=== uart_frame_parser ===
`src/rtl/uart_pkg.sv`:
```
// Shared definitions for the UART command-frame path: SOF marker, parser
// state encodings and the running-checksum step.
package uart_pkg;

  localparam logic [7:0] UART_SOF = 8'hA5;

  localparam logic [2:0] ST_HUNT    = 3'd0;
  localparam logic [2:0] ST_LEN     = 3'd1;
  localparam logic [2:0] ST_PAYLOAD = 3'd2;
  localparam logic [2:0] ST_CHK     = 3'd3;
  localparam logic [2:0] ST_DONE    = 3'd4;

  function automatic logic [7:0] chk_step(input logic [7:0] acc, input logic [7:0] data);
    return acc ^ data;
  endfunction

endpackage

```
`src/rtl/uart_frame_buf.sv`:
```
// Payload buffer: MAX_LEN x 8 register array, synchronous write and
// combinational read that returns 0 for addresses outside the array.
module uart_frame_buf
  import uart_pkg::*;
#(
  parameter int MAX_LEN = 16,
  parameter int LEN_W   = 5
) (
  input  logic             clk,
  input  logic             rst_n,
  input  logic             wr_en,
  input  logic [LEN_W-1:0] wr_addr,
  input  logic [7:0]       wr_data,
  input  logic [LEN_W-1:0] rd_addr,
  output logic [7:0]       rd_data
);

  logic [7:0] mem_r [MAX_LEN];

  // Payload storage; cleared on reset so reads never return X.
  always_ff @(posedge clk or negedge rst_n) begin
    if (!rst_n) begin
      for (int i = 0; i < MAX_LEN; i++) begin
        mem_r[i] <= 8'h00;
      end
    end else begin
      for (int i = 0; i < MAX_LEN; i++) begin
        if (wr_en && (wr_addr == LEN_W'(i))) begin
          mem_r[i] <= wr_data;
        end
      end
    end
  end

  // Decoded read mux; an address with no matching entry yields 0.
  always_comb begin
    rd_data = 8'h00;
    for (int i = 0; i < MAX_LEN; i++) begin
      if (rd_addr == LEN_W'(i)) begin
        rd_data = mem_r[i];
      end else begin
        rd_data = rd_data;
      end
    end
  end

endmodule

```
`src/rtl/uart_frame_parser.sv`:
```
// Frame delineator for SOF/LEN/PAYLOAD/CHK commands from the UART receiver.
// Optional inter-byte timeout enabled by defining UART_FRAME_PARSER_TIMEOUT_EN.
module uart_frame_parser
  import uart_pkg::*;
#(
  parameter int MAX_LEN        = 16,
  parameter int LEN_W          = 5,
  parameter int TIMEOUT_CYCLES = 500000
) (
  input  logic             clk,
  input  logic             rst_n,
  input  logic [7:0]       in_data,
  input  logic             in_valid,
  output logic             in_ready,
  output logic             frame_valid,
  input  logic             frame_ready,
  output logic [LEN_W-1:0] frame_len,
  input  logic [LEN_W-1:0] rd_addr,
  output logic [7:0]       rd_data,
  output logic             chk_err,
  output logic             len_err,
  output logic             tmo_err
);

  localparam logic [7:0] MAX_LEN_B = 8'(MAX_LEN);

  generate
    if ((MAX_LEN < 2) || (MAX_LEN > 255) || ((1 << LEN_W) <= MAX_LEN) || (TIMEOUT_CYCLES < 2)) begin : g_cfg_err
      $error("uart_frame_parser: illegal MAX_LEN/LEN_W/TIMEOUT_CYCLES combination");
    end
  endgenerate

  logic [2:0]       state_r;
  logic [7:0]       len_r;
  logic [7:0]       chk_acc_r;
  logic [LEN_W-1:0] idx_r;
  logic [LEN_W-1:0] last_idx_s;
  logic             accept_s;
  logic             buf_we_s;
  logic             tmo_hit_s;

  assign in_ready   = (state_r != ST_DONE);
  assign accept_s   = in_valid && in_ready;
  assign buf_we_s   = accept_s && (state_r == ST_PAYLOAD);
  assign last_idx_s = LEN_W'(len_r - 8'd1);

`ifdef UART_FRAME_PARSER_TIMEOUT_EN
  logic [31:0] tmo_cnt_r;
  logic        busy_s;

  assign busy_s    = (state_r == ST_LEN) || (state_r == ST_PAYLOAD) || (state_r == ST_CHK);
  // An accepted byte on the expiry edge wins over the timeout.
  assign tmo_hit_s = busy_s && !accept_s && (tmo_cnt_r == 32'(TIMEOUT_CYCLES - 1));

  // Inter-byte idle counter, only running while a frame is in progress.
  always_ff @(posedge clk or negedge rst_n) begin
    if (!rst_n) begin
      tmo_cnt_r <= 32'd0;
    end else if (!busy_s || accept_s || tmo_hit_s) begin
      tmo_cnt_r <= 32'd0;
    end else begin
      tmo_cnt_r <= tmo_cnt_r + 32'd1;
    end
  end
`else
  assign tmo_hit_s = 1'b0;
`endif

  // Frame FSM, checksum accumulation and registered status outputs.
  always_ff @(posedge clk or negedge rst_n) begin
    if (!rst_n) begin
      state_r     <= ST_HUNT;
      len_r       <= 8'd0;
      chk_acc_r   <= 8'd0;
      idx_r       <= '0;
      frame_valid <= 1'b0;
      frame_len   <= '0;
      chk_err     <= 1'b0;
      len_err     <= 1'b0;
      tmo_err     <= 1'b0;
    end else begin
      chk_err <= 1'b0;
      len_err <= 1'b0;
      tmo_err <= tmo_hit_s;
      case (state_r)
        ST_HUNT: begin
          if (accept_s && (in_data == UART_SOF)) begin
            state_r <= ST_LEN;
          end
        end
        ST_LEN: begin
          if (accept_s) begin
            len_r     <= in_data;
            chk_acc_r <= in_data;
            if (in_data > MAX_LEN_B) begin
              len_err <= 1'b1;
              state_r <= ST_HUNT;
            end else if (in_data == 8'd0) begin
              state_r <= ST_CHK;
            end else begin
              idx_r   <= '0;
              state_r <= ST_PAYLOAD;
            end
          end else if (tmo_hit_s) begin
            state_r <= ST_HUNT;
          end
        end
        ST_PAYLOAD: begin
          // SOF bytes here are plain data; the length alone delimits the frame.
          if (accept_s) begin
            chk_acc_r <= chk_step(chk_acc_r, in_data);
            idx_r     <= idx_r + LEN_W'(1);
            if (idx_r == last_idx_s) begin
              state_r <= ST_CHK;
            end
          end else if (tmo_hit_s) begin
            state_r <= ST_HUNT;
          end
        end
        ST_CHK: begin
          if (accept_s) begin
            if (in_data == chk_acc_r) begin
              frame_len   <= LEN_W'(len_r);
              frame_valid <= 1'b1;
              state_r     <= ST_DONE;
            end else begin
              chk_err <= 1'b1;
              state_r <= ST_HUNT;
            end
          end else if (tmo_hit_s) begin
            state_r <= ST_HUNT;
          end
        end
        ST_DONE: begin
          if (frame_valid && frame_ready) begin
            frame_valid <= 1'b0;
            state_r     <= ST_HUNT;
          end
        end
        default: begin
          frame_valid <= 1'b0;
          state_r     <= ST_HUNT;
        end
      endcase
    end
  end

  uart_frame_buf #(
    .MAX_LEN (MAX_LEN),
    .LEN_W   (LEN_W)
  ) u_buf (
    .clk     (clk),
    .rst_n   (rst_n),
    .wr_en   (buf_we_s),
    .wr_addr (idx_r),
    .wr_data (in_data),
    .rd_addr (rd_addr),
    .rd_data (rd_data)
  );

endmodule

```
`config.mk`:
```
export PLATFORM = sky130hd
export DESIGN_NAME = uart_frame_parser
export DESIGN_NICKNAME = d
export VERILOG_FILES = /design/src/rtl/uart_pkg.sv /design/src/rtl/uart_frame_buf.sv /design/src/rtl/uart_frame_parser.sv
export SDC_FILE = /design/constraint.sdc
export NUM_CORES = 1
export LEC_CHECK = 0
export CORE_ASPECT_RATIO = 0.7
export CORE_MARGIN = 5
export CORE_UTILIZATION = 61
export DETAILED_ROUTE_END_ITERATION = 10
export PLACE_DENSITY = 0.8
export SLEW_MARGIN = 20
export SYNTH_ARGS = -nofsm -noshare
export SYNTH_HDL_FRONTEND = slang
export SYNTH_SLANG_ARGS = --single-unit
```
`constraint.sdc`:
```
create_clock -name clk -period 2.65 [get_ports clk]
set_clock_uncertainty 0.15 [all_clocks]
set_input_delay 0.265 -clock clk [delete_from_list [all_inputs] [get_ports clk]]
set_output_delay 0.265 -clock clk [all_outputs]
set_load 0.005 [all_outputs]
```
### Where the registers sit, uart_frame_parser

The bar under the picture is 50 um long. Other sequential cells in the stronger gray, the rest of the logic in the fainter gray.
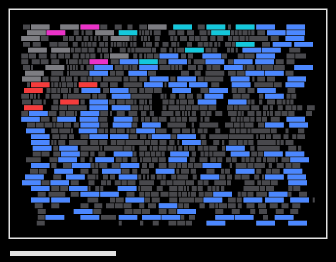
legend:
  chk_acc_r:
    color: cyan
    flops: 8
  idx_r:
    color: red
    flops: 5
  u_buf.mem_r:
    color: blue
    flops: 128
    where: widely spread
  state_r:
    color: magenta
    flops: 3
Sequential Area: 3930 um2
flop share of the area: 38.2%
final core utilization: 77.8%

### Clock routing, uart_frame_parser

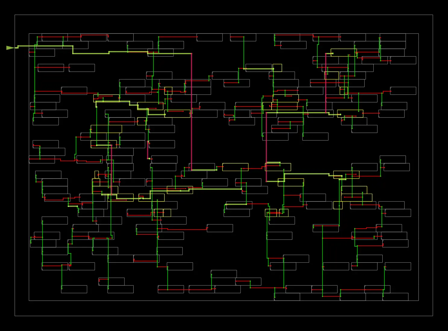
CTS sink cnt: 157
Clock Power: 2.50 mW
Clock Latency Late Sink: 420 ps

==> flow_summary.toml <==
# synthesis and place-and-route metrics
[floorplan]
pin_count = 35
die_x_um = 149
fp.dieH_um = 107

[place]
pre_cts_ws_ps = -840
dp_hpwl_mm = 17.3

[global_route]
gr-total-overflow = 0
grt_pass1_vias = 6870

[layout]
comb_share_pct = 40.7
largest_reg_flops = 128
clkCellAreaFrac_pct = 5.80
combGateArea_um2 = 4180
antenna_cells = 0

[pwr]
vdd_ir_drop_max_mv = 0.687
powerDensity_nw_per_um2 = 914

[synthesis]
mux_share_pct = 21.0
ys_seq_share_pct = 47.6
top_cells_by_count = "157 x dfrtp_1, 138 x mux2_2, 45 x nor2_1"
yosys_warnings = 0
compound_area_share_pct = 12.1
ff_type = "dfrtp_1"

[sta]
max_freq_mhz = 387

[drt]
dr.pass1.iters = 6
drtIter0Drc = 820
wl_met2_mm = 11.1

[setup_path]
reg2reg_depth = 4
path_depth = 11

[status]
status = "completed"

[clock_network]
cts_inserted_buffers = 17

=== uart_rx ===
### Clock network drawn from the DEF, uart_rx

The bar under the picture is 20 um long.
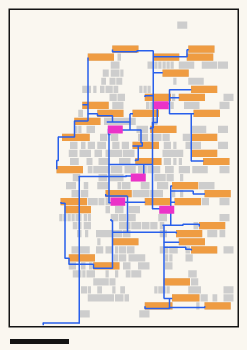
### Drive-strength map, uart_rx

The bar under the picture is 20 um long.
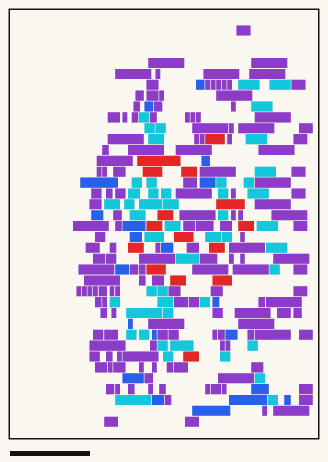
File: src/rtl/uart_rx_pkg.sv
// Shared UART definitions: receiver state encoding and default baud timing for 125 MHz.
package uart_rx_pkg;

    localparam int unsigned UartSlowBit = 1085;
    localparam int unsigned UartFastBit = 31;
    localparam int unsigned CntWidth    = 11;

    typedef enum logic [2:0] {
        StIdle,
        StStart,
        StData,
        StStop,
        StBreak
    } rx_state_e;

endpackage

File: src/rtl/sync2.sv
// Two-flop synchronizer for a single asynchronous input, with a selectable reset level.
module sync2 #(
    parameter logic ResetVal = 1'b1
) (
    input  logic clk,
    input  logic rst_n,
    input  logic d,
    output logic q
);

    logic meta_q;
    logic sync_q;

    always_ff @(posedge clk or negedge rst_n) begin
        if (!rst_n) begin
            meta_q <= ResetVal;
            sync_q <= ResetVal;
        end else begin
            meta_q <= d;
            sync_q <= meta_q;
        end
    end

    assign q = sync_q;

endmodule

File: src/rtl/uart_rx.sv
// 8n1 UART receiver with two selectable bit rates, valid/ready byte output and
// single-cycle framing-error and overflow pulses.
module uart_rx
    import uart_rx_pkg::*;
#(
    parameter int unsigned SLOW_BIT = UartSlowBit,
    parameter int unsigned FAST_BIT = UartFastBit
) (
    input  logic       clk,
    input  logic       rst_n,
    input  logic       rx,
    input  logic       high_speed,
    output logic [7:0] data,
    output logic       valid,
    input  logic       ready,
    output logic       frame_error,
    output logic       overflow
);

    localparam logic [CntWidth-1:0] SlowLen = CntWidth'(SLOW_BIT);
    localparam logic [CntWidth-1:0] FastLen = CntWidth'(FAST_BIT);

    logic                rxs;
    rx_state_e           state_q;
    logic [CntWidth-1:0] cnt_q;
    logic [CntWidth-1:0] bit_len_q;
    logic [CntWidth-1:0] new_len;
    logic                cnt_zero;
    logic [2:0]          idx_q;
    logic [7:0]          shift_q;
    logic [7:0]          data_q;
    logic                valid_q;
    logic                frame_error_q;
    logic                overflow_q;

    sync2 #(
        .ResetVal(1'b1)
    ) u_sync (
        .clk  (clk),
        .rst_n(rst_n),
        .d    (rx),
        .q    (rxs)
    );

    assign new_len  = high_speed ? FastLen : SlowLen;
    assign cnt_zero = (cnt_q == '0);

    always_ff @(posedge clk or negedge rst_n) begin
        if (!rst_n) begin
            state_q       <= StIdle;
            cnt_q         <= '0;
            bit_len_q     <= SlowLen;
            idx_q         <= '0;
            shift_q       <= '0;
            data_q        <= '0;
            valid_q       <= 1'b0;
            frame_error_q <= 1'b0;
            overflow_q    <= 1'b0;
        end else begin
            frame_error_q <= 1'b0;
            overflow_q    <= 1'b0;
            if (valid_q && ready) begin
                valid_q <= 1'b0;
            end
            // Free-running decrement; states that reload override it below.
            if (!cnt_zero) begin
                cnt_q <= cnt_q - CntWidth'(1);
            end

            unique case (state_q)
                StIdle: begin
                    if (!rxs) begin
                        bit_len_q <= new_len;
                        cnt_q     <= (new_len >> 1) - CntWidth'(1);
                        state_q   <= StStart;
                    end
                end
                StStart: begin
                    if (cnt_zero) begin
                        if (rxs) begin
                            state_q <= StIdle;
                        end else begin
                            cnt_q   <= bit_len_q - CntWidth'(1);
                            idx_q   <= '0;
                            state_q <= StData;
                        end
                    end
                end
                StData: begin
                    if (cnt_zero) begin
                        shift_q <= {rxs, shift_q[7:1]};
                        cnt_q   <= bit_len_q - CntWidth'(1);
                        idx_q   <= idx_q + 3'd1;
                        if (idx_q == 3'd7) begin
                            state_q <= StStop;
                        end
                    end
                end
                StStop: begin
                    if (cnt_zero) begin
                        if (rxs) begin
                            state_q <= StIdle;
                            // A new byte may replace one being consumed this same cycle.
                            if (!valid_q || ready) begin
                                data_q  <= shift_q;
                                valid_q <= 1'b1;
                            end else begin
                                overflow_q <= 1'b1;
                            end
                        end else begin
                            frame_error_q <= 1'b1;
                            state_q       <= StBreak;
                        end
                    end
                end
                StBreak: begin
                    if (rxs) begin
                        state_q <= StIdle;
                    end
                end
                default: state_q <= StIdle;
            endcase
        end
    end

    assign data        = data_q;
    assign valid       = valid_q;
    assign frame_error = frame_error_q;
    assign overflow    = overflow_q;

endmodule

File: config.mk
export PLATFORM = sky130hd
export DESIGN_NAME = uart_rx
export DESIGN_NICKNAME = d
export VERILOG_FILES = /design/src/rtl/uart_rx_pkg.sv /design/src/rtl/sync2.sv /design/src/rtl/uart_rx.sv
export SDC_FILE = /design/constraint.sdc
export NUM_CORES = 1
export LEC_CHECK = 0
export CAP_MARGIN = 10
export CORE_ASPECT_RATIO = 1.4
export CORE_UTILIZATION = 25
export CTS_CLUSTER_SIZE = 10
export DETAILED_ROUTE_END_ITERATION = 12
export GPL_ROUTABILITY_DRIVEN = 0
export HOLD_SLACK_MARGIN = 0.12
export PLACE_DENSITY = 0.43
export SETUP_SLACK_MARGIN = 0.2
export SLEW_MARGIN = 20
export SYNTH_ARGS = -nofsm -noshare
export SYNTH_HDL_FRONTEND = slang
export SYNTH_SLANG_ARGS = --single-unit
File: constraint.sdc
create_clock -name clk -period 2.42 [get_ports clk]
set_clock_uncertainty 0.15 [all_clocks]
set_input_delay 0.484 -clock clk [delete_from_list [all_inputs] [get_ports clk]]
set_output_delay 0.484 -clock clk [all_outputs]
set_load 0.01 [all_outputs]
==> flow_summary.toml <==
# synthesis and place-and-route metrics
[floorplan]
die_x_um = 77.1
std_cell_rows = 38

[worst_hold_path]
min_path_type = "flip-flop to flip-flop"

[setup_path]
crit_buf_inv = 2
reg2reg_depth = 7
worst-path-max-fanout = 8
slowest_stage = "dfrtp_1"

[place]
dp_hpwl_mm = 3.31
place_inst = 322

[clock_network]
cts_inserted_buffers = 5

[sta]
worst_slew_pin_slew_ps = 593
whs_ps = 210

[global_route]
grtUsageMet1_pct = 13.6
grt_pass1_wl_mm = 7.63

[synthesis]
avgSynthCellArea_um2 = 10.2
syn_inst = 194
top_cells_by_area = "dfrtp_1 47%, nand2_1 6.3%, mux2_4 6.1%, dfstp_2 4.0%, nor2_1 2.9%"
ys_sh_adder_pct = 2.54

[layout]
layout.nonclk_buf_share_pct = 16.7
final.fill_count = 815
flops = 40

[pwr]
vdd_ir_drop_max_mv = 0.274

[status]
status = "completed"
## Picture notes: 'Clock network drawn from the DEF' of uart_rx
legend:
  flip-flops:
    color: orange
    count: 40
  clock wires:
    color: blue
    length: 595 um
  cells driving clock nets:
    color: magenta
    count: 5
routed clock nets: 6
Clock Power: 0.556 mW
power share of the clock group: 24.7%
Clock Latency Late Sink: 300 ps

## Picture notes: 'Drive-strength map' of uart_rx
legend:
  drive 1 or less:
    color: purple
    cells: 158
  drive 6 and up:
    color: red
    cells: 15
  drive 2:
    color: blue
    cells: 20
  drive 3 to 4:
    color: cyan
    cells: 49
worst setup margin: 20.2 ps
Signal buffers: 51
area grow syn2layout: 40.1%
post-layout instance area: 2770 um2


=== ram_prog_loader_flat ===
==> src/rtl/ram_prog_loader_pkg.sv <==
// Shared definitions for the program-load sequencer: default bus widths
// (also used by the program RAM and instruction decoder), the loader state
// encoding and the checksum add helper.
package ram_prog_loader_pkg;

    localparam int unsigned LOADER_ADDR_W = 4;
    localparam int unsigned LOADER_DATA_W = 8;
    localparam int unsigned LOADER_SUM_W  = 8;

    typedef enum logic [2:0] {
        LS_IDLE  = 3'd0,
        LS_RECV  = 3'd1,
        LS_WRITE = 3'd2,
        LS_CSUM  = 3'd3,
        LS_DONE  = 3'd4
    } loader_state_t;

    // Plain-vector state constants so the FSM register stays a logic vector
    localparam logic [2:0] ST_IDLE  = LS_IDLE;
    localparam logic [2:0] ST_RECV  = LS_RECV;
    localparam logic [2:0] ST_WRITE = LS_WRITE;
    localparam logic [2:0] ST_CSUM  = LS_CSUM;
    localparam logic [2:0] ST_DONE  = LS_DONE;

    // Modulo-256 running-sum step
    function automatic logic [LOADER_SUM_W-1:0] sum8_add(
        input logic [LOADER_SUM_W-1:0] acc,
        input logic [LOADER_SUM_W-1:0] din
    );
        return acc + din;
    endfunction

endpackage

==> src/rtl/ram_prog_loader_if.sv <==
// Byte-stream input and RAM write port of the program loader.
// master: the loader (consumes the stream, drives the RAM write port).
// slave : the pin/RAM side (drives the stream, observes the write port).
interface ram_prog_loader_if
    import ram_prog_loader_pkg::*;
#(
    parameter int unsigned ADDR_W = LOADER_ADDR_W,
    parameter int unsigned DATA_W = LOADER_DATA_W
) ();

    logic [DATA_W-1:0] in_data;
    logic              in_valid;
    logic              in_ready;
    logic [ADDR_W-1:0] ram_addr;
    logic [DATA_W-1:0] ram_wdata;
    logic              ram_we;

    modport master (
        input  in_data,
        input  in_valid,
        output in_ready,
        output ram_addr,
        output ram_wdata,
        output ram_we
    );

    modport slave (
        output in_data,
        output in_valid,
        input  in_ready,
        input  ram_addr,
        input  ram_wdata,
        input  ram_we
    );

endinterface

==> src/rtl/ram_prog_loader_sum_acc.sv <==
// loader_sum_acc: 8-bit modulo-256 accumulator with synchronous clear and
// add. Only instantiated when LOADER_CHECKSUM_EN is defined.
module loader_sum_acc
    import ram_prog_loader_pkg::*;
(
    input  logic                    clk,
    input  logic                    rst,
    input  logic                    clr,
    input  logic                    add,
    input  logic [LOADER_SUM_W-1:0] din,
    output logic [LOADER_SUM_W-1:0] sum
);

    logic [LOADER_SUM_W-1:0] sum_q;
    logic [LOADER_SUM_W-1:0] sum_d;

    // Next sum: clear wins over add, otherwise hold
    always_comb begin
        sum_d = sum_q;
        if (clr) begin
            sum_d = {LOADER_SUM_W{1'b0}};
        end else if (add) begin
            sum_d = sum8_add(sum_q, din);
        end else begin
            sum_d = sum_q;
        end
    end

    // Accumulator register
    always_ff @(posedge clk) begin
        if (rst) begin
            sum_q <= {LOADER_SUM_W{1'b0}};
        end else begin
            sum_q <= sum_d;
        end
    end

    assign sum = sum_q;

endmodule

==> src/rtl/ram_prog_loader.sv <==
// ram_prog_loader: writes a byte stream into program RAM while prog_mode is
// high, holds the CPU for the whole load and requests a one-cycle CPU restart
// once prog_mode is released after a complete load.
// Optional feature macro: LOADER_CHECKSUM_EN (trailing checksum byte check).
module ram_prog_loader
    import ram_prog_loader_pkg::*;
#(
    parameter int unsigned ADDR_W     = LOADER_ADDR_W,
    parameter int unsigned DATA_W     = LOADER_DATA_W,
    parameter int unsigned START_ADDR = 0,
    parameter int unsigned LAST_ADDR  = (2**ADDR_W) - 1
) (
    input  logic               clk,
    input  logic               rst,
    input  logic               prog_mode,
    ram_prog_loader_if.master  bus,
    output logic               cpu_hold,
    output logic               cpu_rst_req,
    output logic               load_done,
    output logic               checksum_err
);

    logic [2:0]        state_q,       state_d;
    logic              prog_mode_q,   prog_mode_d;
    logic              arm_q,         arm_d;
    logic [ADDR_W-1:0] ram_addr_q,    ram_addr_d;
    logic [DATA_W-1:0] ram_wdata_q,   ram_wdata_d;
    logic              in_ready_q,    in_ready_d;
    logic              ram_we_q,      ram_we_d;
    logic              cpu_hold_q,    cpu_hold_d;
    logic              cpu_rst_req_q, cpu_rst_req_d;
    logic              load_done_q,   load_done_d;
    logic              start_s;
    logic              handshake_s;
    logic              at_last_s;

    // arm_q blocks a false "edge" when prog_mode is already high as reset ends:
    // a load only starts after prog_mode has been seen low.
    assign start_s     = prog_mode & ~prog_mode_q & arm_q;
    assign handshake_s = bus.in_valid & in_ready_q;
    assign at_last_s   = (ram_addr_q == ADDR_W'(LAST_ADDR));

`ifdef LOADER_CHECKSUM_EN
    logic                    acc_clr_s;
    logic                    acc_add_s;
    logic [LOADER_SUM_W-1:0] acc_sum_s;
    logic                    checksum_err_q, checksum_err_d;

    loader_sum_acc u_sum_acc (
        .clk (clk),
        .rst (rst),
        .clr (acc_clr_s),
        .add (acc_add_s),
        .din (bus.in_data[LOADER_SUM_W-1:0]),
        .sum (acc_sum_s)
    );
`endif

    // Next-state and next-output computation for the load sequencer
    always_comb begin
        state_d       = state_q;
        prog_mode_d   = prog_mode;
        arm_d         = arm_q | ~prog_mode;
        ram_addr_d    = ram_addr_q;
        ram_wdata_d   = ram_wdata_q;
        load_done_d   = load_done_q;
        cpu_rst_req_d = 1'b0;
`ifdef LOADER_CHECKSUM_EN
        acc_clr_s      = 1'b0;
        acc_add_s      = 1'b0;
        checksum_err_d = checksum_err_q;
`endif
        case (state_q)
            ST_IDLE: begin
                if (start_s) begin
                    ram_addr_d  = ADDR_W'(START_ADDR);
                    load_done_d = 1'b0;
                    state_d     = ST_RECV;
`ifdef LOADER_CHECKSUM_EN
                    acc_clr_s      = 1'b1;
                    checksum_err_d = 1'b0;
`endif
                end else begin
                    state_d = ST_IDLE;
                end
            end
            ST_RECV: begin
                if (!prog_mode) begin
                    state_d = ST_IDLE;
                end else if (handshake_s) begin
                    ram_wdata_d = bus.in_data;
                    state_d     = ST_WRITE;
`ifdef LOADER_CHECKSUM_EN
                    acc_add_s = 1'b1;
`endif
                end else begin
                    state_d = ST_RECV;
                end
            end
            ST_WRITE: begin
                // The strobe of this cycle is already registered, so an abort
                // here still completes the write.
                if (!prog_mode) begin
                    state_d = ST_IDLE;
                end else if (at_last_s) begin
`ifdef LOADER_CHECKSUM_EN
                    state_d = ST_CSUM;
`else
                    load_done_d = 1'b1;
                    state_d     = ST_DONE;
`endif
                end else begin
                    ram_addr_d = ram_addr_q + ADDR_W'(1);
                    state_d    = ST_RECV;
                end
            end
            ST_CSUM: begin
`ifdef LOADER_CHECKSUM_EN
                if (!prog_mode) begin
                    state_d = ST_IDLE;
                end else if (handshake_s) begin
                    checksum_err_d = (bus.in_data[LOADER_SUM_W-1:0] != acc_sum_s);
                    load_done_d    = 1'b1;
                    state_d        = ST_DONE;
                end else begin
                    state_d = ST_CSUM;
                end
`else
                state_d = ST_IDLE;
`endif
            end
            ST_DONE: begin
                if (!prog_mode) begin
                    cpu_rst_req_d = 1'b1;
                    state_d       = ST_IDLE;
                end else begin
                    state_d = ST_DONE;
                end
            end
            default: begin
                state_d = ST_IDLE;
            end
        endcase

        // Strobes are registered from the next state so they line up with it
        in_ready_d = (state_d == ST_RECV) || (state_d == ST_CSUM);
        ram_we_d   = (state_d == ST_WRITE);
        cpu_hold_d = (state_d != ST_IDLE);
    end

    // Sequencer and output registers
    always_ff @(posedge clk) begin
        if (rst) begin
            state_q       <= ST_IDLE;
            prog_mode_q   <= 1'b0;
            arm_q         <= ~prog_mode;
            ram_addr_q    <= ADDR_W'(START_ADDR);
            ram_wdata_q   <= {DATA_W{1'b0}};
            in_ready_q    <= 1'b0;
            ram_we_q      <= 1'b0;
            cpu_hold_q    <= 1'b0;
            cpu_rst_req_q <= 1'b0;
            load_done_q   <= 1'b0;
        end else begin
            state_q       <= state_d;
            prog_mode_q   <= prog_mode_d;
            arm_q         <= arm_d;
            ram_addr_q    <= ram_addr_d;
            ram_wdata_q   <= ram_wdata_d;
            in_ready_q    <= in_ready_d;
            ram_we_q      <= ram_we_d;
            cpu_hold_q    <= cpu_hold_d;
            cpu_rst_req_q <= cpu_rst_req_d;
            load_done_q   <= load_done_d;
        end
    end

`ifdef LOADER_CHECKSUM_EN
    // Checksum result flag, sticky until the next start
    always_ff @(posedge clk) begin
        if (rst) begin
            checksum_err_q <= 1'b0;
        end else begin
            checksum_err_q <= checksum_err_d;
        end
    end

    assign checksum_err = checksum_err_q;
`else
    assign checksum_err = 1'b0;
`endif

    assign bus.in_ready  = in_ready_q;
    assign bus.ram_addr  = ram_addr_q;
    assign bus.ram_wdata = ram_wdata_q;
    assign bus.ram_we    = ram_we_q;
    assign cpu_hold      = cpu_hold_q;
    assign cpu_rst_req   = cpu_rst_req_q;
    assign load_done     = load_done_q;

endmodule
==> src/flat_wrapper.sv <==
// flat-port wrapper written by rule: the top's interface ports become plain ports
module ram_prog_loader_flat import ram_prog_loader_pkg::*;
#(
    parameter int unsigned ADDR_W     = LOADER_ADDR_W,
    parameter int unsigned DATA_W     = LOADER_DATA_W,
    parameter int unsigned START_ADDR = 0,
    parameter int unsigned LAST_ADDR  = (2**ADDR_W) - 1
)
  (clk, rst, prog_mode, cpu_hold, cpu_rst_req, load_done, checksum_err, bus_in_data, bus_in_valid, bus_in_ready, bus_ram_addr, bus_ram_wdata, bus_ram_we);
  ram_prog_loader_if #(.ADDR_W(ADDR_W), .DATA_W(DATA_W)) bus_i ();
  input  logic clk;
  input  logic rst;
  input  logic prog_mode;
  output logic cpu_hold;
  output logic cpu_rst_req;
  output logic load_done;
  output logic checksum_err;
  input wire logic [$bits(bus_i.in_data)-1:0] bus_in_data;
  input wire logic [$bits(bus_i.in_valid)-1:0] bus_in_valid;
  output wire logic [$bits(bus_i.in_ready)-1:0] bus_in_ready;
  output wire logic [$bits(bus_i.ram_addr)-1:0] bus_ram_addr;
  output wire logic [$bits(bus_i.ram_wdata)-1:0] bus_ram_wdata;
  output wire logic [$bits(bus_i.ram_we)-1:0] bus_ram_we;
  assign bus_i.in_data = bus_in_data;
  assign bus_i.in_valid = bus_in_valid;
  assign bus_in_ready = bus_i.in_ready;
  assign bus_ram_addr = bus_i.ram_addr;
  assign bus_ram_wdata = bus_i.ram_wdata;
  assign bus_ram_we = bus_i.ram_we;
  ram_prog_loader #(.ADDR_W(ADDR_W), .DATA_W(DATA_W), .START_ADDR(START_ADDR), .LAST_ADDR(LAST_ADDR)) u_core (.clk(clk), .rst(rst), .prog_mode(prog_mode), .bus(bus_i), .cpu_hold(cpu_hold), .cpu_rst_req(cpu_rst_req), .load_done(load_done), .checksum_err(checksum_err));
endmodule
==> config.mk <==
export PLATFORM = sky130hd
export DESIGN_NAME = ram_prog_loader_flat
export DESIGN_NICKNAME = d
export VERILOG_FILES = /design/src/rtl/ram_prog_loader_pkg.sv /design/src/rtl/ram_prog_loader_if.sv /design/src/rtl/ram_prog_loader_sum_acc.sv /design/src/rtl/ram_prog_loader.sv /design/src/flat_wrapper.sv
export SDC_FILE = /design/constraint.sdc
export NUM_CORES = 1
export LEC_CHECK = 0
export CAP_MARGIN = 0
export CORE_AREA = 2 2 47 49
export CTS_CLUSTER_DIAMETER = 60
export DETAILED_ROUTE_END_ITERATION = 7
export DIE_AREA = 0 0 49 51
export PLACE_DENSITY = 0.91
export SLEW_MARGIN = 15
export SYNTH_ARGS = -nofsm -noshare
export SYNTH_HDL_FRONTEND = slang
export SYNTH_SLANG_ARGS = --single-unit
export TNS_END_PERCENT = 100
==> constraint.sdc <==
create_clock -name clk -period 3.7 [get_ports clk]
set_input_delay 0.37 -clock clk [delete_from_list [all_inputs] [get_ports clk]]
set_output_delay 0.37 -clock clk [all_outputs]
set_load 0.1 [all_outputs]
### Where the registers sit, ram_prog_loader_flat

The bar under the picture is 10 um long. Other sequential cells in the stronger gray, the rest of the logic in the fainter gray.
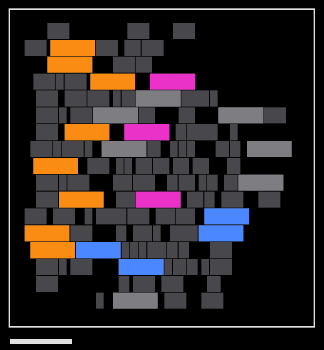
legend:
  u_core.bus.ram_wdata:
    color: orange
    flops: 8
  u_core.state_q:
    color: magenta
    flops: 3
  u_core.bus.ram_addr:
    color: blue
    flops: 4
not colored: 7
flop share of the area: 36.2%
final core utilization: 58.9%
Seq. pwr: 0.245 mW

==> flow_summary.toml <==
# synthesis and place-and-route metrics
[synthesis]
ys_sh_simple_pct = 24.5
top_cell = "dfxtp_1"
ys_cells = 93
synth.logic.top_family = "simple AND/OR/NAND/NOR gates"

[sta]
worst_slew_pin_slew_ps = 987
maxSlewHeadroom_pct = 34.0
whs_ps = 495
finalClockSkew_ps = 5.34
tns_ps = 0

[layout]
signal_buffers = 28
flops = 22
combGateArea_um2 = 409
layout.cells.most_common = "clkdlybuf4s50_1"
areaGrowthSynthToFinish_pct = 36.7

[clock_network]
cts_root_buf = "clkbuf_4"

[drt]
drc_errors = 0
drtIter0Drc = 11
wirelength_mm = 1.83

[run]
max_cap_violations = 0

[pwr]
switching_share_pct = 26.1
fin_total_pwr_mw = 0.439
clock_net_power_mw = 0.132

[global_route]
gr-usage-met3_pct = 4.68
grt_usage_pct = 16.0

[status]
status = "completed"

[setup_path]
reg2reg_slack_ps = 1600

[worst_hold_path]
min_path_type = "flip-flop to flip-flop"

=== booth_mult_flat ===
### Where the registers sit, booth_mult_flat

The bar under the picture is 100 um long. Other sequential cells in the stronger gray, the rest of the logic in the fainter gray.
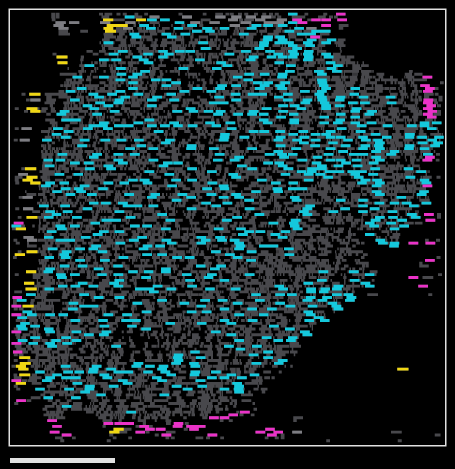
### Clock network drawn from the DEF, booth_mult_flat

The bar under the picture is 100 um long.
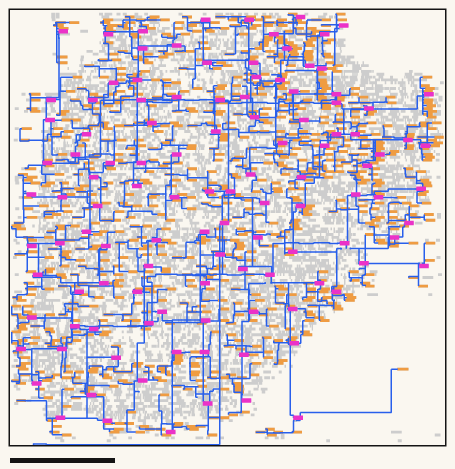
### config.mk
export PLATFORM = sky130hd
export DESIGN_NAME = booth_mult_flat
export DESIGN_NICKNAME = d
export VERILOG_FILES = /design/src/rtl/mult_pkg.sv /design/src/rtl/booth_mult_if.sv /design/src/rtl/booth_pp_gen.sv /design/src/rtl/booth_mult.sv /design/src/flat_wrapper.sv
export SDC_FILE = /design/constraint.sdc
export NUM_CORES = 2
export LEC_CHECK = 0
export CAP_MARGIN = 10
export CORE_MARGIN = 1
export CORE_UTILIZATION = 40
export CTS_CLUSTER_SIZE = 24
export DETAILED_ROUTE_END_ITERATION = 7
export GPL_TIMING_DRIVEN = 0
export HOLD_SLACK_MARGIN = 0.02
export REMOVE_ABC_BUFFERS = 1
export SETUP_SLACK_MARGIN = 0.4
export SYNTH_ARGS = -nofsm -noshare
export SYNTH_HDL_FRONTEND = slang
export SYNTH_SLANG_ARGS = --single-unit
export TNS_END_PERCENT = 10
### constraint.sdc
create_clock -name clk -period 7.5 [get_ports clk]
set_clock_uncertainty 0.2 [all_clocks]
set_input_delay 1.125 -clock clk [delete_from_list [all_inputs] [get_ports clk]]
set_output_delay 1.125 -clock clk [all_outputs]
set_load 0.01 [all_outputs]
### src/rtl/mult_pkg.sv
// Shared definitions for the radix-4 Booth multiplier.
//   MULT_DATA_WIDTH : default operand width
//   booth_digit_t   : recoded Booth digit (0, +A, +2A, -A, -2A)
//   booth_decode    : maps a multiplier triplet {b[2k+1], b[2k], b[2k-1]} to its digit
package mult_pkg;

    localparam int MULT_DATA_WIDTH = 32;

    typedef enum logic [2:0] {
        ZERO = 3'd0,
        POS1 = 3'd1,
        POS2 = 3'd2,
        NEG1 = 3'd3,
        NEG2 = 3'd4
    } booth_digit_t;

    function automatic booth_digit_t booth_decode(input logic [2:0] t);
        case (t)
            3'b001, 3'b010: return POS1;
            3'b011:         return POS2;
            3'b100:         return NEG2;
            3'b101, 3'b110: return NEG1;
            default:        return ZERO;  // 000 and 111
        endcase
    endfunction

endpackage

### src/rtl/booth_mult_if.sv
// Operand/result bundle of the Booth multiplier.
//   i_a : multiplicand, unsigned, DATA_WIDTH bits
//   i_b : multiplier, unsigned, DATA_WIDTH bits
//   o_c : registered product, 2*DATA_WIDTH bits
// Handshake: none. There is no valid/ready; every clock's i_a/i_b pair is
// consumed and its product appears on o_c three rising edges later.
interface booth_mult_if #(
    parameter int DATA_WIDTH = mult_pkg::MULT_DATA_WIDTH
) ();

    logic [DATA_WIDTH-1:0]   i_a;
    logic [DATA_WIDTH-1:0]   i_b;
    logic [2*DATA_WIDTH-1:0] o_c;

    // master drives the operands and observes the product
    modport master (output i_a, output i_b, input o_c);
    // slave is the multiplier itself
    modport slave  (input i_a, input i_b, output o_c);

endinterface

### src/rtl/booth_pp_gen.sv
// One radix-4 Booth partial-product generator.
//   a       : multiplicand (unsigned, DATA_WIDTH bits)
//   triplet : {b[2k+1], b[2k], b[2k-1]} of the zero-extended multiplier
//   pp      : signed partial product in 2*DATA_WIDTH-bit two's complement,
//             not yet shifted by 2k
module booth_pp_gen #(
    parameter int DATA_WIDTH = mult_pkg::MULT_DATA_WIDTH
) (
    input  logic [DATA_WIDTH-1:0]   a,
    input  logic [2:0]              triplet,
    output logic [2*DATA_WIDTH-1:0] pp
);
    import mult_pkg::*;

    logic [2*DATA_WIDTH-1:0] a1;
    logic [2*DATA_WIDTH-1:0] a2;
    booth_digit_t            digit;

    // Zero-extend first so the multiplicand is never read as negative.
    assign a1    = {{DATA_WIDTH{1'b0}}, a};
    assign a2    = a1 << 1;
    assign digit = booth_decode(triplet);

    always_comb begin
        pp = '0;
        case (digit)
            POS1:    pp = a1;
            POS2:    pp = a2;
            NEG1:    pp = ~a1 + 1'b1;
            NEG2:    pp = ~a2 + 1'b1;
            default: pp = '0;
        endcase
    end

endmodule

### src/rtl/booth_mult.sv
// Fully pipelined radix-4 Booth multiplier, unsigned operands, full-width
// product, fixed latency of three rising edges, one product per cycle.
//   clk   : clock, rising edge
//   rst_n : asynchronous active-low reset, clears every pipeline register
//   bus   : booth_mult_if.slave carrying i_a, i_b (inputs) and o_c (output)
// Pipeline:
//   edge 1 : a_q/b_q  <- i_a/i_b
//   edge 2 : pp_q[k]  <- Booth partial product k, shifted by 2k
//   edge 3 : c_q      <- sum of pp_q (modulo 2^(2*DATA_WIDTH)), drives o_c
module booth_mult #(
    parameter int DATA_WIDTH = mult_pkg::MULT_DATA_WIDTH
) (
    input  logic         clk,
    input  logic         rst_n,
    booth_mult_if.slave  bus
);
    import mult_pkg::*;

    localparam int PW     = 2 * DATA_WIDTH;
    // Multiplier is zero-extended by two bits, so the top digit is never negative.
    localparam int NUM_PP = (DATA_WIDTH + 2) / 2;

    logic [DATA_WIDTH-1:0] a_q;
    logic [DATA_WIDTH-1:0] b_q;
    // {00, b, b[-1]=0}: index 0 holds the implicit b[-1].
    logic [DATA_WIDTH+2:0] b_ext;
    logic [PW-1:0]         pp_raw [NUM_PP];
    logic [PW-1:0]         pp_q   [NUM_PP];
    logic [PW-1:0]         sum;
    logic [PW-1:0]         c_q;

    // Stage 1: operand registers.
    always_ff @(posedge clk or negedge rst_n) begin
        if (!rst_n) begin
            a_q <= '0;
            b_q <= '0;
        end else begin
            a_q <= bus.i_a;
            b_q <= bus.i_b;
        end
    end

    assign b_ext = {2'b00, b_q, 1'b0};

    genvar k;
    generate
        for (k = 0; k < NUM_PP; k++) begin : g_pp
            booth_pp_gen #(
                .DATA_WIDTH(DATA_WIDTH)
            ) u_pp_gen (
                .a       (a_q),
                .triplet (b_ext[2*k+2 : 2*k]),
                .pp      (pp_raw[k])
            );
        end
    endgenerate

    // Stage 2: shifted partial products.
    always_ff @(posedge clk or negedge rst_n) begin
        if (!rst_n) begin
            for (int i = 0; i < NUM_PP; i++) begin
                pp_q[i] <= '0;
            end
        end else begin
            for (int i = 0; i < NUM_PP; i++) begin
                pp_q[i] <= pp_raw[i] << (2 * i);
            end
        end
    end

    // Reduction: plain modular sum; bits shifted past PW fall away naturally.
    always_comb begin
        sum = '0;
        for (int i = 0; i < NUM_PP; i++) begin
            sum = sum + pp_q[i];
        end
    end

    // Stage 3: product register, o_c comes straight from here.
    always_ff @(posedge clk or negedge rst_n) begin
        if (!rst_n) begin
            c_q <= '0;
        end else begin
            c_q <= sum;
        end
    end

    assign bus.o_c = c_q;

endmodule

### src/flat_wrapper.sv
// flat-port wrapper written by rule: the top's interface ports become plain ports
module booth_mult_flat import mult_pkg::*;
#(
    parameter int DATA_WIDTH = mult_pkg::MULT_DATA_WIDTH
)
  (clk, rst_n, bus_i_a, bus_i_b, bus_o_c);
  booth_mult_if #(.DATA_WIDTH(DATA_WIDTH)) bus_i ();
  input  logic clk;
  input  logic rst_n;
  input wire logic [$bits(bus_i.i_a)-1:0] bus_i_a;
  input wire logic [$bits(bus_i.i_b)-1:0] bus_i_b;
  output wire logic [$bits(bus_i.o_c)-1:0] bus_o_c;
  assign bus_i.i_a = bus_i_a;
  assign bus_i.i_b = bus_i_b;
  assign bus_o_c = bus_i.o_c;
  booth_mult #(.DATA_WIDTH(DATA_WIDTH)) u_core (.clk(clk), .rst_n(rst_n), .bus(bus_i));
endmodule
==> flow_summary.toml <==
# synthesis and place-and-route metrics
[synthesis]
top_cells_by_area = "dfrtp_1 35%, fa_1 20%, inv_1 6.0%, nand2_1 4.6%, a221oi_1 3.7%"

[floorplan]
num_tap_cells = 2204
fp_util_pct = 40.4

[status]
status = "completed"

[global_route]
grt_usage_pct = 30.7

[drt]
avgViaCountPerCell = 6.05
drtIter0Drc = 8233

[setup_path]
arrival_ps = 7600
reg2reg_depth = 21
slowest_stage = "fa_1"
critical-path-top-delay-family = "adder cells"

[clock_network]
h-tree-depth = 3

[layout]
fin_nets = 7895

[place]
postPlaceCellArea_um2 = 72500
About 'Where the registers sit' of booth_mult_flat:
legend:
  u_core.b_q:
    color: yellow
    flops: 32
    where: a column on the left
  u_core.pp_q:
    color: cyan
    flops: 816
    where: widely spread
  u_core.bus.o_c:
    color: magenta
    flops: 64
    where: widely spread
flop share of the area: 30.9%
final core utilization: 45.9%

About 'Clock network drawn from the DEF' of booth_mult_flat:
legend:
  flip-flops:
    color: orange
    count: 944
  clock wires:
    color: blue
    length: 15,300 um
  cells driving clock nets:
    color: magenta
    count: 114
routed clock nets: 115
flops lie: widely spread
Clock Latency Late Sink: 800 ps


=== serial_subtractor ===
--- config.mk ---
export PLATFORM = sky130hd
export DESIGN_NAME = serial_subtractor
export DESIGN_NICKNAME = d
export VERILOG_FILES = /design/src/rtl/serial_subtractor.sv
export SDC_FILE = /design/constraint.sdc
export NUM_CORES = 1
export LEC_CHECK = 0
export CAP_MARGIN = 10
export CORE_AREA = 2 2 58 60
export CTS_CLUSTER_DIAMETER = 40
export DETAILED_ROUTE_END_ITERATION = 12
export DIE_AREA = 0 0 60 62
export GPL_TIMING_DRIVEN = 0
export PLACE_DENSITY = 0.57
export SLEW_MARGIN = 25
export SYNTH_ARGS = -nofsm -noshare
export SYNTH_HDL_FRONTEND = slang
export SYNTH_SLANG_ARGS = --single-unit
--- constraint.sdc ---
create_clock -name clk -period 1.7 [get_ports clk]
set_input_delay 0.17 -clock clk [delete_from_list [all_inputs] [get_ports clk]]
set_output_delay 0.17 -clock clk [all_outputs]
set_load 0.1 [all_outputs]
--- src/rtl/serial_subtractor.sv ---
// rtl/serial_subtractor.sv - bit-serial a - b via one registered full-adder cell, LSB first; optional add mode under SERIAL_SUB_ADD_MODE_EN
module serial_subtractor #(
    parameter int WIDTH = 4
) (
    input  logic             clk,
    input  logic             reset,
    input  logic             start,
    input  logic [WIDTH-1:0] a,
    input  logic [WIDTH-1:0] b,
`ifdef SERIAL_SUB_ADD_MODE_EN
    input  logic             op,
`endif
    output logic [WIDTH-1:0] diff,
    output logic             carryout,
    output logic             overflow,
    output logic             busy,
    output logic             done
);
    localparam int CW = $clog2(WIDTH);

    typedef enum logic {IDLE, RUN} state_t;

    state_t           state;
    logic [WIDTH-1:0] a_sh;
    logic [WIDTH-1:0] b_sh;
    logic [WIDTH-1:0] res;
    logic [CW-1:0]    cnt;
    logic             c;
    logic             a_msb;
    logic             b_msb;
    logic             sub_op;

    logic             op_in;
    logic             s;
    logic             c_next;
    logic [WIDTH-1:0] res_next;
    logic             ovf_next;

`ifdef SERIAL_SUB_ADD_MODE_EN
    assign op_in = op;
`else
    assign op_in = 1'b1;
`endif

    // Subtract overflows when operand signs differ; add when they match.
    always_comb begin
        s        = a_sh[0] ^ b_sh[0] ^ c;
        c_next   = (a_sh[0] & b_sh[0]) | (a_sh[0] & c) | (b_sh[0] & c);
        res_next = {s, res[WIDTH-1:1]};
        ovf_next = ((a_msb ^ b_msb) == sub_op) && (res_next[WIDTH-1] != a_msb);
    end

    always_ff @(posedge clk) begin
        if (reset) begin
            state    <= IDLE;
            a_sh     <= '0;
            b_sh     <= '0;
            res      <= '0;
            cnt      <= '0;
            c        <= 1'b0;
            a_msb    <= 1'b0;
            b_msb    <= 1'b0;
            sub_op   <= 1'b1;
            diff     <= '0;
            carryout <= 1'b0;
            overflow <= 1'b0;
            busy     <= 1'b0;
            done     <= 1'b0;
        end else begin
            done <= 1'b0;
            case (state)
                IDLE: begin
                    if (start) begin
                        a_sh   <= a;
                        b_sh   <= op_in ? ~b : b;
                        c      <= op_in;
                        cnt    <= '0;
                        res    <= '0;
                        a_msb  <= a[WIDTH-1];
                        b_msb  <= b[WIDTH-1];
                        sub_op <= op_in;
                        busy   <= 1'b1;
                        state  <= RUN;
                    end
                end
                RUN: begin
                    a_sh <= a_sh >> 1;
                    b_sh <= b_sh >> 1;
                    c    <= c_next;
                    res  <= res_next;
                    cnt  <= cnt + 1'b1;
                    if (cnt == CW'(WIDTH - 1)) begin
                        diff     <= res_next;
                        carryout <= c_next;
                        overflow <= ovf_next;
                        done     <= 1'b1;
                        busy     <= 1'b0;
                        state    <= IDLE;
                    end
                end
                default: state <= IDLE;
            endcase
        end
    end
endmodule
### Drive-strength map, serial_subtractor

The bar under the picture is 20 um long.
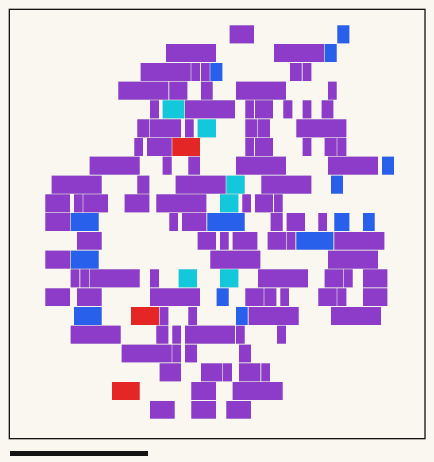
legend:
  drive 6 and up:
    color: red
    cells: 3
  drive 3 to 4:
    color: cyan
    cells: 6
  drive 2:
    color: blue
    cells: 14
  drive 1 or less:
    color: purple
    cells: 107
post-layout instance area: 1260 um2
worst setup margin: 52.3 ps
Signal buffers: 25
area grow syn2layout: 21.1%

==> flow_summary.toml <==
# synthesis and place-and-route metrics
[pwr]
clock_net_power_mw = 0.263
clockPowerShare_pct = 25.2
powerSeq_mw = 0.625
power-top-group = "sequential cells"
p_int_mw = 0.771
comb-power_mw = 0.157

[setup_path]
crit_chain = "clkdlybuf4s15_1"
crit_buf_inv = 1

[global_route]
top_usage_layer = "met2"
grt_pass1_vias = 709

[layout]
top_regs = "a_sh x4, b_sh x4, diff x4"
stdcell_count = 176
layout.nonclk_buf_share_pct = 15.9
combGateArea_um2 = 462

[synthesis]
top_cells_by_count = "25 x dfxtp_1, 19 x nor2_1, 11 x a21oi_1"
syn_nets = 123
ys_cells = 110
ys_seq_share_pct = 48.0
async_flop_share_pct = 0
xor_share_pct = 0
top_area_share_pct = 48.0

[sta]
rsz0062_at_grt = "false"
finalClockSkew_ps = 7.35

[drt]
wl_met2_um = 962
dr.pass1.iters = 3

[worst_hold_path]
min_path_type = "input port to flip-flop"

[clock_network]
clkTransAtPathRegs_ps = 130

[status]
status = "completed"

[place]
numPortBuffers = 16

[floorplan]
fp.dieH_um = 62

=== instr_fetch_unit_flat ===
[src/rtl/instr_fetch_unit_if.sv]
// Fetch-stage bus bundle: program_memory read port, redirect/control inputs
// and the IR/status outputs handed to decode.
//  slave  : the fetch unit (drives pc_addr, ir*, status; samples the rest)
//  master : the surrounding pipeline / memory / controller
interface instr_fetch_unit_if #(
  parameter int ADDR_W  = 12,
  parameter int INSTR_W = 16
);
  logic [ADDR_W-1:0]  pc_addr;
  logic [INSTR_W-1:0] mem_instr;
  logic               stall;
  logic               jmp;
  logic               call;
  logic               ret;
  logic [ADDR_W-1:0]  tgt;
  logic               halt_req;
  logic               resume;
  logic [INSTR_W-1:0] ir;
  logic [ADDR_W-1:0]  ir_pc;
  logic               ir_valid;
  logic               halted;
  logic               fault;
  logic               stk_ovf;

  modport slave (
    input  mem_instr, stall, jmp, call, ret, tgt, halt_req, resume,
    output pc_addr, ir, ir_pc, ir_valid, halted, fault, stk_ovf
  );

  modport master (
    output mem_instr, stall, jmp, call, ret, tgt, halt_req, resume,
    input  pc_addr, ir, ir_pc, ir_valid, halted, fault, stk_ovf
  );
endinterface

[src/rtl/instr_fetch_unit.sv]
// Fetch stage: owns the PC, presents it to program_memory, latches the
// returned word into IR. Handles jmp/call/ret redirects (one-bubble penalty)
// through a small return-address stack, plus stall, halt/resume and fault.
// Ports:
//  clk     rising-edge clock
//  rst_n   synchronous active-low reset
//  bus     instr_fetch_unit_if.slave
//           pc_addr  -> fetch address (the PC register itself)
//           mem_instr<- combinational read data at pc_addr
//           stall/jmp/call/ret/tgt/halt_req/resume <- control
//           ir/ir_pc/ir_valid -> instruction register to decode
//           halted/fault/stk_ovf -> registered status
module instr_fetch_unit #(
  parameter int                 ADDR_W      = 12,
  parameter int                 INSTR_W     = 16,
  parameter int                 STACK_DEPTH = 4,
  parameter logic [ADDR_W-1:0]  RESET_PC    = '0,
  parameter logic [INSTR_W-1:0] NOP_WORD    = '1
) (
  input logic               clk,
  input logic               rst_n,
  instr_fetch_unit_if.slave bus
);

  localparam int IDX_W = $clog2(STACK_DEPTH);
  localparam int SP_W  = IDX_W + 1;   // must be able to hold STACK_DEPTH itself

  localparam logic [1:0] ST_RUN   = 2'd0;
  localparam logic [1:0] ST_HALT  = 2'd1;
  localparam logic [1:0] ST_FAULT = 2'd2;

  logic [1:0]         state;
  logic [ADDR_W-1:0]  pc;
  logic [INSTR_W-1:0] ir_q;
  logic [ADDR_W-1:0]  ir_pc_q;
  logic               vld_q;
  logic               ovf_q;
  logic [SP_W-1:0]    sp;
  logic [ADDR_W-1:0]  stk [STACK_DEPTH];

  logic [SP_W-1:0]    sp_dec;
  logic [IDX_W-1:0]   push_idx;
  logic [IDX_W-1:0]   pop_idx;
  logic               stk_full;
  logic               stk_empty;
  logic               push_en;
  logic [ADDR_W-1:0]  ret_addr;

  always_comb begin
    sp_dec    = sp - 1'b1;
    push_idx  = sp[IDX_W-1:0];
    pop_idx   = sp_dec[IDX_W-1:0];
    stk_full  = (sp == SP_W'(STACK_DEPTH));
    stk_empty = (sp == '0);
    ret_addr  = ir_pc_q + ADDR_W'(1);
    // Push only when call is the winning action this cycle (halt_req and ret
    // outrank it) and there is room; an overflowing call just redirects.
    push_en   = rst_n && (state == ST_RUN) && !bus.halt_req && !bus.ret &&
                bus.call && !stk_full;
  end

  // Stack storage carries no reset: SP alone defines which entries are live.
  always_ff @(posedge clk) begin
    if (push_en) stk[push_idx] <= ret_addr;
  end

  always_ff @(posedge clk) begin
    if (!rst_n) begin
      state   <= ST_RUN;
      pc      <= RESET_PC;
      ir_q    <= NOP_WORD;
      ir_pc_q <= '0;
      vld_q   <= 1'b0;
      sp      <= '0;
      ovf_q   <= 1'b0;
    end else begin
      case (state)
        ST_RUN: begin
          if (bus.halt_req) begin
            // PC holds so the pending fetch is replayed after resume.
            state <= ST_HALT;
            ir_q  <= NOP_WORD;
            vld_q <= 1'b0;
          end else if (bus.ret) begin
            ir_q  <= NOP_WORD;
            vld_q <= 1'b0;
            if (stk_empty) begin
              state <= ST_FAULT;
            end else begin
              pc <= stk[pop_idx];
              sp <= sp_dec;
            end
          end else if (bus.call) begin
            pc    <= bus.tgt;
            ir_q  <= NOP_WORD;
            vld_q <= 1'b0;
            if (stk_full) ovf_q <= 1'b1;
            else          sp    <= sp + 1'b1;
          end else if (bus.jmp) begin
            pc    <= bus.tgt;
            ir_q  <= NOP_WORD;
            vld_q <= 1'b0;
          end else if (!bus.stall) begin
            ir_q    <= bus.mem_instr;
            ir_pc_q <= pc;
            vld_q   <= 1'b1;
            pc      <= pc + 1'b1;
          end
        end
        ST_HALT: begin
          vld_q <= 1'b0;
          if (bus.resume && !bus.halt_req) state <= ST_RUN;
        end
        default: begin
          // FAULT is absorbing; only reset leaves it.
          vld_q <= 1'b0;
        end
      endcase
    end
  end

  assign bus.pc_addr  = pc;
  assign bus.ir       = ir_q;
  assign bus.ir_pc    = ir_pc_q;
  assign bus.ir_valid = vld_q;
  assign bus.halted   = (state == ST_HALT);
  assign bus.fault    = (state == ST_FAULT);
  assign bus.stk_ovf  = ovf_q;

endmodule

[src/flat_wrapper.sv]
// flat-port wrapper written by rule: the top's interface ports become plain ports
module instr_fetch_unit_flat 
#(
  parameter int                 ADDR_W      = 12,
  parameter int                 INSTR_W     = 16,
  parameter int                 STACK_DEPTH = 4,
  parameter logic [ADDR_W-1:0]  RESET_PC    = '0,
  parameter logic [INSTR_W-1:0] NOP_WORD    = '1
)
  (clk, rst_n, bus_mem_instr, bus_stall, bus_jmp, bus_call, bus_ret, bus_tgt, bus_halt_req, bus_resume, bus_pc_addr, bus_ir, bus_ir_pc, bus_ir_valid, bus_halted, bus_fault, bus_stk_ovf);
  instr_fetch_unit_if #(.ADDR_W(ADDR_W), .INSTR_W(INSTR_W)) bus_i ();
  input logic clk;
  input logic rst_n;
  input wire logic [$bits(bus_i.mem_instr)-1:0] bus_mem_instr;
  input wire logic [$bits(bus_i.stall)-1:0] bus_stall;
  input wire logic [$bits(bus_i.jmp)-1:0] bus_jmp;
  input wire logic [$bits(bus_i.call)-1:0] bus_call;
  input wire logic [$bits(bus_i.ret)-1:0] bus_ret;
  input wire logic [$bits(bus_i.tgt)-1:0] bus_tgt;
  input wire logic [$bits(bus_i.halt_req)-1:0] bus_halt_req;
  input wire logic [$bits(bus_i.resume)-1:0] bus_resume;
  output wire logic [$bits(bus_i.pc_addr)-1:0] bus_pc_addr;
  output wire logic [$bits(bus_i.ir)-1:0] bus_ir;
  output wire logic [$bits(bus_i.ir_pc)-1:0] bus_ir_pc;
  output wire logic [$bits(bus_i.ir_valid)-1:0] bus_ir_valid;
  output wire logic [$bits(bus_i.halted)-1:0] bus_halted;
  output wire logic [$bits(bus_i.fault)-1:0] bus_fault;
  output wire logic [$bits(bus_i.stk_ovf)-1:0] bus_stk_ovf;
  assign bus_i.mem_instr = bus_mem_instr;
  assign bus_i.stall = bus_stall;
  assign bus_i.jmp = bus_jmp;
  assign bus_i.call = bus_call;
  assign bus_i.ret = bus_ret;
  assign bus_i.tgt = bus_tgt;
  assign bus_i.halt_req = bus_halt_req;
  assign bus_i.resume = bus_resume;
  assign bus_pc_addr = bus_i.pc_addr;
  assign bus_ir = bus_i.ir;
  assign bus_ir_pc = bus_i.ir_pc;
  assign bus_ir_valid = bus_i.ir_valid;
  assign bus_halted = bus_i.halted;
  assign bus_fault = bus_i.fault;
  assign bus_stk_ovf = bus_i.stk_ovf;
  instr_fetch_unit #(.ADDR_W(ADDR_W), .INSTR_W(INSTR_W), .STACK_DEPTH(STACK_DEPTH), .RESET_PC(RESET_PC), .NOP_WORD(NOP_WORD)) u_core (.clk(clk), .rst_n(rst_n), .bus(bus_i));
endmodule
[config.mk]
export PLATFORM = sky130hd
export DESIGN_NAME = instr_fetch_unit_flat
export DESIGN_NICKNAME = d
export VERILOG_FILES = /design/src/rtl/instr_fetch_unit_if.sv /design/src/rtl/instr_fetch_unit.sv /design/src/flat_wrapper.sv
export SDC_FILE = /design/constraint.sdc
export NUM_CORES = 1
export LEC_CHECK = 0
export CAP_MARGIN = 20
export CORE_MARGIN = 2
export CORE_UTILIZATION = 47
export DETAILED_ROUTE_END_ITERATION = 8
export GPL_TIMING_DRIVEN = 0
export PLACE_DENSITY = 0.79
export REMOVE_ABC_BUFFERS = 1
export SYNTH_ARGS = -nofsm -noshare
export SYNTH_HDL_FRONTEND = slang
export SYNTH_SLANG_ARGS = --single-unit
[constraint.sdc]
create_clock -name clk -period 2.35 [get_ports clk]
set_clock_uncertainty 0.2 [all_clocks]
set_input_delay 0.5875 -clock clk [delete_from_list [all_inputs] [get_ports clk]]
set_output_delay 0.5875 -clock clk [all_outputs]
set_load 0.02 [all_outputs]
### Clock routing, instr_fetch_unit_flat

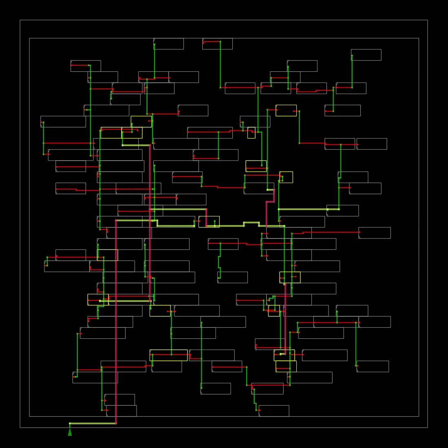
sequential cell count: 95
Num CTS Buffers: 9

### Where the registers sit, instr_fetch_unit_flat

The bar under the picture is 20 um long. Other sequential cells in the stronger gray, the rest of the logic in the fainter gray.
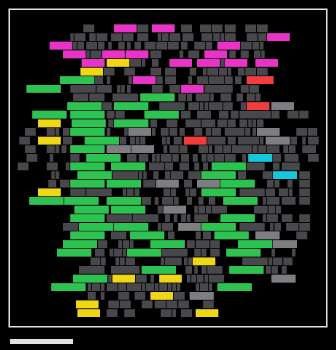
legend:
  u_core.bus.ir_pc:
    color: yellow
    flops: 12
  u_core.stk:
    color: green
    flops: 48
  u_core.state:
    color: cyan
    flops: 2
  u_core.sp:
    color: red
    flops: 3
  u_core.bus.ir:
    color: magenta
    flops: 16
final core utilization: 62.5%
Seq. pwr: 1.83 mW
flop share of the area: 43.5%

==> flow_summary.toml <==
# synthesis and place-and-route metrics
[clock_network]
clkTransAtPathRegs_ps = 90
ctsHoldBuffers = 0

[setup_path]
cpPeakStageDelay_ps = 670
cp-end-kind = "primary output"

[floorplan]
num_tap_cells = 108
pin_count = 80

[layout]
clock_buffers = 13
largest_class = "sequential cells"
largest_reg_flops = 48

[worst_hold_path]
min_path_type = "flip-flop to flip-flop"
hold_start = "u_core.bus.stk_ovf"

[synthesis]
top_cells_by_area = "edfxtp_1 34%, dfxtp_1 22%, mux4_2 6.3%, nand2_1 5.7%, o22ai_1 2.8%"
ff_type = "edfxtp_1"
compound_area_share_pct = 13.1

[place]
pre_cts_ws_ps = -1360
dp_hpwl_mm = 6.95

[pwr]
power.share.sequential_pct = 53.1
clockPowerShare_pct = 32.1

[global_route]
gr-usage-met3_pct = 3.87

[sta]
max_freq_mhz = 434
whs_ps = 273

[status]
status = "completed"

=== oversampling_sensor_ctrl ===
--- src/rtl/oversampling_sensor_ctrl.sv ---
// Start-up sequencer and edge-silence watchdog for one oversampling ISERDES sensor channel.
// Optional feature: define SENSOR_CTRL_AUTORESTART_EN to restart the datapath on a watchdog timeout.
module oversampling_sensor_ctrl #(
  parameter int RESET_CYCLES   = 16,
  parameter int SETTLE_CYCLES  = 8,
  parameter int TIMEOUT_CYCLES = 1500000,
  parameter int RESTART_W      = 8
) (
  input  logic                 CLK_PARALLEL,
  input  logic                 RESET,
  input  logic                 ENABLE,
  input  logic                 DLY_RDY,
  input  logic                 DET_FLAG,
  input  logic [5:0]           DET_BIT,
  output logic                 SERDES_RESET,
  output logic                 SERDES_CE,
  output logic                 READY,
  output logic                 SIGNAL_OK,
  output logic                 EVENT_VALID,
  output logic [5:0]           EVENT_BIT,
  output logic [RESTART_W-1:0] RESTART_COUNT,
  output logic [2:0]           DBG_STATE
);

  localparam int PHASE_MAX = (RESET_CYCLES > SETTLE_CYCLES) ? RESET_CYCLES : SETTLE_CYCLES;
  localparam int PW = $clog2(PHASE_MAX + 1);
  localparam int TW = $clog2(TIMEOUT_CYCLES + 1);
  localparam logic [PW-1:0] HOLD_LOAD   = PW'(RESET_CYCLES - 1);
  localparam logic [PW-1:0] SETTLE_LOAD = PW'(SETTLE_CYCLES - 1);
  localparam logic [TW-1:0] TIMEOUT_V   = TW'(TIMEOUT_CYCLES);
  localparam logic [TW-1:0] TIMEOUT_M1  = TW'(TIMEOUT_CYCLES - 1);

  typedef enum logic [2:0] {
    S_IDLE     = 3'd0,
    S_WAIT_RDY = 3'd1,
    S_RST_HOLD = 3'd2,
    S_SETTLE   = 3'd3,
`ifdef SENSOR_CTRL_AUTORESTART_EN
    S_RESTART  = 3'd5,
`endif
    S_RUN      = 3'd4
  } state_t;

  state_t        state;
  state_t        state_nxt;
  logic          rdy_meta;
  logic          rdy;
  logic [PW-1:0] phase_cnt;
  logic [TW-1:0] silence;
  logic          timeout_hit;
  logic          live_nxt;

  assign DBG_STATE   = state;
  assign timeout_hit = !DET_FLAG && (silence >= TIMEOUT_M1);
  assign live_nxt    = (state_nxt == S_SETTLE) || (state_nxt == S_RUN);

  always_comb begin
    state_nxt = state;
    if (!ENABLE) begin
      state_nxt = S_IDLE;
    end else if (!rdy && (state == S_RST_HOLD || state == S_SETTLE || state == S_RUN)) begin
      state_nxt = S_WAIT_RDY;
    end else begin
      case (state)
        S_IDLE:     state_nxt = S_WAIT_RDY;
        S_WAIT_RDY: state_nxt = rdy ? S_RST_HOLD : S_WAIT_RDY;
        S_RST_HOLD: state_nxt = (phase_cnt == '0) ? S_SETTLE : S_RST_HOLD;
        S_SETTLE:   state_nxt = (phase_cnt == '0) ? S_RUN : S_SETTLE;
`ifdef SENSOR_CTRL_AUTORESTART_EN
        S_RUN:      state_nxt = timeout_hit ? S_RESTART : S_RUN;
        S_RESTART:  state_nxt = S_RST_HOLD;
`else
        S_RUN:      state_nxt = S_RUN;
`endif
        default:    state_nxt = S_IDLE;
      endcase
    end
  end

  // EVENT_VALID is a one-cycle pulse with no back-pressure: the consumer must take
  // EVENT_BIT in the cycle EVENT_VALID=1; EVENT_BIT holds its value afterwards.
  always_ff @(posedge CLK_PARALLEL or posedge RESET) begin
    if (RESET) begin
      rdy_meta      <= 1'b0;
      rdy           <= 1'b0;
      state         <= S_IDLE;
      phase_cnt     <= '0;
      silence       <= '0;
      SERDES_RESET  <= 1'b1;
      SERDES_CE     <= 1'b0;
      READY         <= 1'b0;
      SIGNAL_OK     <= 1'b0;
      EVENT_VALID   <= 1'b0;
      EVENT_BIT     <= '0;
      RESTART_COUNT <= '0;
    end else begin
      rdy_meta     <= DLY_RDY;
      rdy          <= rdy_meta;
      state        <= state_nxt;
      SERDES_RESET <= !live_nxt;
      SERDES_CE    <= live_nxt;
      READY        <= (state_nxt == S_RUN);
      EVENT_VALID  <= 1'b0;

      if (state_nxt == S_RST_HOLD && state != S_RST_HOLD) begin
        phase_cnt <= HOLD_LOAD;
      end else if (state_nxt == S_SETTLE && state != S_SETTLE) begin
        phase_cnt <= SETTLE_LOAD;
      end else if (phase_cnt != '0) begin
        phase_cnt <= phase_cnt - PW'(1);
      end

      // A detector event in the cycle the watchdog would expire takes precedence.
      if (state == S_RUN && state_nxt == S_RUN) begin
        if (DET_FLAG) begin
          EVENT_VALID <= 1'b1;
          EVENT_BIT   <= DET_BIT;
          silence     <= '0;
          SIGNAL_OK   <= 1'b1;
        end else begin
          if (silence != TIMEOUT_V) silence <= silence + TW'(1);
          if (timeout_hit) SIGNAL_OK <= 1'b0;
        end
      end else begin
        SIGNAL_OK <= 1'b0;
        if (state_nxt == S_RUN) silence <= '0;
      end

`ifdef SENSOR_CTRL_AUTORESTART_EN
      if (state_nxt == S_RESTART && state != S_RESTART && RESTART_COUNT != {RESTART_W{1'b1}})
        RESTART_COUNT <= RESTART_COUNT + RESTART_W'(1);
`endif
    end
  end

endmodule

--- config.mk ---
export PLATFORM = sky130hd
export DESIGN_NAME = oversampling_sensor_ctrl
export DESIGN_NICKNAME = d
export VERILOG_FILES = /design/src/rtl/oversampling_sensor_ctrl.sv
export SDC_FILE = /design/constraint.sdc
export NUM_CORES = 1
export LEC_CHECK = 0
export CORE_ASPECT_RATIO = 1.25
export CORE_UTILIZATION = 30
export DETAILED_ROUTE_END_ITERATION = 7
export GPL_ROUTABILITY_DRIVEN = 0
export PLACE_DENSITY = 0.62
export RECOVER_POWER = 100
export SYNTH_ARGS = -nofsm -noshare
export SYNTH_HDL_FRONTEND = slang
export SYNTH_SLANG_ARGS = --single-unit
--- constraint.sdc ---
create_clock -name CLK_PARALLEL -period 1.9 [get_ports CLK_PARALLEL]
set_input_delay 0.38 -clock CLK_PARALLEL [delete_from_list [all_inputs] [get_ports CLK_PARALLEL]]
set_output_delay 0.38 -clock CLK_PARALLEL [all_outputs]
set_load 0.05 [all_outputs]
### Close-up of the layout, oversampling_sensor_ctrl

Window x 44 to 74, y 10 to 40 um. Cells in gray, sequential cells in the stronger gray; small squares are vias.
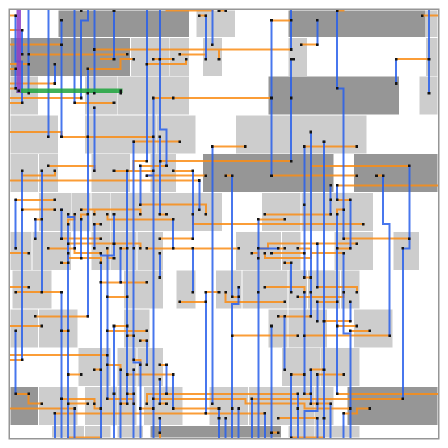
legend:
  met4:
    color: purple
  met3:
    color: green
  met1:
    color: orange
  met2:
    color: blue
most frequent: buf_4 (12), dfrtp_1 (6), nand2_1 (6)
cells with their middle in the window: 63
netlist names of flops here include: phase_cnt (3), silence (2)
sequential cells in the window: 7

==> flow_summary.toml <==
# synthesis and place-and-route metrics
[sta]
finalCriticalPeriod_ps = 2020
setup_ws_ps = -119
setup_viol = 20

[setup_path]
arrival_ps = 2180
crit-reg2reg-capture = "silence[1]"
slowest_stage = "or4b_4"
path_class = "flip-flop to flip-flop"

[layout]
layout_top_cells = "38 x dfrtp_1, 34 x buf_4, 17 x o21ai_1, 17 x clkdlybuf4s50_1"
clock_buffers = 7
logic_gates = 175
combGateArea_um2 = 1150

[synthesis]
top_area_cell = "dfrtp_1"
syn_area_um2 = 2240
top_cell = "dfrtp_1"
top_cells_by_count = "41 x dfrtp_1, 26 x o21ai_0, 16 x nand2_1, 16 x nor2_1, 15 x nand3_1"
top_cells_by_area = "dfrtp_1 46%, o21ai_0 5.8%, nand3_1 3.4%, mux2_2 3.0%, buf_4 2.7%"

[clock_network]
numClockSinks = 42
clockBufferDepth = 2

[status]
violations = "negative setup slack"
status = "finished with violations"

[run]
max_cap_violations = 0

[pwr]
leakage_nw = 1.33
fin_total_pwr_mw = 2.25
### Where the registers sit, oversampling_sensor_ctrl

The bar under the picture is 20 um long. Other sequential cells in the stronger gray, the rest of the logic in the fainter gray.
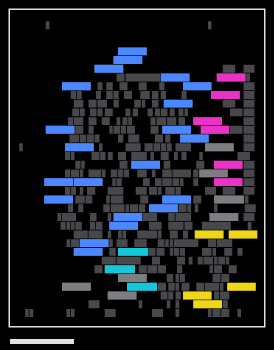
legend:
  EVENT_BIT:
    color: magenta
    flops: 6
  silence:
    color: blue
    flops: 21
  DBG_STATE:
    color: cyan
    flops: 3
  phase_cnt:
    color: yellow
    flops: 5
    where: bottom right
not colored: 7
Sequential Area: 1060 um2
final core utilization: 42.2%
flop share of the area: 35.2%
Seq. pwr: 1.01 mW


=== systolic_job_sequencer ===
### Close-up of the layout, systolic_job_sequencer

Window x 61 to 91, y 3 to 33 um. Cells in gray, sequential cells in the stronger gray; small squares are vias.
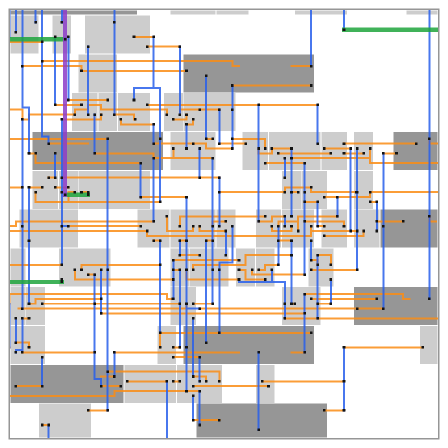
==> src/rtl/systolic_ctrl_pkg.sv <==
// Shared definitions for the systolic wrapper host-side controller:
// wrapper register map and the job sequencer state encoding.
package systolic_ctrl_pkg;

  // Wrapper register map (byte addresses on the 6-bit wrapper bus)
  localparam int A_BASE      = 0;
  localparam int A_BYTES     = 32;
  localparam int B_BASE      = 32;
  localparam int B_BYTES     = 16;
  localparam int RES_BASE    = 48;
  localparam int RES_WIN     = 15;
  localparam int STATUS_ADDR = 63;

  // Operand stream length: matrix A followed directly by matrix B
  localparam int OPND_BYTES  = A_BYTES + B_BYTES;

  // Job sequencer states
  typedef enum logic [2:0] {
    IDLE   = 3'd0,
    LOAD   = 3'd1,
    KICK   = 3'd2,
    WAIT   = 3'd3,
    SETTLE = 3'd4,
    READ   = 3'd5,
    PUSH   = 3'd6
  } seq_state_t;

endpackage : systolic_ctrl_pkg

==> src/rtl/systolic_job_sequencer.sv <==
// Host-side job sequencer for the 4x4 systolic wrapper. Writes a 48-byte
// operand stream into the wrapper map, pulses start, waits for done under a
// timeout, then reads the result window one byte at a time and streams it out.
//
// Handshakes: both byte streams use valid/ready. A byte moves on a rising clk
// edge where valid and ready are both high; valid never depends on ready, and
// once out_valid is raised out_data/out_last hold until the transfer happens.
module systolic_job_sequencer
  import systolic_ctrl_pkg::*;
#(
  parameter int RES_BYTES      = 15,
  parameter int TIMEOUT_CYCLES = 256,
  parameter int CNT_W          = 16
) (
  input  logic             clk,
  input  logic             rst,
  // operand byte stream
  input  logic             in_valid,
  input  logic [7:0]       in_data,
  output logic             in_ready,
  // result byte stream
  output logic             out_valid,
  output logic [7:0]       out_data,
  output logic             out_last,
  input  logic             out_ready,
  // status
  input  logic             err_clr,
  output logic             busy,
  output logic             timeout_err,
  output logic [CNT_W-1:0] job_count,
  // wrapper pins
  output logic [7:0]       sa_data_in,
  output logic [5:0]       sa_addr,
  output logic             sa_write_en,
  output logic             sa_read_en,
  output logic             sa_start,
  input  logic [7:0]       sa_data_out,
  input  logic             sa_ready,
  input  logic             sa_done
);

  localparam int TMO_W = (TIMEOUT_CYCLES > 1) ? $clog2(TIMEOUT_CYCLES) : 1;

  seq_state_t       state_q, state_d;
  logic [5:0]       byte_cnt_q;
  logic [3:0]       res_idx_q;
  logic [TMO_W-1:0] tmo_cnt_q;
  logic [7:0]       out_data_q;
  logic             timeout_err_q;
  logic [CNT_W-1:0] job_count_q;

  logic in_fire;     // operand byte accepted this cycle
  logic out_fire;    // result byte accepted this cycle
  logic res_last;    // current result byte is the final one of the job
  logic tmo_fire;    // WAIT expired without done

  assign busy        = (state_q != IDLE);
  assign out_data    = out_data_q;
  assign timeout_err = timeout_err_q;
  assign job_count   = job_count_q;

  // Next-state logic and all strobes decoded from the current state
  always_comb begin
    state_d     = state_q;
    in_ready    = 1'b0;
    out_valid   = 1'b0;
    out_last    = 1'b0;
    sa_write_en = 1'b0;
    sa_read_en  = 1'b0;
    sa_start    = 1'b0;
    sa_addr     = 6'd0;
    sa_data_in  = 8'd0;
    in_fire     = 1'b0;
    out_fire    = 1'b0;
    res_last    = (res_idx_q == 4'(RES_BYTES - 1));
    tmo_fire    = 1'b0;
    unique case (state_q)
      IDLE: begin
        if (sa_ready) state_d = LOAD;
      end
      LOAD: begin
        in_ready = 1'b1;
        if (in_valid) begin
          in_fire     = 1'b1;
          sa_write_en = 1'b1;
          sa_addr     = byte_cnt_q;
          sa_data_in  = in_data;
          if (byte_cnt_q == 6'(OPND_BYTES - 1)) state_d = KICK;
        end
      end
      KICK: begin
        sa_start = 1'b1;
        state_d  = WAIT;
      end
      WAIT: begin
        // done is checked first so a done on the last allowed cycle still wins
        if (sa_done) begin
          state_d = SETTLE;
        end else if (tmo_cnt_q == TMO_W'(TIMEOUT_CYCLES - 1)) begin
          tmo_fire = 1'b1;
          state_d  = IDLE;
        end
      end
      SETTLE: begin
        state_d = READ;
      end
      READ: begin
        sa_read_en = 1'b1;
        sa_addr    = 6'(RES_BASE) + 6'(res_idx_q);
        state_d    = PUSH;
      end
      PUSH: begin
        out_valid = 1'b1;
        out_last  = res_last;
        if (out_ready) begin
          out_fire = 1'b1;
          state_d  = res_last ? IDLE : READ;
        end
      end
      default: state_d = IDLE;
    endcase
  end

  // State register
  always_ff @(posedge clk or posedge rst) begin
    if (rst) state_q <= IDLE;
    else     state_q <= state_d;
  end

  // Operand byte counter: doubles as the write address during LOAD
  always_ff @(posedge clk or posedge rst) begin
    if (rst)                byte_cnt_q <= 6'd0;
    else if (state_q != LOAD) byte_cnt_q <= 6'd0;
    else if (in_fire)       byte_cnt_q <= byte_cnt_q + 6'd1;
  end

  // Timeout counter: cleared on the start pulse, counts every WAIT cycle
  always_ff @(posedge clk or posedge rst) begin
    if (rst)                  tmo_cnt_q <= '0;
    else if (state_q == KICK) tmo_cnt_q <= '0;
    else if (state_q == WAIT) tmo_cnt_q <= tmo_cnt_q + 1'b1;
  end

  // Result index: restarts after the settle cycle, advances per delivered byte
  always_ff @(posedge clk or posedge rst) begin
    if (rst)                       res_idx_q <= 4'd0;
    else if (state_q == SETTLE)    res_idx_q <= 4'd0;
    else if (out_fire && !res_last) res_idx_q <= res_idx_q + 4'd1;
  end

  // Result byte register: captures the combinational wrapper read data
  always_ff @(posedge clk or posedge rst) begin
    if (rst)                  out_data_q <= 8'd0;
    else if (state_q == READ) out_data_q <= sa_data_out;
  end

  // Sticky timeout flag: a new timeout takes priority over a clear
  always_ff @(posedge clk or posedge rst) begin
    if (rst)          timeout_err_q <= 1'b0;
    else if (tmo_fire) timeout_err_q <= 1'b1;
    else if (err_clr) timeout_err_q <= 1'b0;
  end

  // Completed-job counter: bumps when the final result byte is taken
  always_ff @(posedge clk or posedge rst) begin
    if (rst)                       job_count_q <= '0;
    else if (out_fire && res_last) job_count_q <= job_count_q + 1'b1;
  end

endmodule : systolic_job_sequencer

==> config.mk <==
export PLATFORM = sky130hd
export DESIGN_NAME = systolic_job_sequencer
export DESIGN_NICKNAME = d
export VERILOG_FILES = /design/src/rtl/systolic_ctrl_pkg.sv /design/src/rtl/systolic_job_sequencer.sv
export SDC_FILE = /design/constraint.sdc
export NUM_CORES = 1
export LEC_CHECK = 0
export CAP_MARGIN = 20
export CORE_ASPECT_RATIO = 0.7
export CORE_MARGIN = 1.5
export CORE_UTILIZATION = 35
export DETAILED_ROUTE_END_ITERATION = 12
export REMOVE_ABC_BUFFERS = 1
export SLEW_MARGIN = 20
export SYNTH_ARGS = -nofsm -noshare
export SYNTH_HDL_FRONTEND = slang
export SYNTH_SLANG_ARGS = --single-unit
==> constraint.sdc <==
create_clock -name clk -period 2.5 [get_ports clk]
set_clock_uncertainty 0.15 [all_clocks]
set_input_delay 0.5 -clock clk [delete_from_list [all_inputs] [get_ports clk]]
set_output_delay 0.5 -clock clk [all_outputs]
set_load 0.02 [all_outputs]
==> flow_summary.toml <==
# synthesis and place-and-route metrics
[status]
status = "completed"

[pwr]
powerSeq_mw = 1.01
power_frac_comb_pct = 44.8

[floorplan]
fp.dieH_um = 71.8
core_um2 = 6400

[clock_network]
cts_tree = "yes"
cts_resized = 13

[global_route]
grt_usage_pct = 16.1

[layout]
fin_nets = 355
finalInstanceArea_um2 = 3320
comb_share_pct = 34.6

[setup_path]
worst-path-max-fanout = 6
crit_buf_inv = 2

[place]
dp_hpwl_mm = 4.07

[drt]
avgViaCountPerCell = 4.84

[synthesis]
yosys_warnings = 0
Notes on 'Close-up of the layout' of systolic_job_sequencer above:
legend:
  met2:
    color: blue
  met1:
    color: orange
  met3:
    color: green
  met4:
    color: purple
most frequent: nand2_1 (10), dfrtp_1 (6), o21ai_0 (5)
cells with their middle in the window: 50
sequential cells in the window: 6
netlist names of flops here include: tmo_cnt_q (5), timeout_err (1)


=== jk_switch_debouncer ===
### Close-up of the layout, jk_switch_debouncer

Window x 35 to 65, y 2 to 32 um. Cells in gray, sequential cells in the stronger gray; small squares are vias.
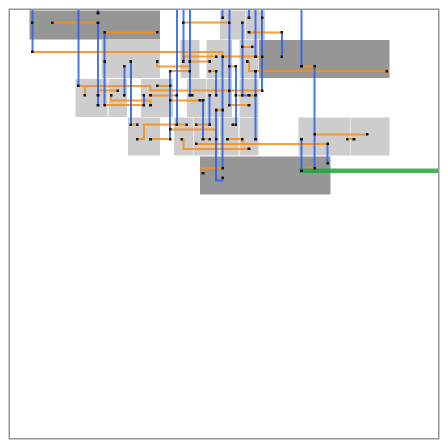
### Clock network drawn from the DEF, jk_switch_debouncer

The bar under the picture is 20 um long.
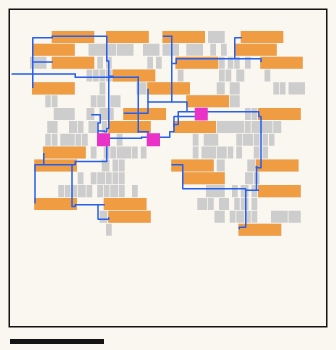
[config.mk]
export PLATFORM = sky130hd
export DESIGN_NAME = jk_switch_debouncer
export DESIGN_NICKNAME = d
export VERILOG_FILES = /design/src/rtl/jk_switch_debouncer.sv
export SDC_FILE = /design/constraint.sdc
export NUM_CORES = 1
export LEC_CHECK = 0
export ABC_AREA = 1
export CORE_MARGIN = 4
export CORE_UTILIZATION = 35
export DETAILED_ROUTE_END_ITERATION = 10
export SYNTH_ARGS = -nofsm -noshare
export SYNTH_HDL_FRONTEND = slang
export SYNTH_SLANG_ARGS = --single-unit
export TNS_END_PERCENT = 30
[constraint.sdc]
create_clock -name input_clock1_clk_1 -period 3.4 [get_ports input_clock1_clk_1]
set_input_delay 0.68 -clock input_clock1_clk_1 [delete_from_list [all_inputs] [get_ports input_clock1_clk_1]]
set_output_delay 0.68 -clock input_clock1_clk_1 [all_outputs]
set_load 0.005 [all_outputs]
[src/rtl/jk_switch_debouncer.sv]
// Switch conditioning for the JK flip-flop: 2-FF synchronisers, per-channel debounce
// counters, rise strobes and a registered toggle-mode indicator.
module jk_db_channel #(
   parameter int DEBOUNCE_CYCLES = 4,
   parameter int CNT_WIDTH       = 8
) (
   input  logic clk_i,
   input  logic rst_ni,
   input  logic raw_i,
   output logic stable_o,
   output logic stable_d_o,
   output logic rise_o
);

   // ACC_RISE doubles as the registered rise strobe: it is only ever held for one cycle.
   typedef enum logic [1:0] {
      IDLE     = 2'b00,
      COUNTING = 2'b01,
      ACC_FALL = 2'b10,
      ACC_RISE = 2'b11
   } state_t;

   localparam logic [CNT_WIDTH-1:0] LAST = CNT_WIDTH'(DEBOUNCE_CYCLES - 1);

   logic                 s1_q, s2_q;
   logic                 stable_q, stable_d;
   logic [CNT_WIDTH-1:0] cnt_q, cnt_d;
   state_t               state_q, state_d;

   always_comb begin
      stable_d = stable_q;
      cnt_d    = '0;
      state_d  = IDLE;
      if (s2_q != stable_q) begin
         if (cnt_q == LAST) begin
            stable_d = s2_q;
            state_d  = s2_q ? ACC_RISE : ACC_FALL;
         end else begin
            cnt_d   = cnt_q + 1'b1;
            state_d = COUNTING;
         end
      end
   end

   always_ff @(posedge clk_i or negedge rst_ni) begin
      if (!rst_ni) begin
         s1_q     <= 1'b0;
         s2_q     <= 1'b0;
         stable_q <= 1'b0;
         cnt_q    <= '0;
         state_q  <= IDLE;
      end else begin
         s1_q     <= raw_i;
         s2_q     <= s1_q;
         stable_q <= stable_d;
         cnt_q    <= cnt_d;
         state_q  <= state_d;
      end
   end

   assign stable_o   = stable_q;
   assign stable_d_o = stable_d;
   assign rise_o     = (state_q == ACC_RISE);

endmodule

module jk_switch_debouncer #(
   parameter int DEBOUNCE_CYCLES = 4,
   parameter int CNT_WIDTH       = 8
) (
   input  logic input_clock1_clk_1,
   input  logic input_input_switch2__reset_2,
   input  logic input_input_switch3_j_3,
   input  logic input_input_switch4_k_4,
   output logic output_led1_j_5,
   output logic output_led2_k_6,
   output logic output_led3_j_rise_7,
   output logic output_led4_k_rise_8,
   output logic output_led5_toggle_9
);

   logic j_stable_d, k_stable_d;
   logic toggle_q, toggle_d;

   jk_db_channel #(
      .DEBOUNCE_CYCLES(DEBOUNCE_CYCLES),
      .CNT_WIDTH      (CNT_WIDTH)
   ) u_j (
      .clk_i     (input_clock1_clk_1),
      .rst_ni    (input_input_switch2__reset_2),
      .raw_i     (input_input_switch3_j_3),
      .stable_o  (output_led1_j_5),
      .stable_d_o(j_stable_d),
      .rise_o    (output_led3_j_rise_7)
   );

   jk_db_channel #(
      .DEBOUNCE_CYCLES(DEBOUNCE_CYCLES),
      .CNT_WIDTH      (CNT_WIDTH)
   ) u_k (
      .clk_i     (input_clock1_clk_1),
      .rst_ni    (input_input_switch2__reset_2),
      .raw_i     (input_input_switch4_k_4),
      .stable_o  (output_led2_k_6),
      .stable_d_o(k_stable_d),
      .rise_o    (output_led4_k_rise_8)
   );

   // Built from next-state levels so toggle moves on the same edge as the later channel.
   assign toggle_d = j_stable_d & k_stable_d;

   always_ff @(posedge input_clock1_clk_1 or negedge input_input_switch2__reset_2) begin
      if (!input_input_switch2__reset_2) toggle_q <= 1'b0;
      else                               toggle_q <= toggle_d;
   end

   assign output_led5_toggle_9 = toggle_q;

endmodule
==> flow_summary.toml <==
# synthesis and place-and-route metrics
[sta]
slew_violations = 0
maxSlewHeadroom_pct = 63.4

[layout]
final.fill_count = 351
signal_buffers = 9
combGateArea_um2 = 453
logic_gates = 88
nonClockInverterCount = 23

[synthesis]
mux_share_pct = 0
top_area_cell = "dfrtp_1"
ys_cells = 138
xor_share_pct = 4.94
ys_sh_simple_pct = 26.8

[global_route]
gr-total-overflow = 0

[drt]
wirelength_mm = 1.84
drtIter0Drc = 22
m1WireLength_um = 809
dr.pass1.iters = 3
wl_per_cell_um = 9.32

[status]
status = "completed"

[place]
gp_congestion = 0.717
postPlaceCellArea_um2 = 1360
place_inst = 193

[pwr]
fin_total_pwr_mw = 0.764
vdd_ir_drop_max_mv = 0.283
power_frac_comb_pct = 27.7

[worst_hold_path]
min_to = "u_j.s2_q"
min_path_type = "flip-flop to flip-flop"

[setup_path]
start_kind = "flip-flop"

[floorplan]
fp_util_pct = 36.4
## Picture notes: 'Close-up of the layout' of jk_switch_debouncer
legend:
  met1:
    color: orange
  met3:
    color: green
  met2:
    color: blue
cells with their middle in the window: 22
netlist names of flops here include: u_k.cnt_q (3)
most frequent: inv_1 (4), nand2_1 (3), dfrtp_1 (3)
sequential cells in the window: 3

## Picture notes: 'Clock network drawn from the DEF' of jk_switch_debouncer
legend:
  flip-flops:
    color: orange
    count: 27
  clock wires:
    color: blue
    length: 320 um
  cells driving clock nets:
    color: magenta
    count: 3
routed clock nets: 4
Clock Latency Late Sink: 320 ps
Clock Power: 0.138 mW


=== biquad_power_monitor ===
### Clock network drawn from the DEF, biquad_power_monitor

The bar under the picture is 100 um long.
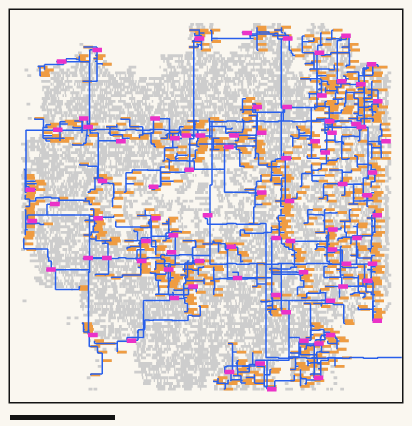
### Where the registers sit, biquad_power_monitor

The bar under the picture is 100 um long. Other sequential cells in the stronger gray, the rest of the logic in the fainter gray.
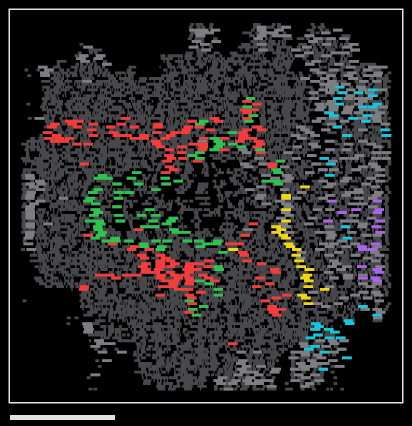
### Clock routing, biquad_power_monitor

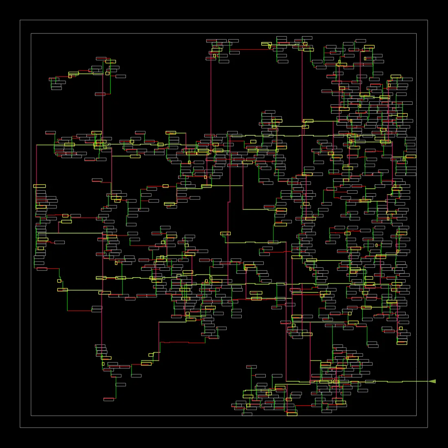
### config.mk
export PLATFORM = sky130hd
export DESIGN_NAME = biquad_power_monitor
export DESIGN_NICKNAME = d
export VERILOG_FILES = /design/src/rtl/bq_mon_pkg.sv /design/src/rtl/sumsq8.sv /design/src/rtl/biquad_power_monitor.sv
export SDC_FILE = /design/constraint.sdc
export NUM_CORES = 2
export LEC_CHECK = 0
export ABC_AREA = 0
export CORE_MARGIN = 10
export CORE_UTILIZATION = 50
export CTS_CLUSTER_SIZE = 25
export DETAILED_ROUTE_END_ITERATION = 7
export PLACE_DENSITY = 0.71
export SLEW_MARGIN = 20
export SYNTH_ARGS = -nofsm -noshare
export SYNTH_HDL_FRONTEND = slang
export SYNTH_SLANG_ARGS = --single-unit
### constraint.sdc
create_clock -name aclk -period 22.3 [get_ports aclk]
set_input_delay 2.23 -clock aclk [delete_from_list [all_inputs] [get_ports aclk]]
set_output_delay 2.23 -clock aclk [all_outputs]
set_load 0.1 [all_outputs]
### src/rtl/bq_mon_pkg.sv
// ---------------------------------------------------------------------------
// bq_mon_pkg
//   Shared constants and helpers for the biquad filter chain, the power
//   monitor and the trigger logic.
//   - NSAMP / NBITS / WINBITS : stream geometry and window-length field width
//   - acc_bits / sat_bits     : widths of the window accumulators
//   - sq_bits / sum_bits      : widths of one square and of one word's sum
//   - sat_pos/sat_neg_pattern : bit patterns of the two saturation codes
//   - mon_state_e, word_tag_t : monitor FSM states and per-word pipeline tags
// ---------------------------------------------------------------------------
package bq_mon_pkg;

  localparam int NSAMP   = 8;
  localparam int NBITS   = 12;
  localparam int WINBITS = 16;

  // Worst case is every sample at -2^(NBITS-1) for 2^WINBITS words, which
  // is exactly 2^(2*NBITS-2+log2(NSAMP)+WINBITS); one more bit holds it.
  function automatic int acc_bits(input int nsamp, input int nbits, input int winbits);
    return 2 * nbits + $clog2(nsamp) + winbits - 1;
  endfunction

  // Every sample of every word saturated gives 2^(log2(NSAMP)+WINBITS).
  function automatic int sat_bits(input int nsamp, input int winbits);
    return $clog2(nsamp) + winbits + 1;
  endfunction

  // A square of an NBITS two's complement value peaks at 2^(2*NBITS-2).
  function automatic int sq_bits(input int nbits);
    return 2 * nbits - 1;
  endfunction

  function automatic int sum_bits(input int nsamp, input int nbits);
    return sq_bits(nbits) + $clog2(nsamp);
  endfunction

  function automatic int popcnt_bits(input int nsamp);
    return $clog2(nsamp) + 1;
  endfunction

  // Largest positive code, 2^(nbits-1)-1.
  function automatic logic [31:0] sat_pos_pattern(input int nbits);
    return (32'd1 << (nbits - 1)) - 32'd1;
  endfunction

  // Most negative code, -2^(nbits-1), seen as its raw bit pattern.
  function automatic logic [31:0] sat_neg_pattern(input int nbits);
    return 32'd1 << (nbits - 1);
  endfunction

  localparam int SQBITS  = sq_bits(NBITS);
  localparam int SUMBITS = sum_bits(NSAMP, NBITS);
  localparam int PCBITS  = popcnt_bits(NSAMP);

  typedef enum logic {
    ST_IDLE = 1'b0,
    ST_RUN  = 1'b1
  } mon_state_e;

  // Travels alongside each word so the accumulator stage knows whether the
  // word belongs to a window and whether it opens or closes that window.
  typedef struct packed {
    logic valid;
    logic first;
    logic last;
  } word_tag_t;

endpackage

### src/rtl/sumsq8.sv
// ---------------------------------------------------------------------------
// sumsq8
//   Purely pipelined per-word reduction, no control. Two register stages:
//     stage A : per-sample square, absolute value and saturation flag
//     stage B : sum of squares, largest magnitude, count of saturated samples
//   Ports:
//     clk      in   clock
//     rst      in   asynchronous active-high reset
//     dat      in   NSAMP*NBITS  packed signed samples, sample k at [NBITS*k +: NBITS]
//     sum_sq   out  SUMBITS      sum of the squares of the word
//     peak     out  NBITS        max |sample| (unsigned, so |-2^(NBITS-1)| fits)
//     sat_cnt  out  PCBITS       number of samples at either saturation code
// ---------------------------------------------------------------------------
module sumsq8
  import bq_mon_pkg::*;
(
  input  logic                     clk,
  input  logic                     rst,
  input  logic [NSAMP*NBITS-1:0]   dat,
  output logic [SUMBITS-1:0]       sum_sq,
  output logic [NBITS-1:0]         peak,
  output logic [PCBITS-1:0]        sat_cnt
);

  localparam logic [NBITS-1:0] SAT_POS = NBITS'(sat_pos_pattern(NBITS));
  localparam logic [NBITS-1:0] SAT_NEG = NBITS'(sat_neg_pattern(NBITS));

  logic [NBITS-1:0]  word   [NSAMP];
  logic [NBITS-1:0]  abs_d  [NSAMP];
  logic [SQBITS-1:0] sq_d   [NSAMP];
  logic [NSAMP-1:0]  sat_d;

  logic [NBITS-1:0]  abs_q  [NSAMP];
  logic [SQBITS-1:0] sq_q   [NSAMP];
  logic [NSAMP-1:0]  sat_q;

  logic [SUMBITS-1:0] sum_d;
  logic [NBITS-1:0]   peak_d;
  logic [PCBITS-1:0]  pc_d;

  // Per-sample work. The square is taken of the magnitude rather than of the
  // signed value: the result is identical, and the product then needs only
  // SQBITS bits, so nothing is computed that is later thrown away. Negating
  // -2^(NBITS-1) wraps to the same bit pattern, which read unsigned is the
  // correct magnitude 2^(NBITS-1).
  always_comb begin
    for (int k = 0; k < NSAMP; k++) begin
      word[k]  = dat[NBITS*k +: NBITS];
      abs_d[k] = word[k][NBITS-1] ? (~word[k] + NBITS'(1)) : word[k];
      sq_d[k]  = SQBITS'(abs_d[k]) * SQBITS'(abs_d[k]);
      sat_d[k] = (word[k] == SAT_POS) || (word[k] == SAT_NEG);
    end
  end

  // Stage A register: squares, magnitudes and saturation flags.
  always_ff @(posedge clk or posedge rst) begin
    if (rst) begin
      for (int k = 0; k < NSAMP; k++) begin
        abs_q[k] <= '0;
        sq_q[k]  <= '0;
      end
      sat_q <= '0;
    end else begin
      for (int k = 0; k < NSAMP; k++) begin
        abs_q[k] <= abs_d[k];
        sq_q[k]  <= sq_d[k];
      end
      sat_q <= sat_d;
    end
  end

  // Word-level reductions. SUMBITS already carries the log2(NSAMP) growth
  // bits, so the sum of eight squares cannot wrap.
  always_comb begin
    sum_d  = '0;
    peak_d = '0;
    pc_d   = '0;
    for (int k = 0; k < NSAMP; k++) begin
      sum_d = sum_d + SUMBITS'(sq_q[k]);
      if (abs_q[k] > peak_d) begin
        peak_d = abs_q[k];
      end
      pc_d = pc_d + PCBITS'(sat_q[k]);
    end
  end

  // Stage B register: the three per-word results handed to the accumulator.
  always_ff @(posedge clk or posedge rst) begin
    if (rst) begin
      sum_sq  <= '0;
      peak    <= '0;
      sat_cnt <= '0;
    end else begin
      sum_sq  <= sum_d;
      peak    <= peak_d;
      sat_cnt <= pc_d;
    end
  end

endmodule

### src/rtl/biquad_power_monitor.sv
// ---------------------------------------------------------------------------
// biquad_power_monitor
//   Integrates sample power, tracks the peak magnitude and counts saturated
//   samples over a programmable window of clocks, producing one result per
//   window with a one-cycle valid strobe and a power-above-threshold flag.
//   Ports:
//     aclk          in   clock
//     rst_i         in   asynchronous active-high reset
//     enable_i      in   run windows while high; low aborts a partial window
//     window_len_i  in   WINBITS  window length minus one, latched at window start
//     thresh_i      in   ACCBITS  unsigned power threshold, latched at window start
//     dat_i         in   NSAMP*NBITS  samples, k=0 oldest at [NBITS*k +: NBITS]
//     pwr_o         out  ACCBITS  window sum of squares
//     peak_o        out  NBITS    window max |sample|
//     sat_cnt_o     out  SATBITS  window count of saturated samples
//     above_o       out  pwr_o > threshold latched for that window
//     valid_o       out  one-cycle strobe; the other outputs change only with it
//   Latency: the last word of a window is sampled on edge k, valid_o rises
//   on edge k+3 (four clocks after that word was presented).
// ---------------------------------------------------------------------------
module biquad_power_monitor
  import bq_mon_pkg::*;
#(
  parameter int ACCBITS = acc_bits(NSAMP, NBITS, WINBITS),
  parameter int SATBITS = sat_bits(NSAMP, WINBITS)
)(
  input  logic                     aclk,
  input  logic                     rst_i,
  input  logic                     enable_i,
  input  logic [WINBITS-1:0]       window_len_i,
  input  logic [ACCBITS-1:0]       thresh_i,
  input  logic [NSAMP*NBITS-1:0]   dat_i,
  output logic [ACCBITS-1:0]       pwr_o,
  output logic [NBITS-1:0]         peak_o,
  output logic [SATBITS-1:0]       sat_cnt_o,
  output logic                     above_o,
  output logic                     valid_o
);

  mon_state_e state_q, state_d;

  logic               in_win;
  logic               win_start;
  logic [WINBITS-1:0] len_eff;
  logic [ACCBITS-1:0] thr_eff;
  logic [WINBITS-1:0] cnt_q, cnt_d;
  logic [WINBITS-1:0] len_q;
  logic [ACCBITS-1:0] thr_q;
  word_tag_t          tag_in;

  logic [NSAMP*NBITS-1:0] s1_dat;
  word_tag_t              s1_tag, s2_tag, s3_tag;
  logic [ACCBITS-1:0]     s1_thr, s2_thr, s3_thr;

  logic [SUMBITS-1:0] s3_sum;
  logic [NBITS-1:0]   s3_peak;
  logic [PCBITS-1:0]  s3_sat;

  logic [ACCBITS-1:0] acc_q;
  logic [NBITS-1:0]   peak_acc_q;
  logic [SATBITS-1:0] sat_acc_q;
  logic [ACCBITS-1:0] pwr_tot;
  logic [NBITS-1:0]   peak_tot;
  logic [SATBITS-1:0] sat_tot;

  // State register.
  always_ff @(posedge aclk or posedge rst_i) begin
    if (rst_i) begin
      state_q <= ST_IDLE;
    end else begin
      state_q <= state_d;
    end
  end

  // Next state. The IDLE cycle that sees enable_i only arms the monitor;
  // the window begins on the following (first RUN) cycle. Any RUN cycle
  // with enable_i low drops back to IDLE and contributes nothing.
  always_comb begin
    state_d = state_q;
    case (state_q)
      ST_IDLE: if (enable_i)  state_d = ST_RUN;
      ST_RUN:  if (!enable_i) state_d = ST_IDLE;
      default: state_d = ST_IDLE;
    endcase
  end

  // Window bookkeeping at the input. On a start cycle the live window_len_i
  // and thresh_i are used directly (they are being latched that same edge),
  // so an N=0 window can close on its own start cycle.
  always_comb begin
    in_win    = (state_q == ST_RUN) && enable_i;
    win_start = in_win && (cnt_q == '0);
    len_eff   = win_start ? window_len_i : len_q;
    thr_eff   = win_start ? thresh_i : thr_q;
    tag_in    = '{valid: in_win, first: win_start, last: in_win && (cnt_q == len_eff)};
    cnt_d     = (!in_win || tag_in.last) ? '0 : cnt_q + WINBITS'(1);
  end

  // Window counter and the per-window latched length and threshold. Leaving
  // RUN clears the counter so the next RUN cycle is always a window start.
  always_ff @(posedge aclk or posedge rst_i) begin
    if (rst_i) begin
      cnt_q <= '0;
      len_q <= '0;
      thr_q <= '0;
    end else begin
      cnt_q <= cnt_d;
      if (win_start) begin
        len_q <= window_len_i;
        thr_q <= thresh_i;
      end
    end
  end

  // Input register plus the tag/threshold delay line that keeps pace with
  // the two stages inside sumsq8. The threshold rides with every word so that
  // back-to-back short windows each compare against their own latched value.
  always_ff @(posedge aclk or posedge rst_i) begin
    if (rst_i) begin
      s1_dat <= '0;
      s1_tag <= '0;
      s2_tag <= '0;
      s3_tag <= '0;
      s1_thr <= '0;
      s2_thr <= '0;
      s3_thr <= '0;
    end else begin
      s1_dat <= dat_i;
      s1_tag <= tag_in;
      s2_tag <= s1_tag;
      s3_tag <= s2_tag;
      s1_thr <= thr_eff;
      s2_thr <= s1_thr;
      s3_thr <= s2_thr;
    end
  end

  sumsq8 u_sumsq8 (
    .clk     (aclk),
    .rst     (rst_i),
    .dat     (s1_dat),
    .sum_sq  (s3_sum),
    .peak    (s3_peak),
    .sat_cnt (s3_sat)
  );

  // Running totals including the current word. A first word restarts all
  // three totals, which is also what flushes any partial aborted window.
  always_comb begin
    pwr_tot  = ACCBITS'(s3_sum);
    peak_tot = s3_peak;
    sat_tot  = SATBITS'(s3_sat);
    if (!s3_tag.first) begin
      pwr_tot = acc_q + ACCBITS'(s3_sum);
      sat_tot = sat_acc_q + SATBITS'(s3_sat);
      if (peak_acc_q > s3_peak) begin
        peak_tot = peak_acc_q;
      end
    end
  end

  // Accumulators and output register. Only in-window words move the
  // accumulators; only a last word updates the outputs and fires valid_o,
  // so the outputs hold steady between strobes and aborted windows are silent.
  always_ff @(posedge aclk or posedge rst_i) begin
    if (rst_i) begin
      acc_q      <= '0;
      peak_acc_q <= '0;
      sat_acc_q  <= '0;
      pwr_o      <= '0;
      peak_o     <= '0;
      sat_cnt_o  <= '0;
      above_o    <= 1'b0;
      valid_o    <= 1'b0;
    end else begin
      valid_o <= s3_tag.valid && s3_tag.last;
      if (s3_tag.valid) begin
        acc_q      <= pwr_tot;
        peak_acc_q <= peak_tot;
        sat_acc_q  <= sat_tot;
      end
      if (s3_tag.valid && s3_tag.last) begin
        pwr_o     <= pwr_tot;
        peak_o    <= peak_tot;
        sat_cnt_o <= sat_tot;
        above_o   <= (pwr_tot > s3_thr);
      end
    end
  end

endmodule
==> flow_summary.toml <==
# synthesis and place-and-route metrics
[status]
status = "completed"

[layout]
comb_share_pct = 56.3
largest-register = "u_sumsq8.sq_q"
layout_top_cells = "1,218 x inv_1, 741 x fa_1, 729 x nor2_1"

[global_route]
grtUsageMet1_pct = 28.3
antenna_found_initial = 9

[sta]
setup_viol = 0
worst_slew_pin_slew_ps = 1180

[setup_path]
path_depth = 64
crit-reg2reg-capture = "u_sumsq8.peak[6]"

[floorplan]
die_x_um = 374
fp_util_pct = 50.5
pin_count = 233

[synthesis]
yosys_warnings = 0
ys_seq_share_pct = 29.1
ys_sh_simple_pct = 10.8
avgSynthCellArea_um2 = 9.95
top_area_share_pct = 29.1

[worst_hold_path]
holdPathStages = 0
min_to = "s3_thr[26]"

[drt]
drtIter0Drc = 2633
drc_errors = 0
drtAntennaViolNets = 0

[clock_network]
h-tree-depth = 3
Notes on 'Clock network drawn from the DEF' of biquad_power_monitor above:
legend:
  flip-flops:
    color: orange
    count: 728
  cells driving clock nets:
    color: magenta
    count: 84
  clock wires:
    color: blue
    length: 10,300 um
flops lie: widely spread
post-route clock skew: 65.6 ps
Clock Latency Late Sink: 720 ps

Notes on 'Where the registers sit' of biquad_power_monitor above:
legend:
  s3_thr:
    color: cyan
    flops: 42
    where: a column on the right
  sat_cnt_o:
    color: purple
    flops: 20
    where: right middle
  u_sumsq8.abs_q:
    color: green
    flops: 96
  u_sumsq8.sq_q:
    color: red
    flops: 168
  u_sumsq8.sum_sq:
    color: yellow
    flops: 26
    where: right middle
not colored: 376
Sequential Area: 18,200 um2
flop share of the area: 26.0%
final core utilization: 56.6%

Notes on 'Clock routing' of biquad_power_monitor above:
Num CTS Buffers: 84
sequential cell count: 728


=== regimm_resolve_unit_flat ===
### Clock network drawn from the DEF, regimm_resolve_unit_flat

The bar under the picture is 50 um long.
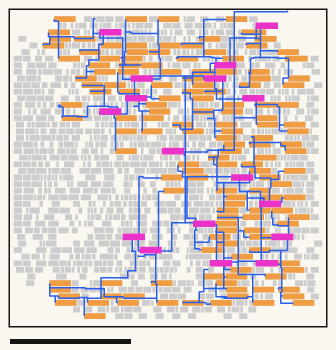
### Drive-strength map, regimm_resolve_unit_flat

The bar under the picture is 50 um long.
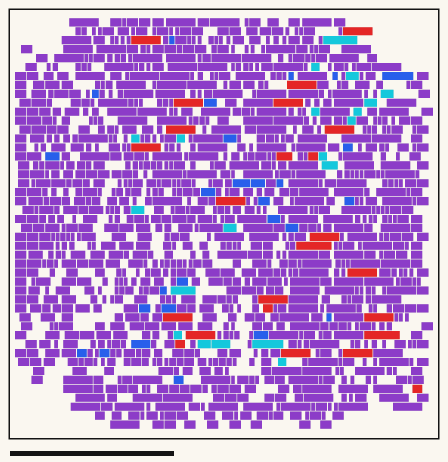
### Clock routing, regimm_resolve_unit_flat

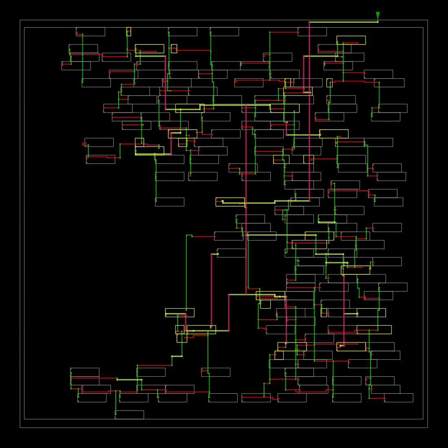
--- config.mk ---
export PLATFORM = sky130hd
export DESIGN_NAME = regimm_resolve_unit_flat
export DESIGN_NICKNAME = d
export VERILOG_FILES = /design/src/rtl/regimm_resolve_unit_if.sv /design/src/rtl/regimm_resolve_unit.sv /design/src/flat_wrapper.sv
export SDC_FILE = /design/constraint.sdc
export NUM_CORES = 1
export LEC_CHECK = 0
export CORE_UTILIZATION = 59
export DETAILED_ROUTE_END_ITERATION = 10
export PLACE_DENSITY = 0.87
export SYNTH_ARGS = -nofsm -noshare
export SYNTH_HDL_FRONTEND = slang
export SYNTH_SLANG_ARGS = --single-unit
export TNS_END_PERCENT = 50
--- constraint.sdc ---
create_clock -name clk -period 8.1 [get_ports clk]
set_clock_uncertainty 0.2 [all_clocks]
set_input_delay 2.025 -clock clk [delete_from_list [all_inputs] [get_ports clk]]
set_output_delay 2.025 -clock clk [all_outputs]
set_load 0.03 [all_outputs]
--- src/rtl/regimm_resolve_unit_if.sv ---
`default_nettype none
// ============================================================================
// Module   : regimm_resolve_unit_if
// Purpose  : Input-beat and result handshake bundle for regimm_resolve_unit.
// Revision : 1.0
// ============================================================================
interface regimm_resolve_unit_if #(
    parameter int DATA_W = 32,
    parameter int ADDR_W = 32
);
    logic              in_valid;
    logic              in_ready;
    logic              in_is_regimm;
    logic [4:0]        in_rt;
    logic [DATA_W-1:0] in_rs_val;
    logic [15:0]       in_imm;
    logic [ADDR_W-1:0] in_pc;

    logic              out_valid;
    logic              out_ready;
    logic              out_taken;
    logic [ADDR_W-1:0] out_target;
    logic              out_link_we;
    logic [ADDR_W-1:0] out_link_val;
    logic              out_trap;
    logic              out_annul;
    logic              out_illegal;

    modport slave (
        input  in_valid, in_is_regimm, in_rt, in_rs_val, in_imm, in_pc,
        output in_ready,
        output out_valid, out_taken, out_target, out_link_we, out_link_val,
               out_trap, out_annul, out_illegal,
        input  out_ready
    );

    modport master (
        output in_valid, in_is_regimm, in_rt, in_rs_val, in_imm, in_pc,
        input  in_ready,
        input  out_valid, out_taken, out_target, out_link_we, out_link_val,
               out_trap, out_annul, out_illegal,
        output out_ready
    );
endinterface
`default_nettype wire

--- src/rtl/regimm_resolve_unit.sv ---
`default_nettype none
// ============================================================================
// Module   : regimm_resolve_unit
// Purpose  : Resolves REGIMM branches/traps, tracks likely delay-slot annulment,
//            and returns results through a 2-entry skid buffer.
// Revision : 1.0
// ============================================================================
module regimm_resolve_unit #(
    parameter int DATA_W        = 32,
    parameter int ADDR_W        = 32,
    parameter int ENABLE_TRAPS  = 1,
    parameter int ENABLE_LIKELY = 1
) (
    input  wire logic               clk,
    input  wire logic               reset,
    input  wire logic               flush,
    regimm_resolve_unit_if.slave    bus
);

    localparam logic [4:0] c_RT_BLTZ    = 5'b00000;
    localparam logic [4:0] c_RT_BGEZ    = 5'b00001;
    localparam logic [4:0] c_RT_BLTZL   = 5'b00010;
    localparam logic [4:0] c_RT_BGEZL   = 5'b00011;
    localparam logic [4:0] c_RT_TGEI    = 5'b01000;
    localparam logic [4:0] c_RT_TGEIU   = 5'b01001;
    localparam logic [4:0] c_RT_TLTI    = 5'b01010;
    localparam logic [4:0] c_RT_TLTIU   = 5'b01011;
    localparam logic [4:0] c_RT_TEQI    = 5'b01100;
    localparam logic [4:0] c_RT_TNEI    = 5'b01110;
    localparam logic [4:0] c_RT_BLTZAL  = 5'b10000;
    localparam logic [4:0] c_RT_BGEZAL  = 5'b10001;
    localparam logic [4:0] c_RT_BLTZALL = 5'b10010;
    localparam logic [4:0] c_RT_BGEZALL = 5'b10011;

    localparam logic [ADDR_W-1:0] c_PC_STEP = ADDR_W'(4);
    localparam logic [ADDR_W-1:0] c_LINK_STEP = ADDR_W'(8);

    typedef enum logic [0:0] {
        ST_NORMAL    = 1'b0,
        ST_SLOT_PEND = 1'b1
    } state_t;

    typedef struct packed {
        logic              taken;
        logic [ADDR_W-1:0] target;
        logic              link_we;
        logic [ADDR_W-1:0] link_val;
        logic              trap;
        logic              annul;
        logic              illegal;
    } result_t;

    state_t            r_state;
    state_t            w_state_nxt;

    result_t           r_mem [0:1];
    logic              r_rd_ptr;
    logic              r_wr_ptr;
    logic [1:0]        r_count;
    logic              r_in_ready;

    logic [DATA_W-1:0] w_simm;
    logic [ADDR_W-1:0] w_br_off;
    logic              w_ltz;
    logic              w_is_branch;
    logic              w_is_likely;
    logic              w_is_link;
    logic              w_br_cond;
    logic              w_is_trap;
    logic              w_trap_cond;
    logic              w_illegal;
    logic              w_arm;
    result_t           w_res;
    result_t           w_head;

    logic              w_accept;
    logic              w_pop;
    logic [1:0]        w_count_nxt;

    assign w_simm   = {{(DATA_W-16){bus.in_imm[15]}}, bus.in_imm};
    assign w_br_off = {{(ADDR_W-18){bus.in_imm[15]}}, bus.in_imm, 2'b00};
    assign w_ltz    = bus.in_rs_val[DATA_W-1];

    // Sub-opcode decode, including parameter-disabled codes folding into illegal.
    always_comb begin
        w_is_branch = 1'b0;
        w_is_likely = 1'b0;
        w_is_link   = 1'b0;
        w_br_cond   = 1'b0;
        w_is_trap   = 1'b0;
        w_trap_cond = 1'b0;
        w_illegal   = 1'b0;
        case (bus.in_rt)
            c_RT_BLTZ:    begin w_is_branch = 1'b1; w_br_cond = w_ltz;  end
            c_RT_BGEZ:    begin w_is_branch = 1'b1; w_br_cond = !w_ltz; end
            c_RT_BLTZL:   begin w_is_branch = 1'b1; w_is_likely = 1'b1; w_br_cond = w_ltz;  end
            c_RT_BGEZL:   begin w_is_branch = 1'b1; w_is_likely = 1'b1; w_br_cond = !w_ltz; end
            c_RT_BLTZAL:  begin w_is_branch = 1'b1; w_is_link = 1'b1; w_br_cond = w_ltz;  end
            c_RT_BGEZAL:  begin w_is_branch = 1'b1; w_is_link = 1'b1; w_br_cond = !w_ltz; end
            c_RT_BLTZALL: begin
                w_is_branch = 1'b1; w_is_link = 1'b1; w_is_likely = 1'b1; w_br_cond = w_ltz;
            end
            c_RT_BGEZALL: begin
                w_is_branch = 1'b1; w_is_link = 1'b1; w_is_likely = 1'b1; w_br_cond = !w_ltz;
            end
            c_RT_TGEI:    begin w_is_trap = 1'b1; w_trap_cond = $signed(bus.in_rs_val) >= $signed(w_simm); end
            c_RT_TGEIU:   begin w_is_trap = 1'b1; w_trap_cond = bus.in_rs_val >= w_simm; end
            c_RT_TLTI:    begin w_is_trap = 1'b1; w_trap_cond = $signed(bus.in_rs_val) < $signed(w_simm); end
            c_RT_TLTIU:   begin w_is_trap = 1'b1; w_trap_cond = bus.in_rs_val < w_simm; end
            c_RT_TEQI:    begin w_is_trap = 1'b1; w_trap_cond = bus.in_rs_val == w_simm; end
            c_RT_TNEI:    begin w_is_trap = 1'b1; w_trap_cond = bus.in_rs_val != w_simm; end
            default:      w_illegal = 1'b1;
        endcase
        if (w_is_likely && (ENABLE_LIKELY == 0)) begin
            w_illegal   = 1'b1;
            w_is_branch = 1'b0;
            w_is_link   = 1'b0;
            w_is_likely = 1'b0;
        end
        if (w_is_trap && (ENABLE_TRAPS == 0)) begin
            w_illegal = 1'b1;
            w_is_trap = 1'b0;
        end
        if (!bus.in_is_regimm) begin
            w_is_branch = 1'b0;
            w_is_likely = 1'b0;
            w_is_link   = 1'b0;
            w_is_trap   = 1'b0;
            w_illegal   = 1'b0;
        end
    end

    always_comb begin
        w_res          = '0;
        w_res.taken    = w_is_branch && w_br_cond;
        w_res.target   = w_is_branch ? (bus.in_pc + c_PC_STEP + w_br_off) : '0;
        w_res.link_we  = w_is_link;
        w_res.link_val = w_is_link ? (bus.in_pc + c_LINK_STEP) : '0;
        w_res.trap     = w_is_trap && w_trap_cond;
        w_res.illegal  = w_illegal;
        // The beat in a pending likely slot is squashed regardless of its kind.
        if (r_state == ST_SLOT_PEND) begin
            w_res.taken   = 1'b0;
            w_res.link_we = 1'b0;
            w_res.trap    = 1'b0;
            w_res.illegal = 1'b0;
            w_res.annul   = 1'b1;
        end
    end

    assign w_arm = (r_state == ST_NORMAL) && w_is_likely && !w_br_cond;

    assign w_accept    = bus.in_valid && r_in_ready && !flush;
    assign w_pop       = (r_count != 2'd0) && bus.out_ready && !flush;
    assign w_count_nxt = r_count + {1'b0, w_accept} - {1'b0, w_pop};

    always_ff @(posedge clk or posedge reset) begin
        if (reset) begin
            r_state <= ST_NORMAL;
        end else begin
            r_state <= w_state_nxt;
        end
    end

    always_comb begin
        w_state_nxt = r_state;
        if (flush) begin
            w_state_nxt = ST_NORMAL;
        end else if (w_accept) begin
            w_state_nxt = w_arm ? ST_SLOT_PEND : ST_NORMAL;
        end
    end

    always_ff @(posedge clk or posedge reset) begin
        if (reset) begin
            r_mem[0]   <= '0;
            r_mem[1]   <= '0;
            r_rd_ptr   <= 1'b0;
            r_wr_ptr   <= 1'b0;
            r_count    <= 2'd0;
            r_in_ready <= 1'b1;
        end else if (flush) begin
            r_rd_ptr   <= 1'b0;
            r_wr_ptr   <= 1'b0;
            r_count    <= 2'd0;
            r_in_ready <= 1'b1;
        end else begin
            if (w_accept) begin
                r_mem[r_wr_ptr] <= w_res;
                r_wr_ptr        <= ~r_wr_ptr;
            end
            if (w_pop) begin
                r_rd_ptr <= ~r_rd_ptr;
            end
            r_count    <= w_count_nxt;
            r_in_ready <= (w_count_nxt != 2'd2);
        end
    end

    // Payload reads as zero whenever nothing is held, so stale entries never leak.
    assign w_head = (r_count != 2'd0) ? r_mem[r_rd_ptr] : '0;

    assign bus.in_ready     = r_in_ready;
    assign bus.out_valid    = (r_count != 2'd0);
    assign bus.out_taken    = w_head.taken;
    assign bus.out_target   = w_head.target;
    assign bus.out_link_we  = w_head.link_we;
    assign bus.out_link_val = w_head.link_val;
    assign bus.out_trap     = w_head.trap;
    assign bus.out_annul    = w_head.annul;
    assign bus.out_illegal  = w_head.illegal;

endmodule
`default_nettype wire
--- src/flat_wrapper.sv ---
// flat-port wrapper written by rule: the top's interface ports become plain ports
module regimm_resolve_unit_flat 
#(
    parameter int DATA_W        = 32,
    parameter int ADDR_W        = 32,
    parameter int ENABLE_TRAPS  = 1,
    parameter int ENABLE_LIKELY = 1
)
  (clk, reset, flush, bus_in_valid, bus_in_is_regimm, bus_in_rt, bus_in_rs_val, bus_in_imm, bus_in_pc, bus_in_ready, bus_out_valid, bus_out_taken, bus_out_target, bus_out_link_we, bus_out_link_val, bus_out_trap, bus_out_annul, bus_out_illegal, bus_out_ready);
  regimm_resolve_unit_if #(.DATA_W(DATA_W), .ADDR_W(ADDR_W)) bus_i ();
  input  wire logic clk;
  input  wire logic reset;
  input  wire logic flush;
  input wire logic [$bits(bus_i.in_valid)-1:0] bus_in_valid;
  input wire logic [$bits(bus_i.in_is_regimm)-1:0] bus_in_is_regimm;
  input wire logic [$bits(bus_i.in_rt)-1:0] bus_in_rt;
  input wire logic [$bits(bus_i.in_rs_val)-1:0] bus_in_rs_val;
  input wire logic [$bits(bus_i.in_imm)-1:0] bus_in_imm;
  input wire logic [$bits(bus_i.in_pc)-1:0] bus_in_pc;
  output wire logic [$bits(bus_i.in_ready)-1:0] bus_in_ready;
  output wire logic [$bits(bus_i.out_valid)-1:0] bus_out_valid;
  output wire logic [$bits(bus_i.out_taken)-1:0] bus_out_taken;
  output wire logic [$bits(bus_i.out_target)-1:0] bus_out_target;
  output wire logic [$bits(bus_i.out_link_we)-1:0] bus_out_link_we;
  output wire logic [$bits(bus_i.out_link_val)-1:0] bus_out_link_val;
  output wire logic [$bits(bus_i.out_trap)-1:0] bus_out_trap;
  output wire logic [$bits(bus_i.out_annul)-1:0] bus_out_annul;
  output wire logic [$bits(bus_i.out_illegal)-1:0] bus_out_illegal;
  input wire logic [$bits(bus_i.out_ready)-1:0] bus_out_ready;
  assign bus_i.in_valid = bus_in_valid;
  assign bus_i.in_is_regimm = bus_in_is_regimm;
  assign bus_i.in_rt = bus_in_rt;
  assign bus_i.in_rs_val = bus_in_rs_val;
  assign bus_i.in_imm = bus_in_imm;
  assign bus_i.in_pc = bus_in_pc;
  assign bus_in_ready = bus_i.in_ready;
  assign bus_out_valid = bus_i.out_valid;
  assign bus_out_taken = bus_i.out_taken;
  assign bus_out_target = bus_i.out_target;
  assign bus_out_link_we = bus_i.out_link_we;
  assign bus_out_link_val = bus_i.out_link_val;
  assign bus_out_trap = bus_i.out_trap;
  assign bus_out_annul = bus_i.out_annul;
  assign bus_out_illegal = bus_i.out_illegal;
  assign bus_i.out_ready = bus_out_ready;
  regimm_resolve_unit #(.DATA_W(DATA_W), .ADDR_W(ADDR_W), .ENABLE_TRAPS(ENABLE_TRAPS), .ENABLE_LIKELY(ENABLE_LIKELY)) u_core (.clk(clk), .reset(reset), .flush(flush), .bus(bus_i));
endmodule
==> flow_summary.toml <==
# synthesis and place-and-route metrics
[place]
postPlaceCellArea_um2 = 11400
numPortBuffers = 161

[global_route]
grt_util_met2_pct = 51.0
grt_pass1_vias = 8256
grt_start_max_net_pins = 75

[drt]
wl_met2_mm = 12.0

[pwr]
p_int_mw = 1.52
switching_share_pct = 33.9
power_frac_comb_pct = 28.9

[setup_path]
crit_buf_inv = 2
path_depth = 11

[clock_network]
post_cts_buffers = 0
cts_resized = 0

[synthesis]
ys_seq_share_pct = 37.2
synth.logic.top_family = "simple AND/OR/NAND/NOR gates"

[status]
status = "completed"

[sta]
whs_ps = 274

[layout]
final.fill_count = 1138
regArea_um2 = 3610
## Picture notes: 'Clock network drawn from the DEF' of regimm_resolve_unit_flat
legend:
  clock wires:
    color: blue
    length: 1,840 um
  flip-flops:
    color: orange
    count: 144
  cells driving clock nets:
    color: magenta
    count: 17
routed clock nets: 18
Clock Latency Late Sink: 430 ps
Clock Power: 0.782 mW
power share of the clock group: 34.1%

## Picture notes: 'Drive-strength map' of regimm_resolve_unit_flat
legend:
  drive 6 and up:
    color: red
    cells: 24
  drive 1 or less:
    color: purple
    cells: 1,163
  drive 2:
    color: blue
    cells: 27
  drive 3 to 4:
    color: cyan
    cells: 20
Signal buffers: 166
post-layout instance area: 12,000 um2
worst setup margin: 2600 ps
area grow syn2layout: 24.0%

## Picture notes: 'Clock routing' of regimm_resolve_unit_flat
sequential cell count: 144
CTS sink cnt: 144
clock buffers: 19
Num CTS Buffers: 17



==> layout pictures side by side <==
Clock network drawn from the DEF.
shot_01.png
The bar under the picture is 20 um long.
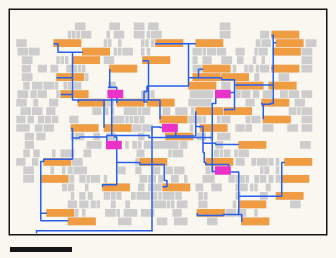
shot_02.png
The bar under the picture is 20 um long.
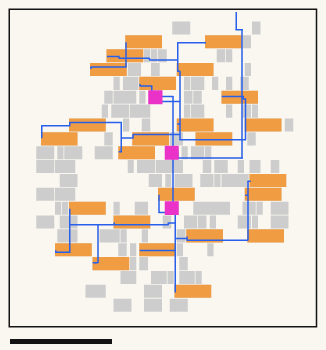
shot_03.png
The bar under the picture is 10 um long.
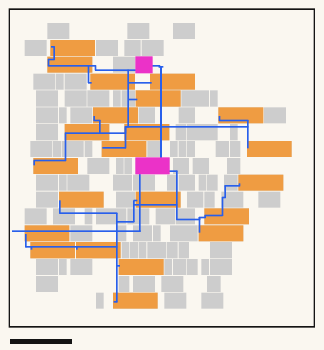
shot_04.png
The bar under the picture is 50 um long.
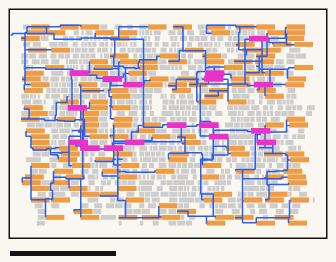
shot_05.png
The bar under the picture is 20 um long.
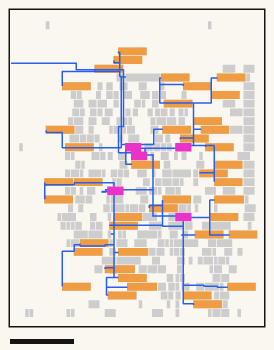
shot_06.png
The bar under the picture is 20 um long.
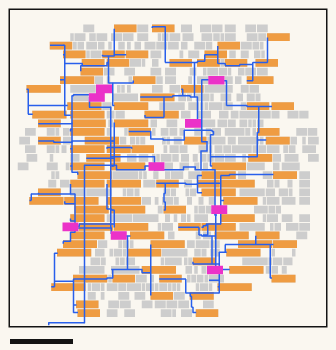
For uart_frame_parser, see shot_04.png.
For instr_fetch_unit_flat, see shot_06.png.
For oversampling_sensor_ctrl, see shot_05.png.
For serial_subtractor, see shot_02.png.
For systolic_job_sequencer, see shot_01.png.
For ram_prog_loader_flat, see shot_03.png.
- smallest die: shot_03.png
- most sequential cells: shot_04.png


==> gallery <==
Drive-strength map.
image #1
The bar under the picture is 50 um long.
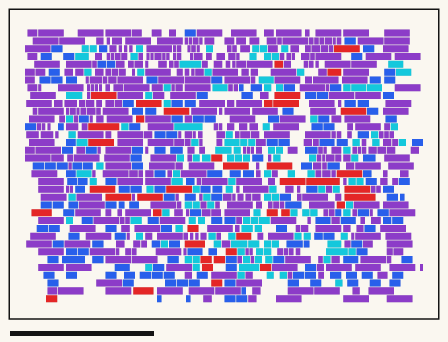
image #2
The bar under the picture is 20 um long.
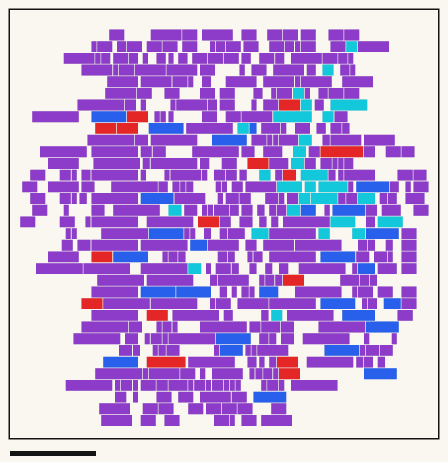
image #3
The bar under the picture is 10 um long.
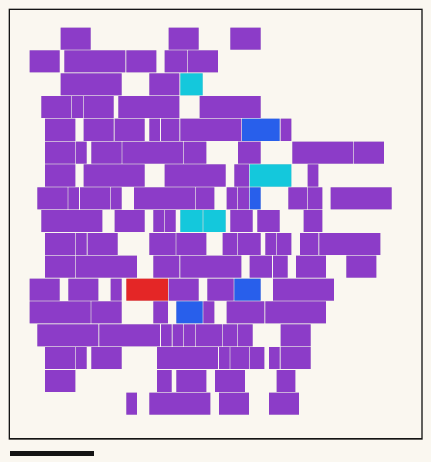
image #4
The bar under the picture is 20 um long.
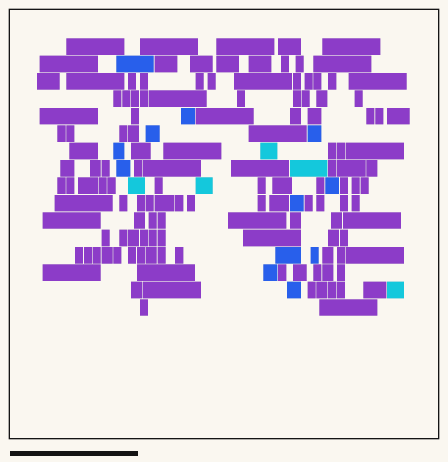
image #5
The bar under the picture is 20 um long.
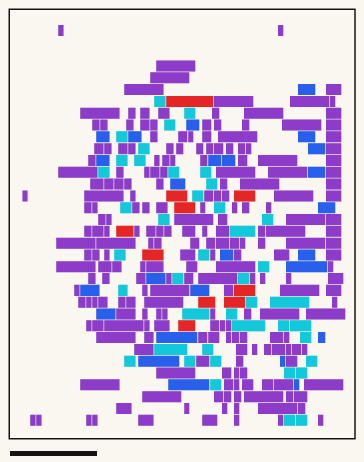
image #6
The bar under the picture is 20 um long.
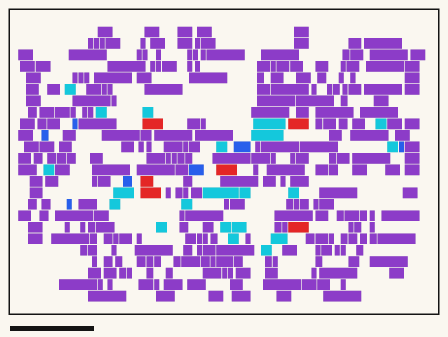
Of these, most cells: image #1
| picture | from |
|---|---|
| image #2 | instr_fetch_unit_flat |
| image #1 | uart_frame_parser |
| image #4 | jk_switch_debouncer |
| image #3 | ram_prog_loader_flat |
| image #5 | oversampling_sensor_ctrl |
| image #6 | systolic_job_sequencer |

Power figures rest on the tool's default switching activity, not on a simulated workload.
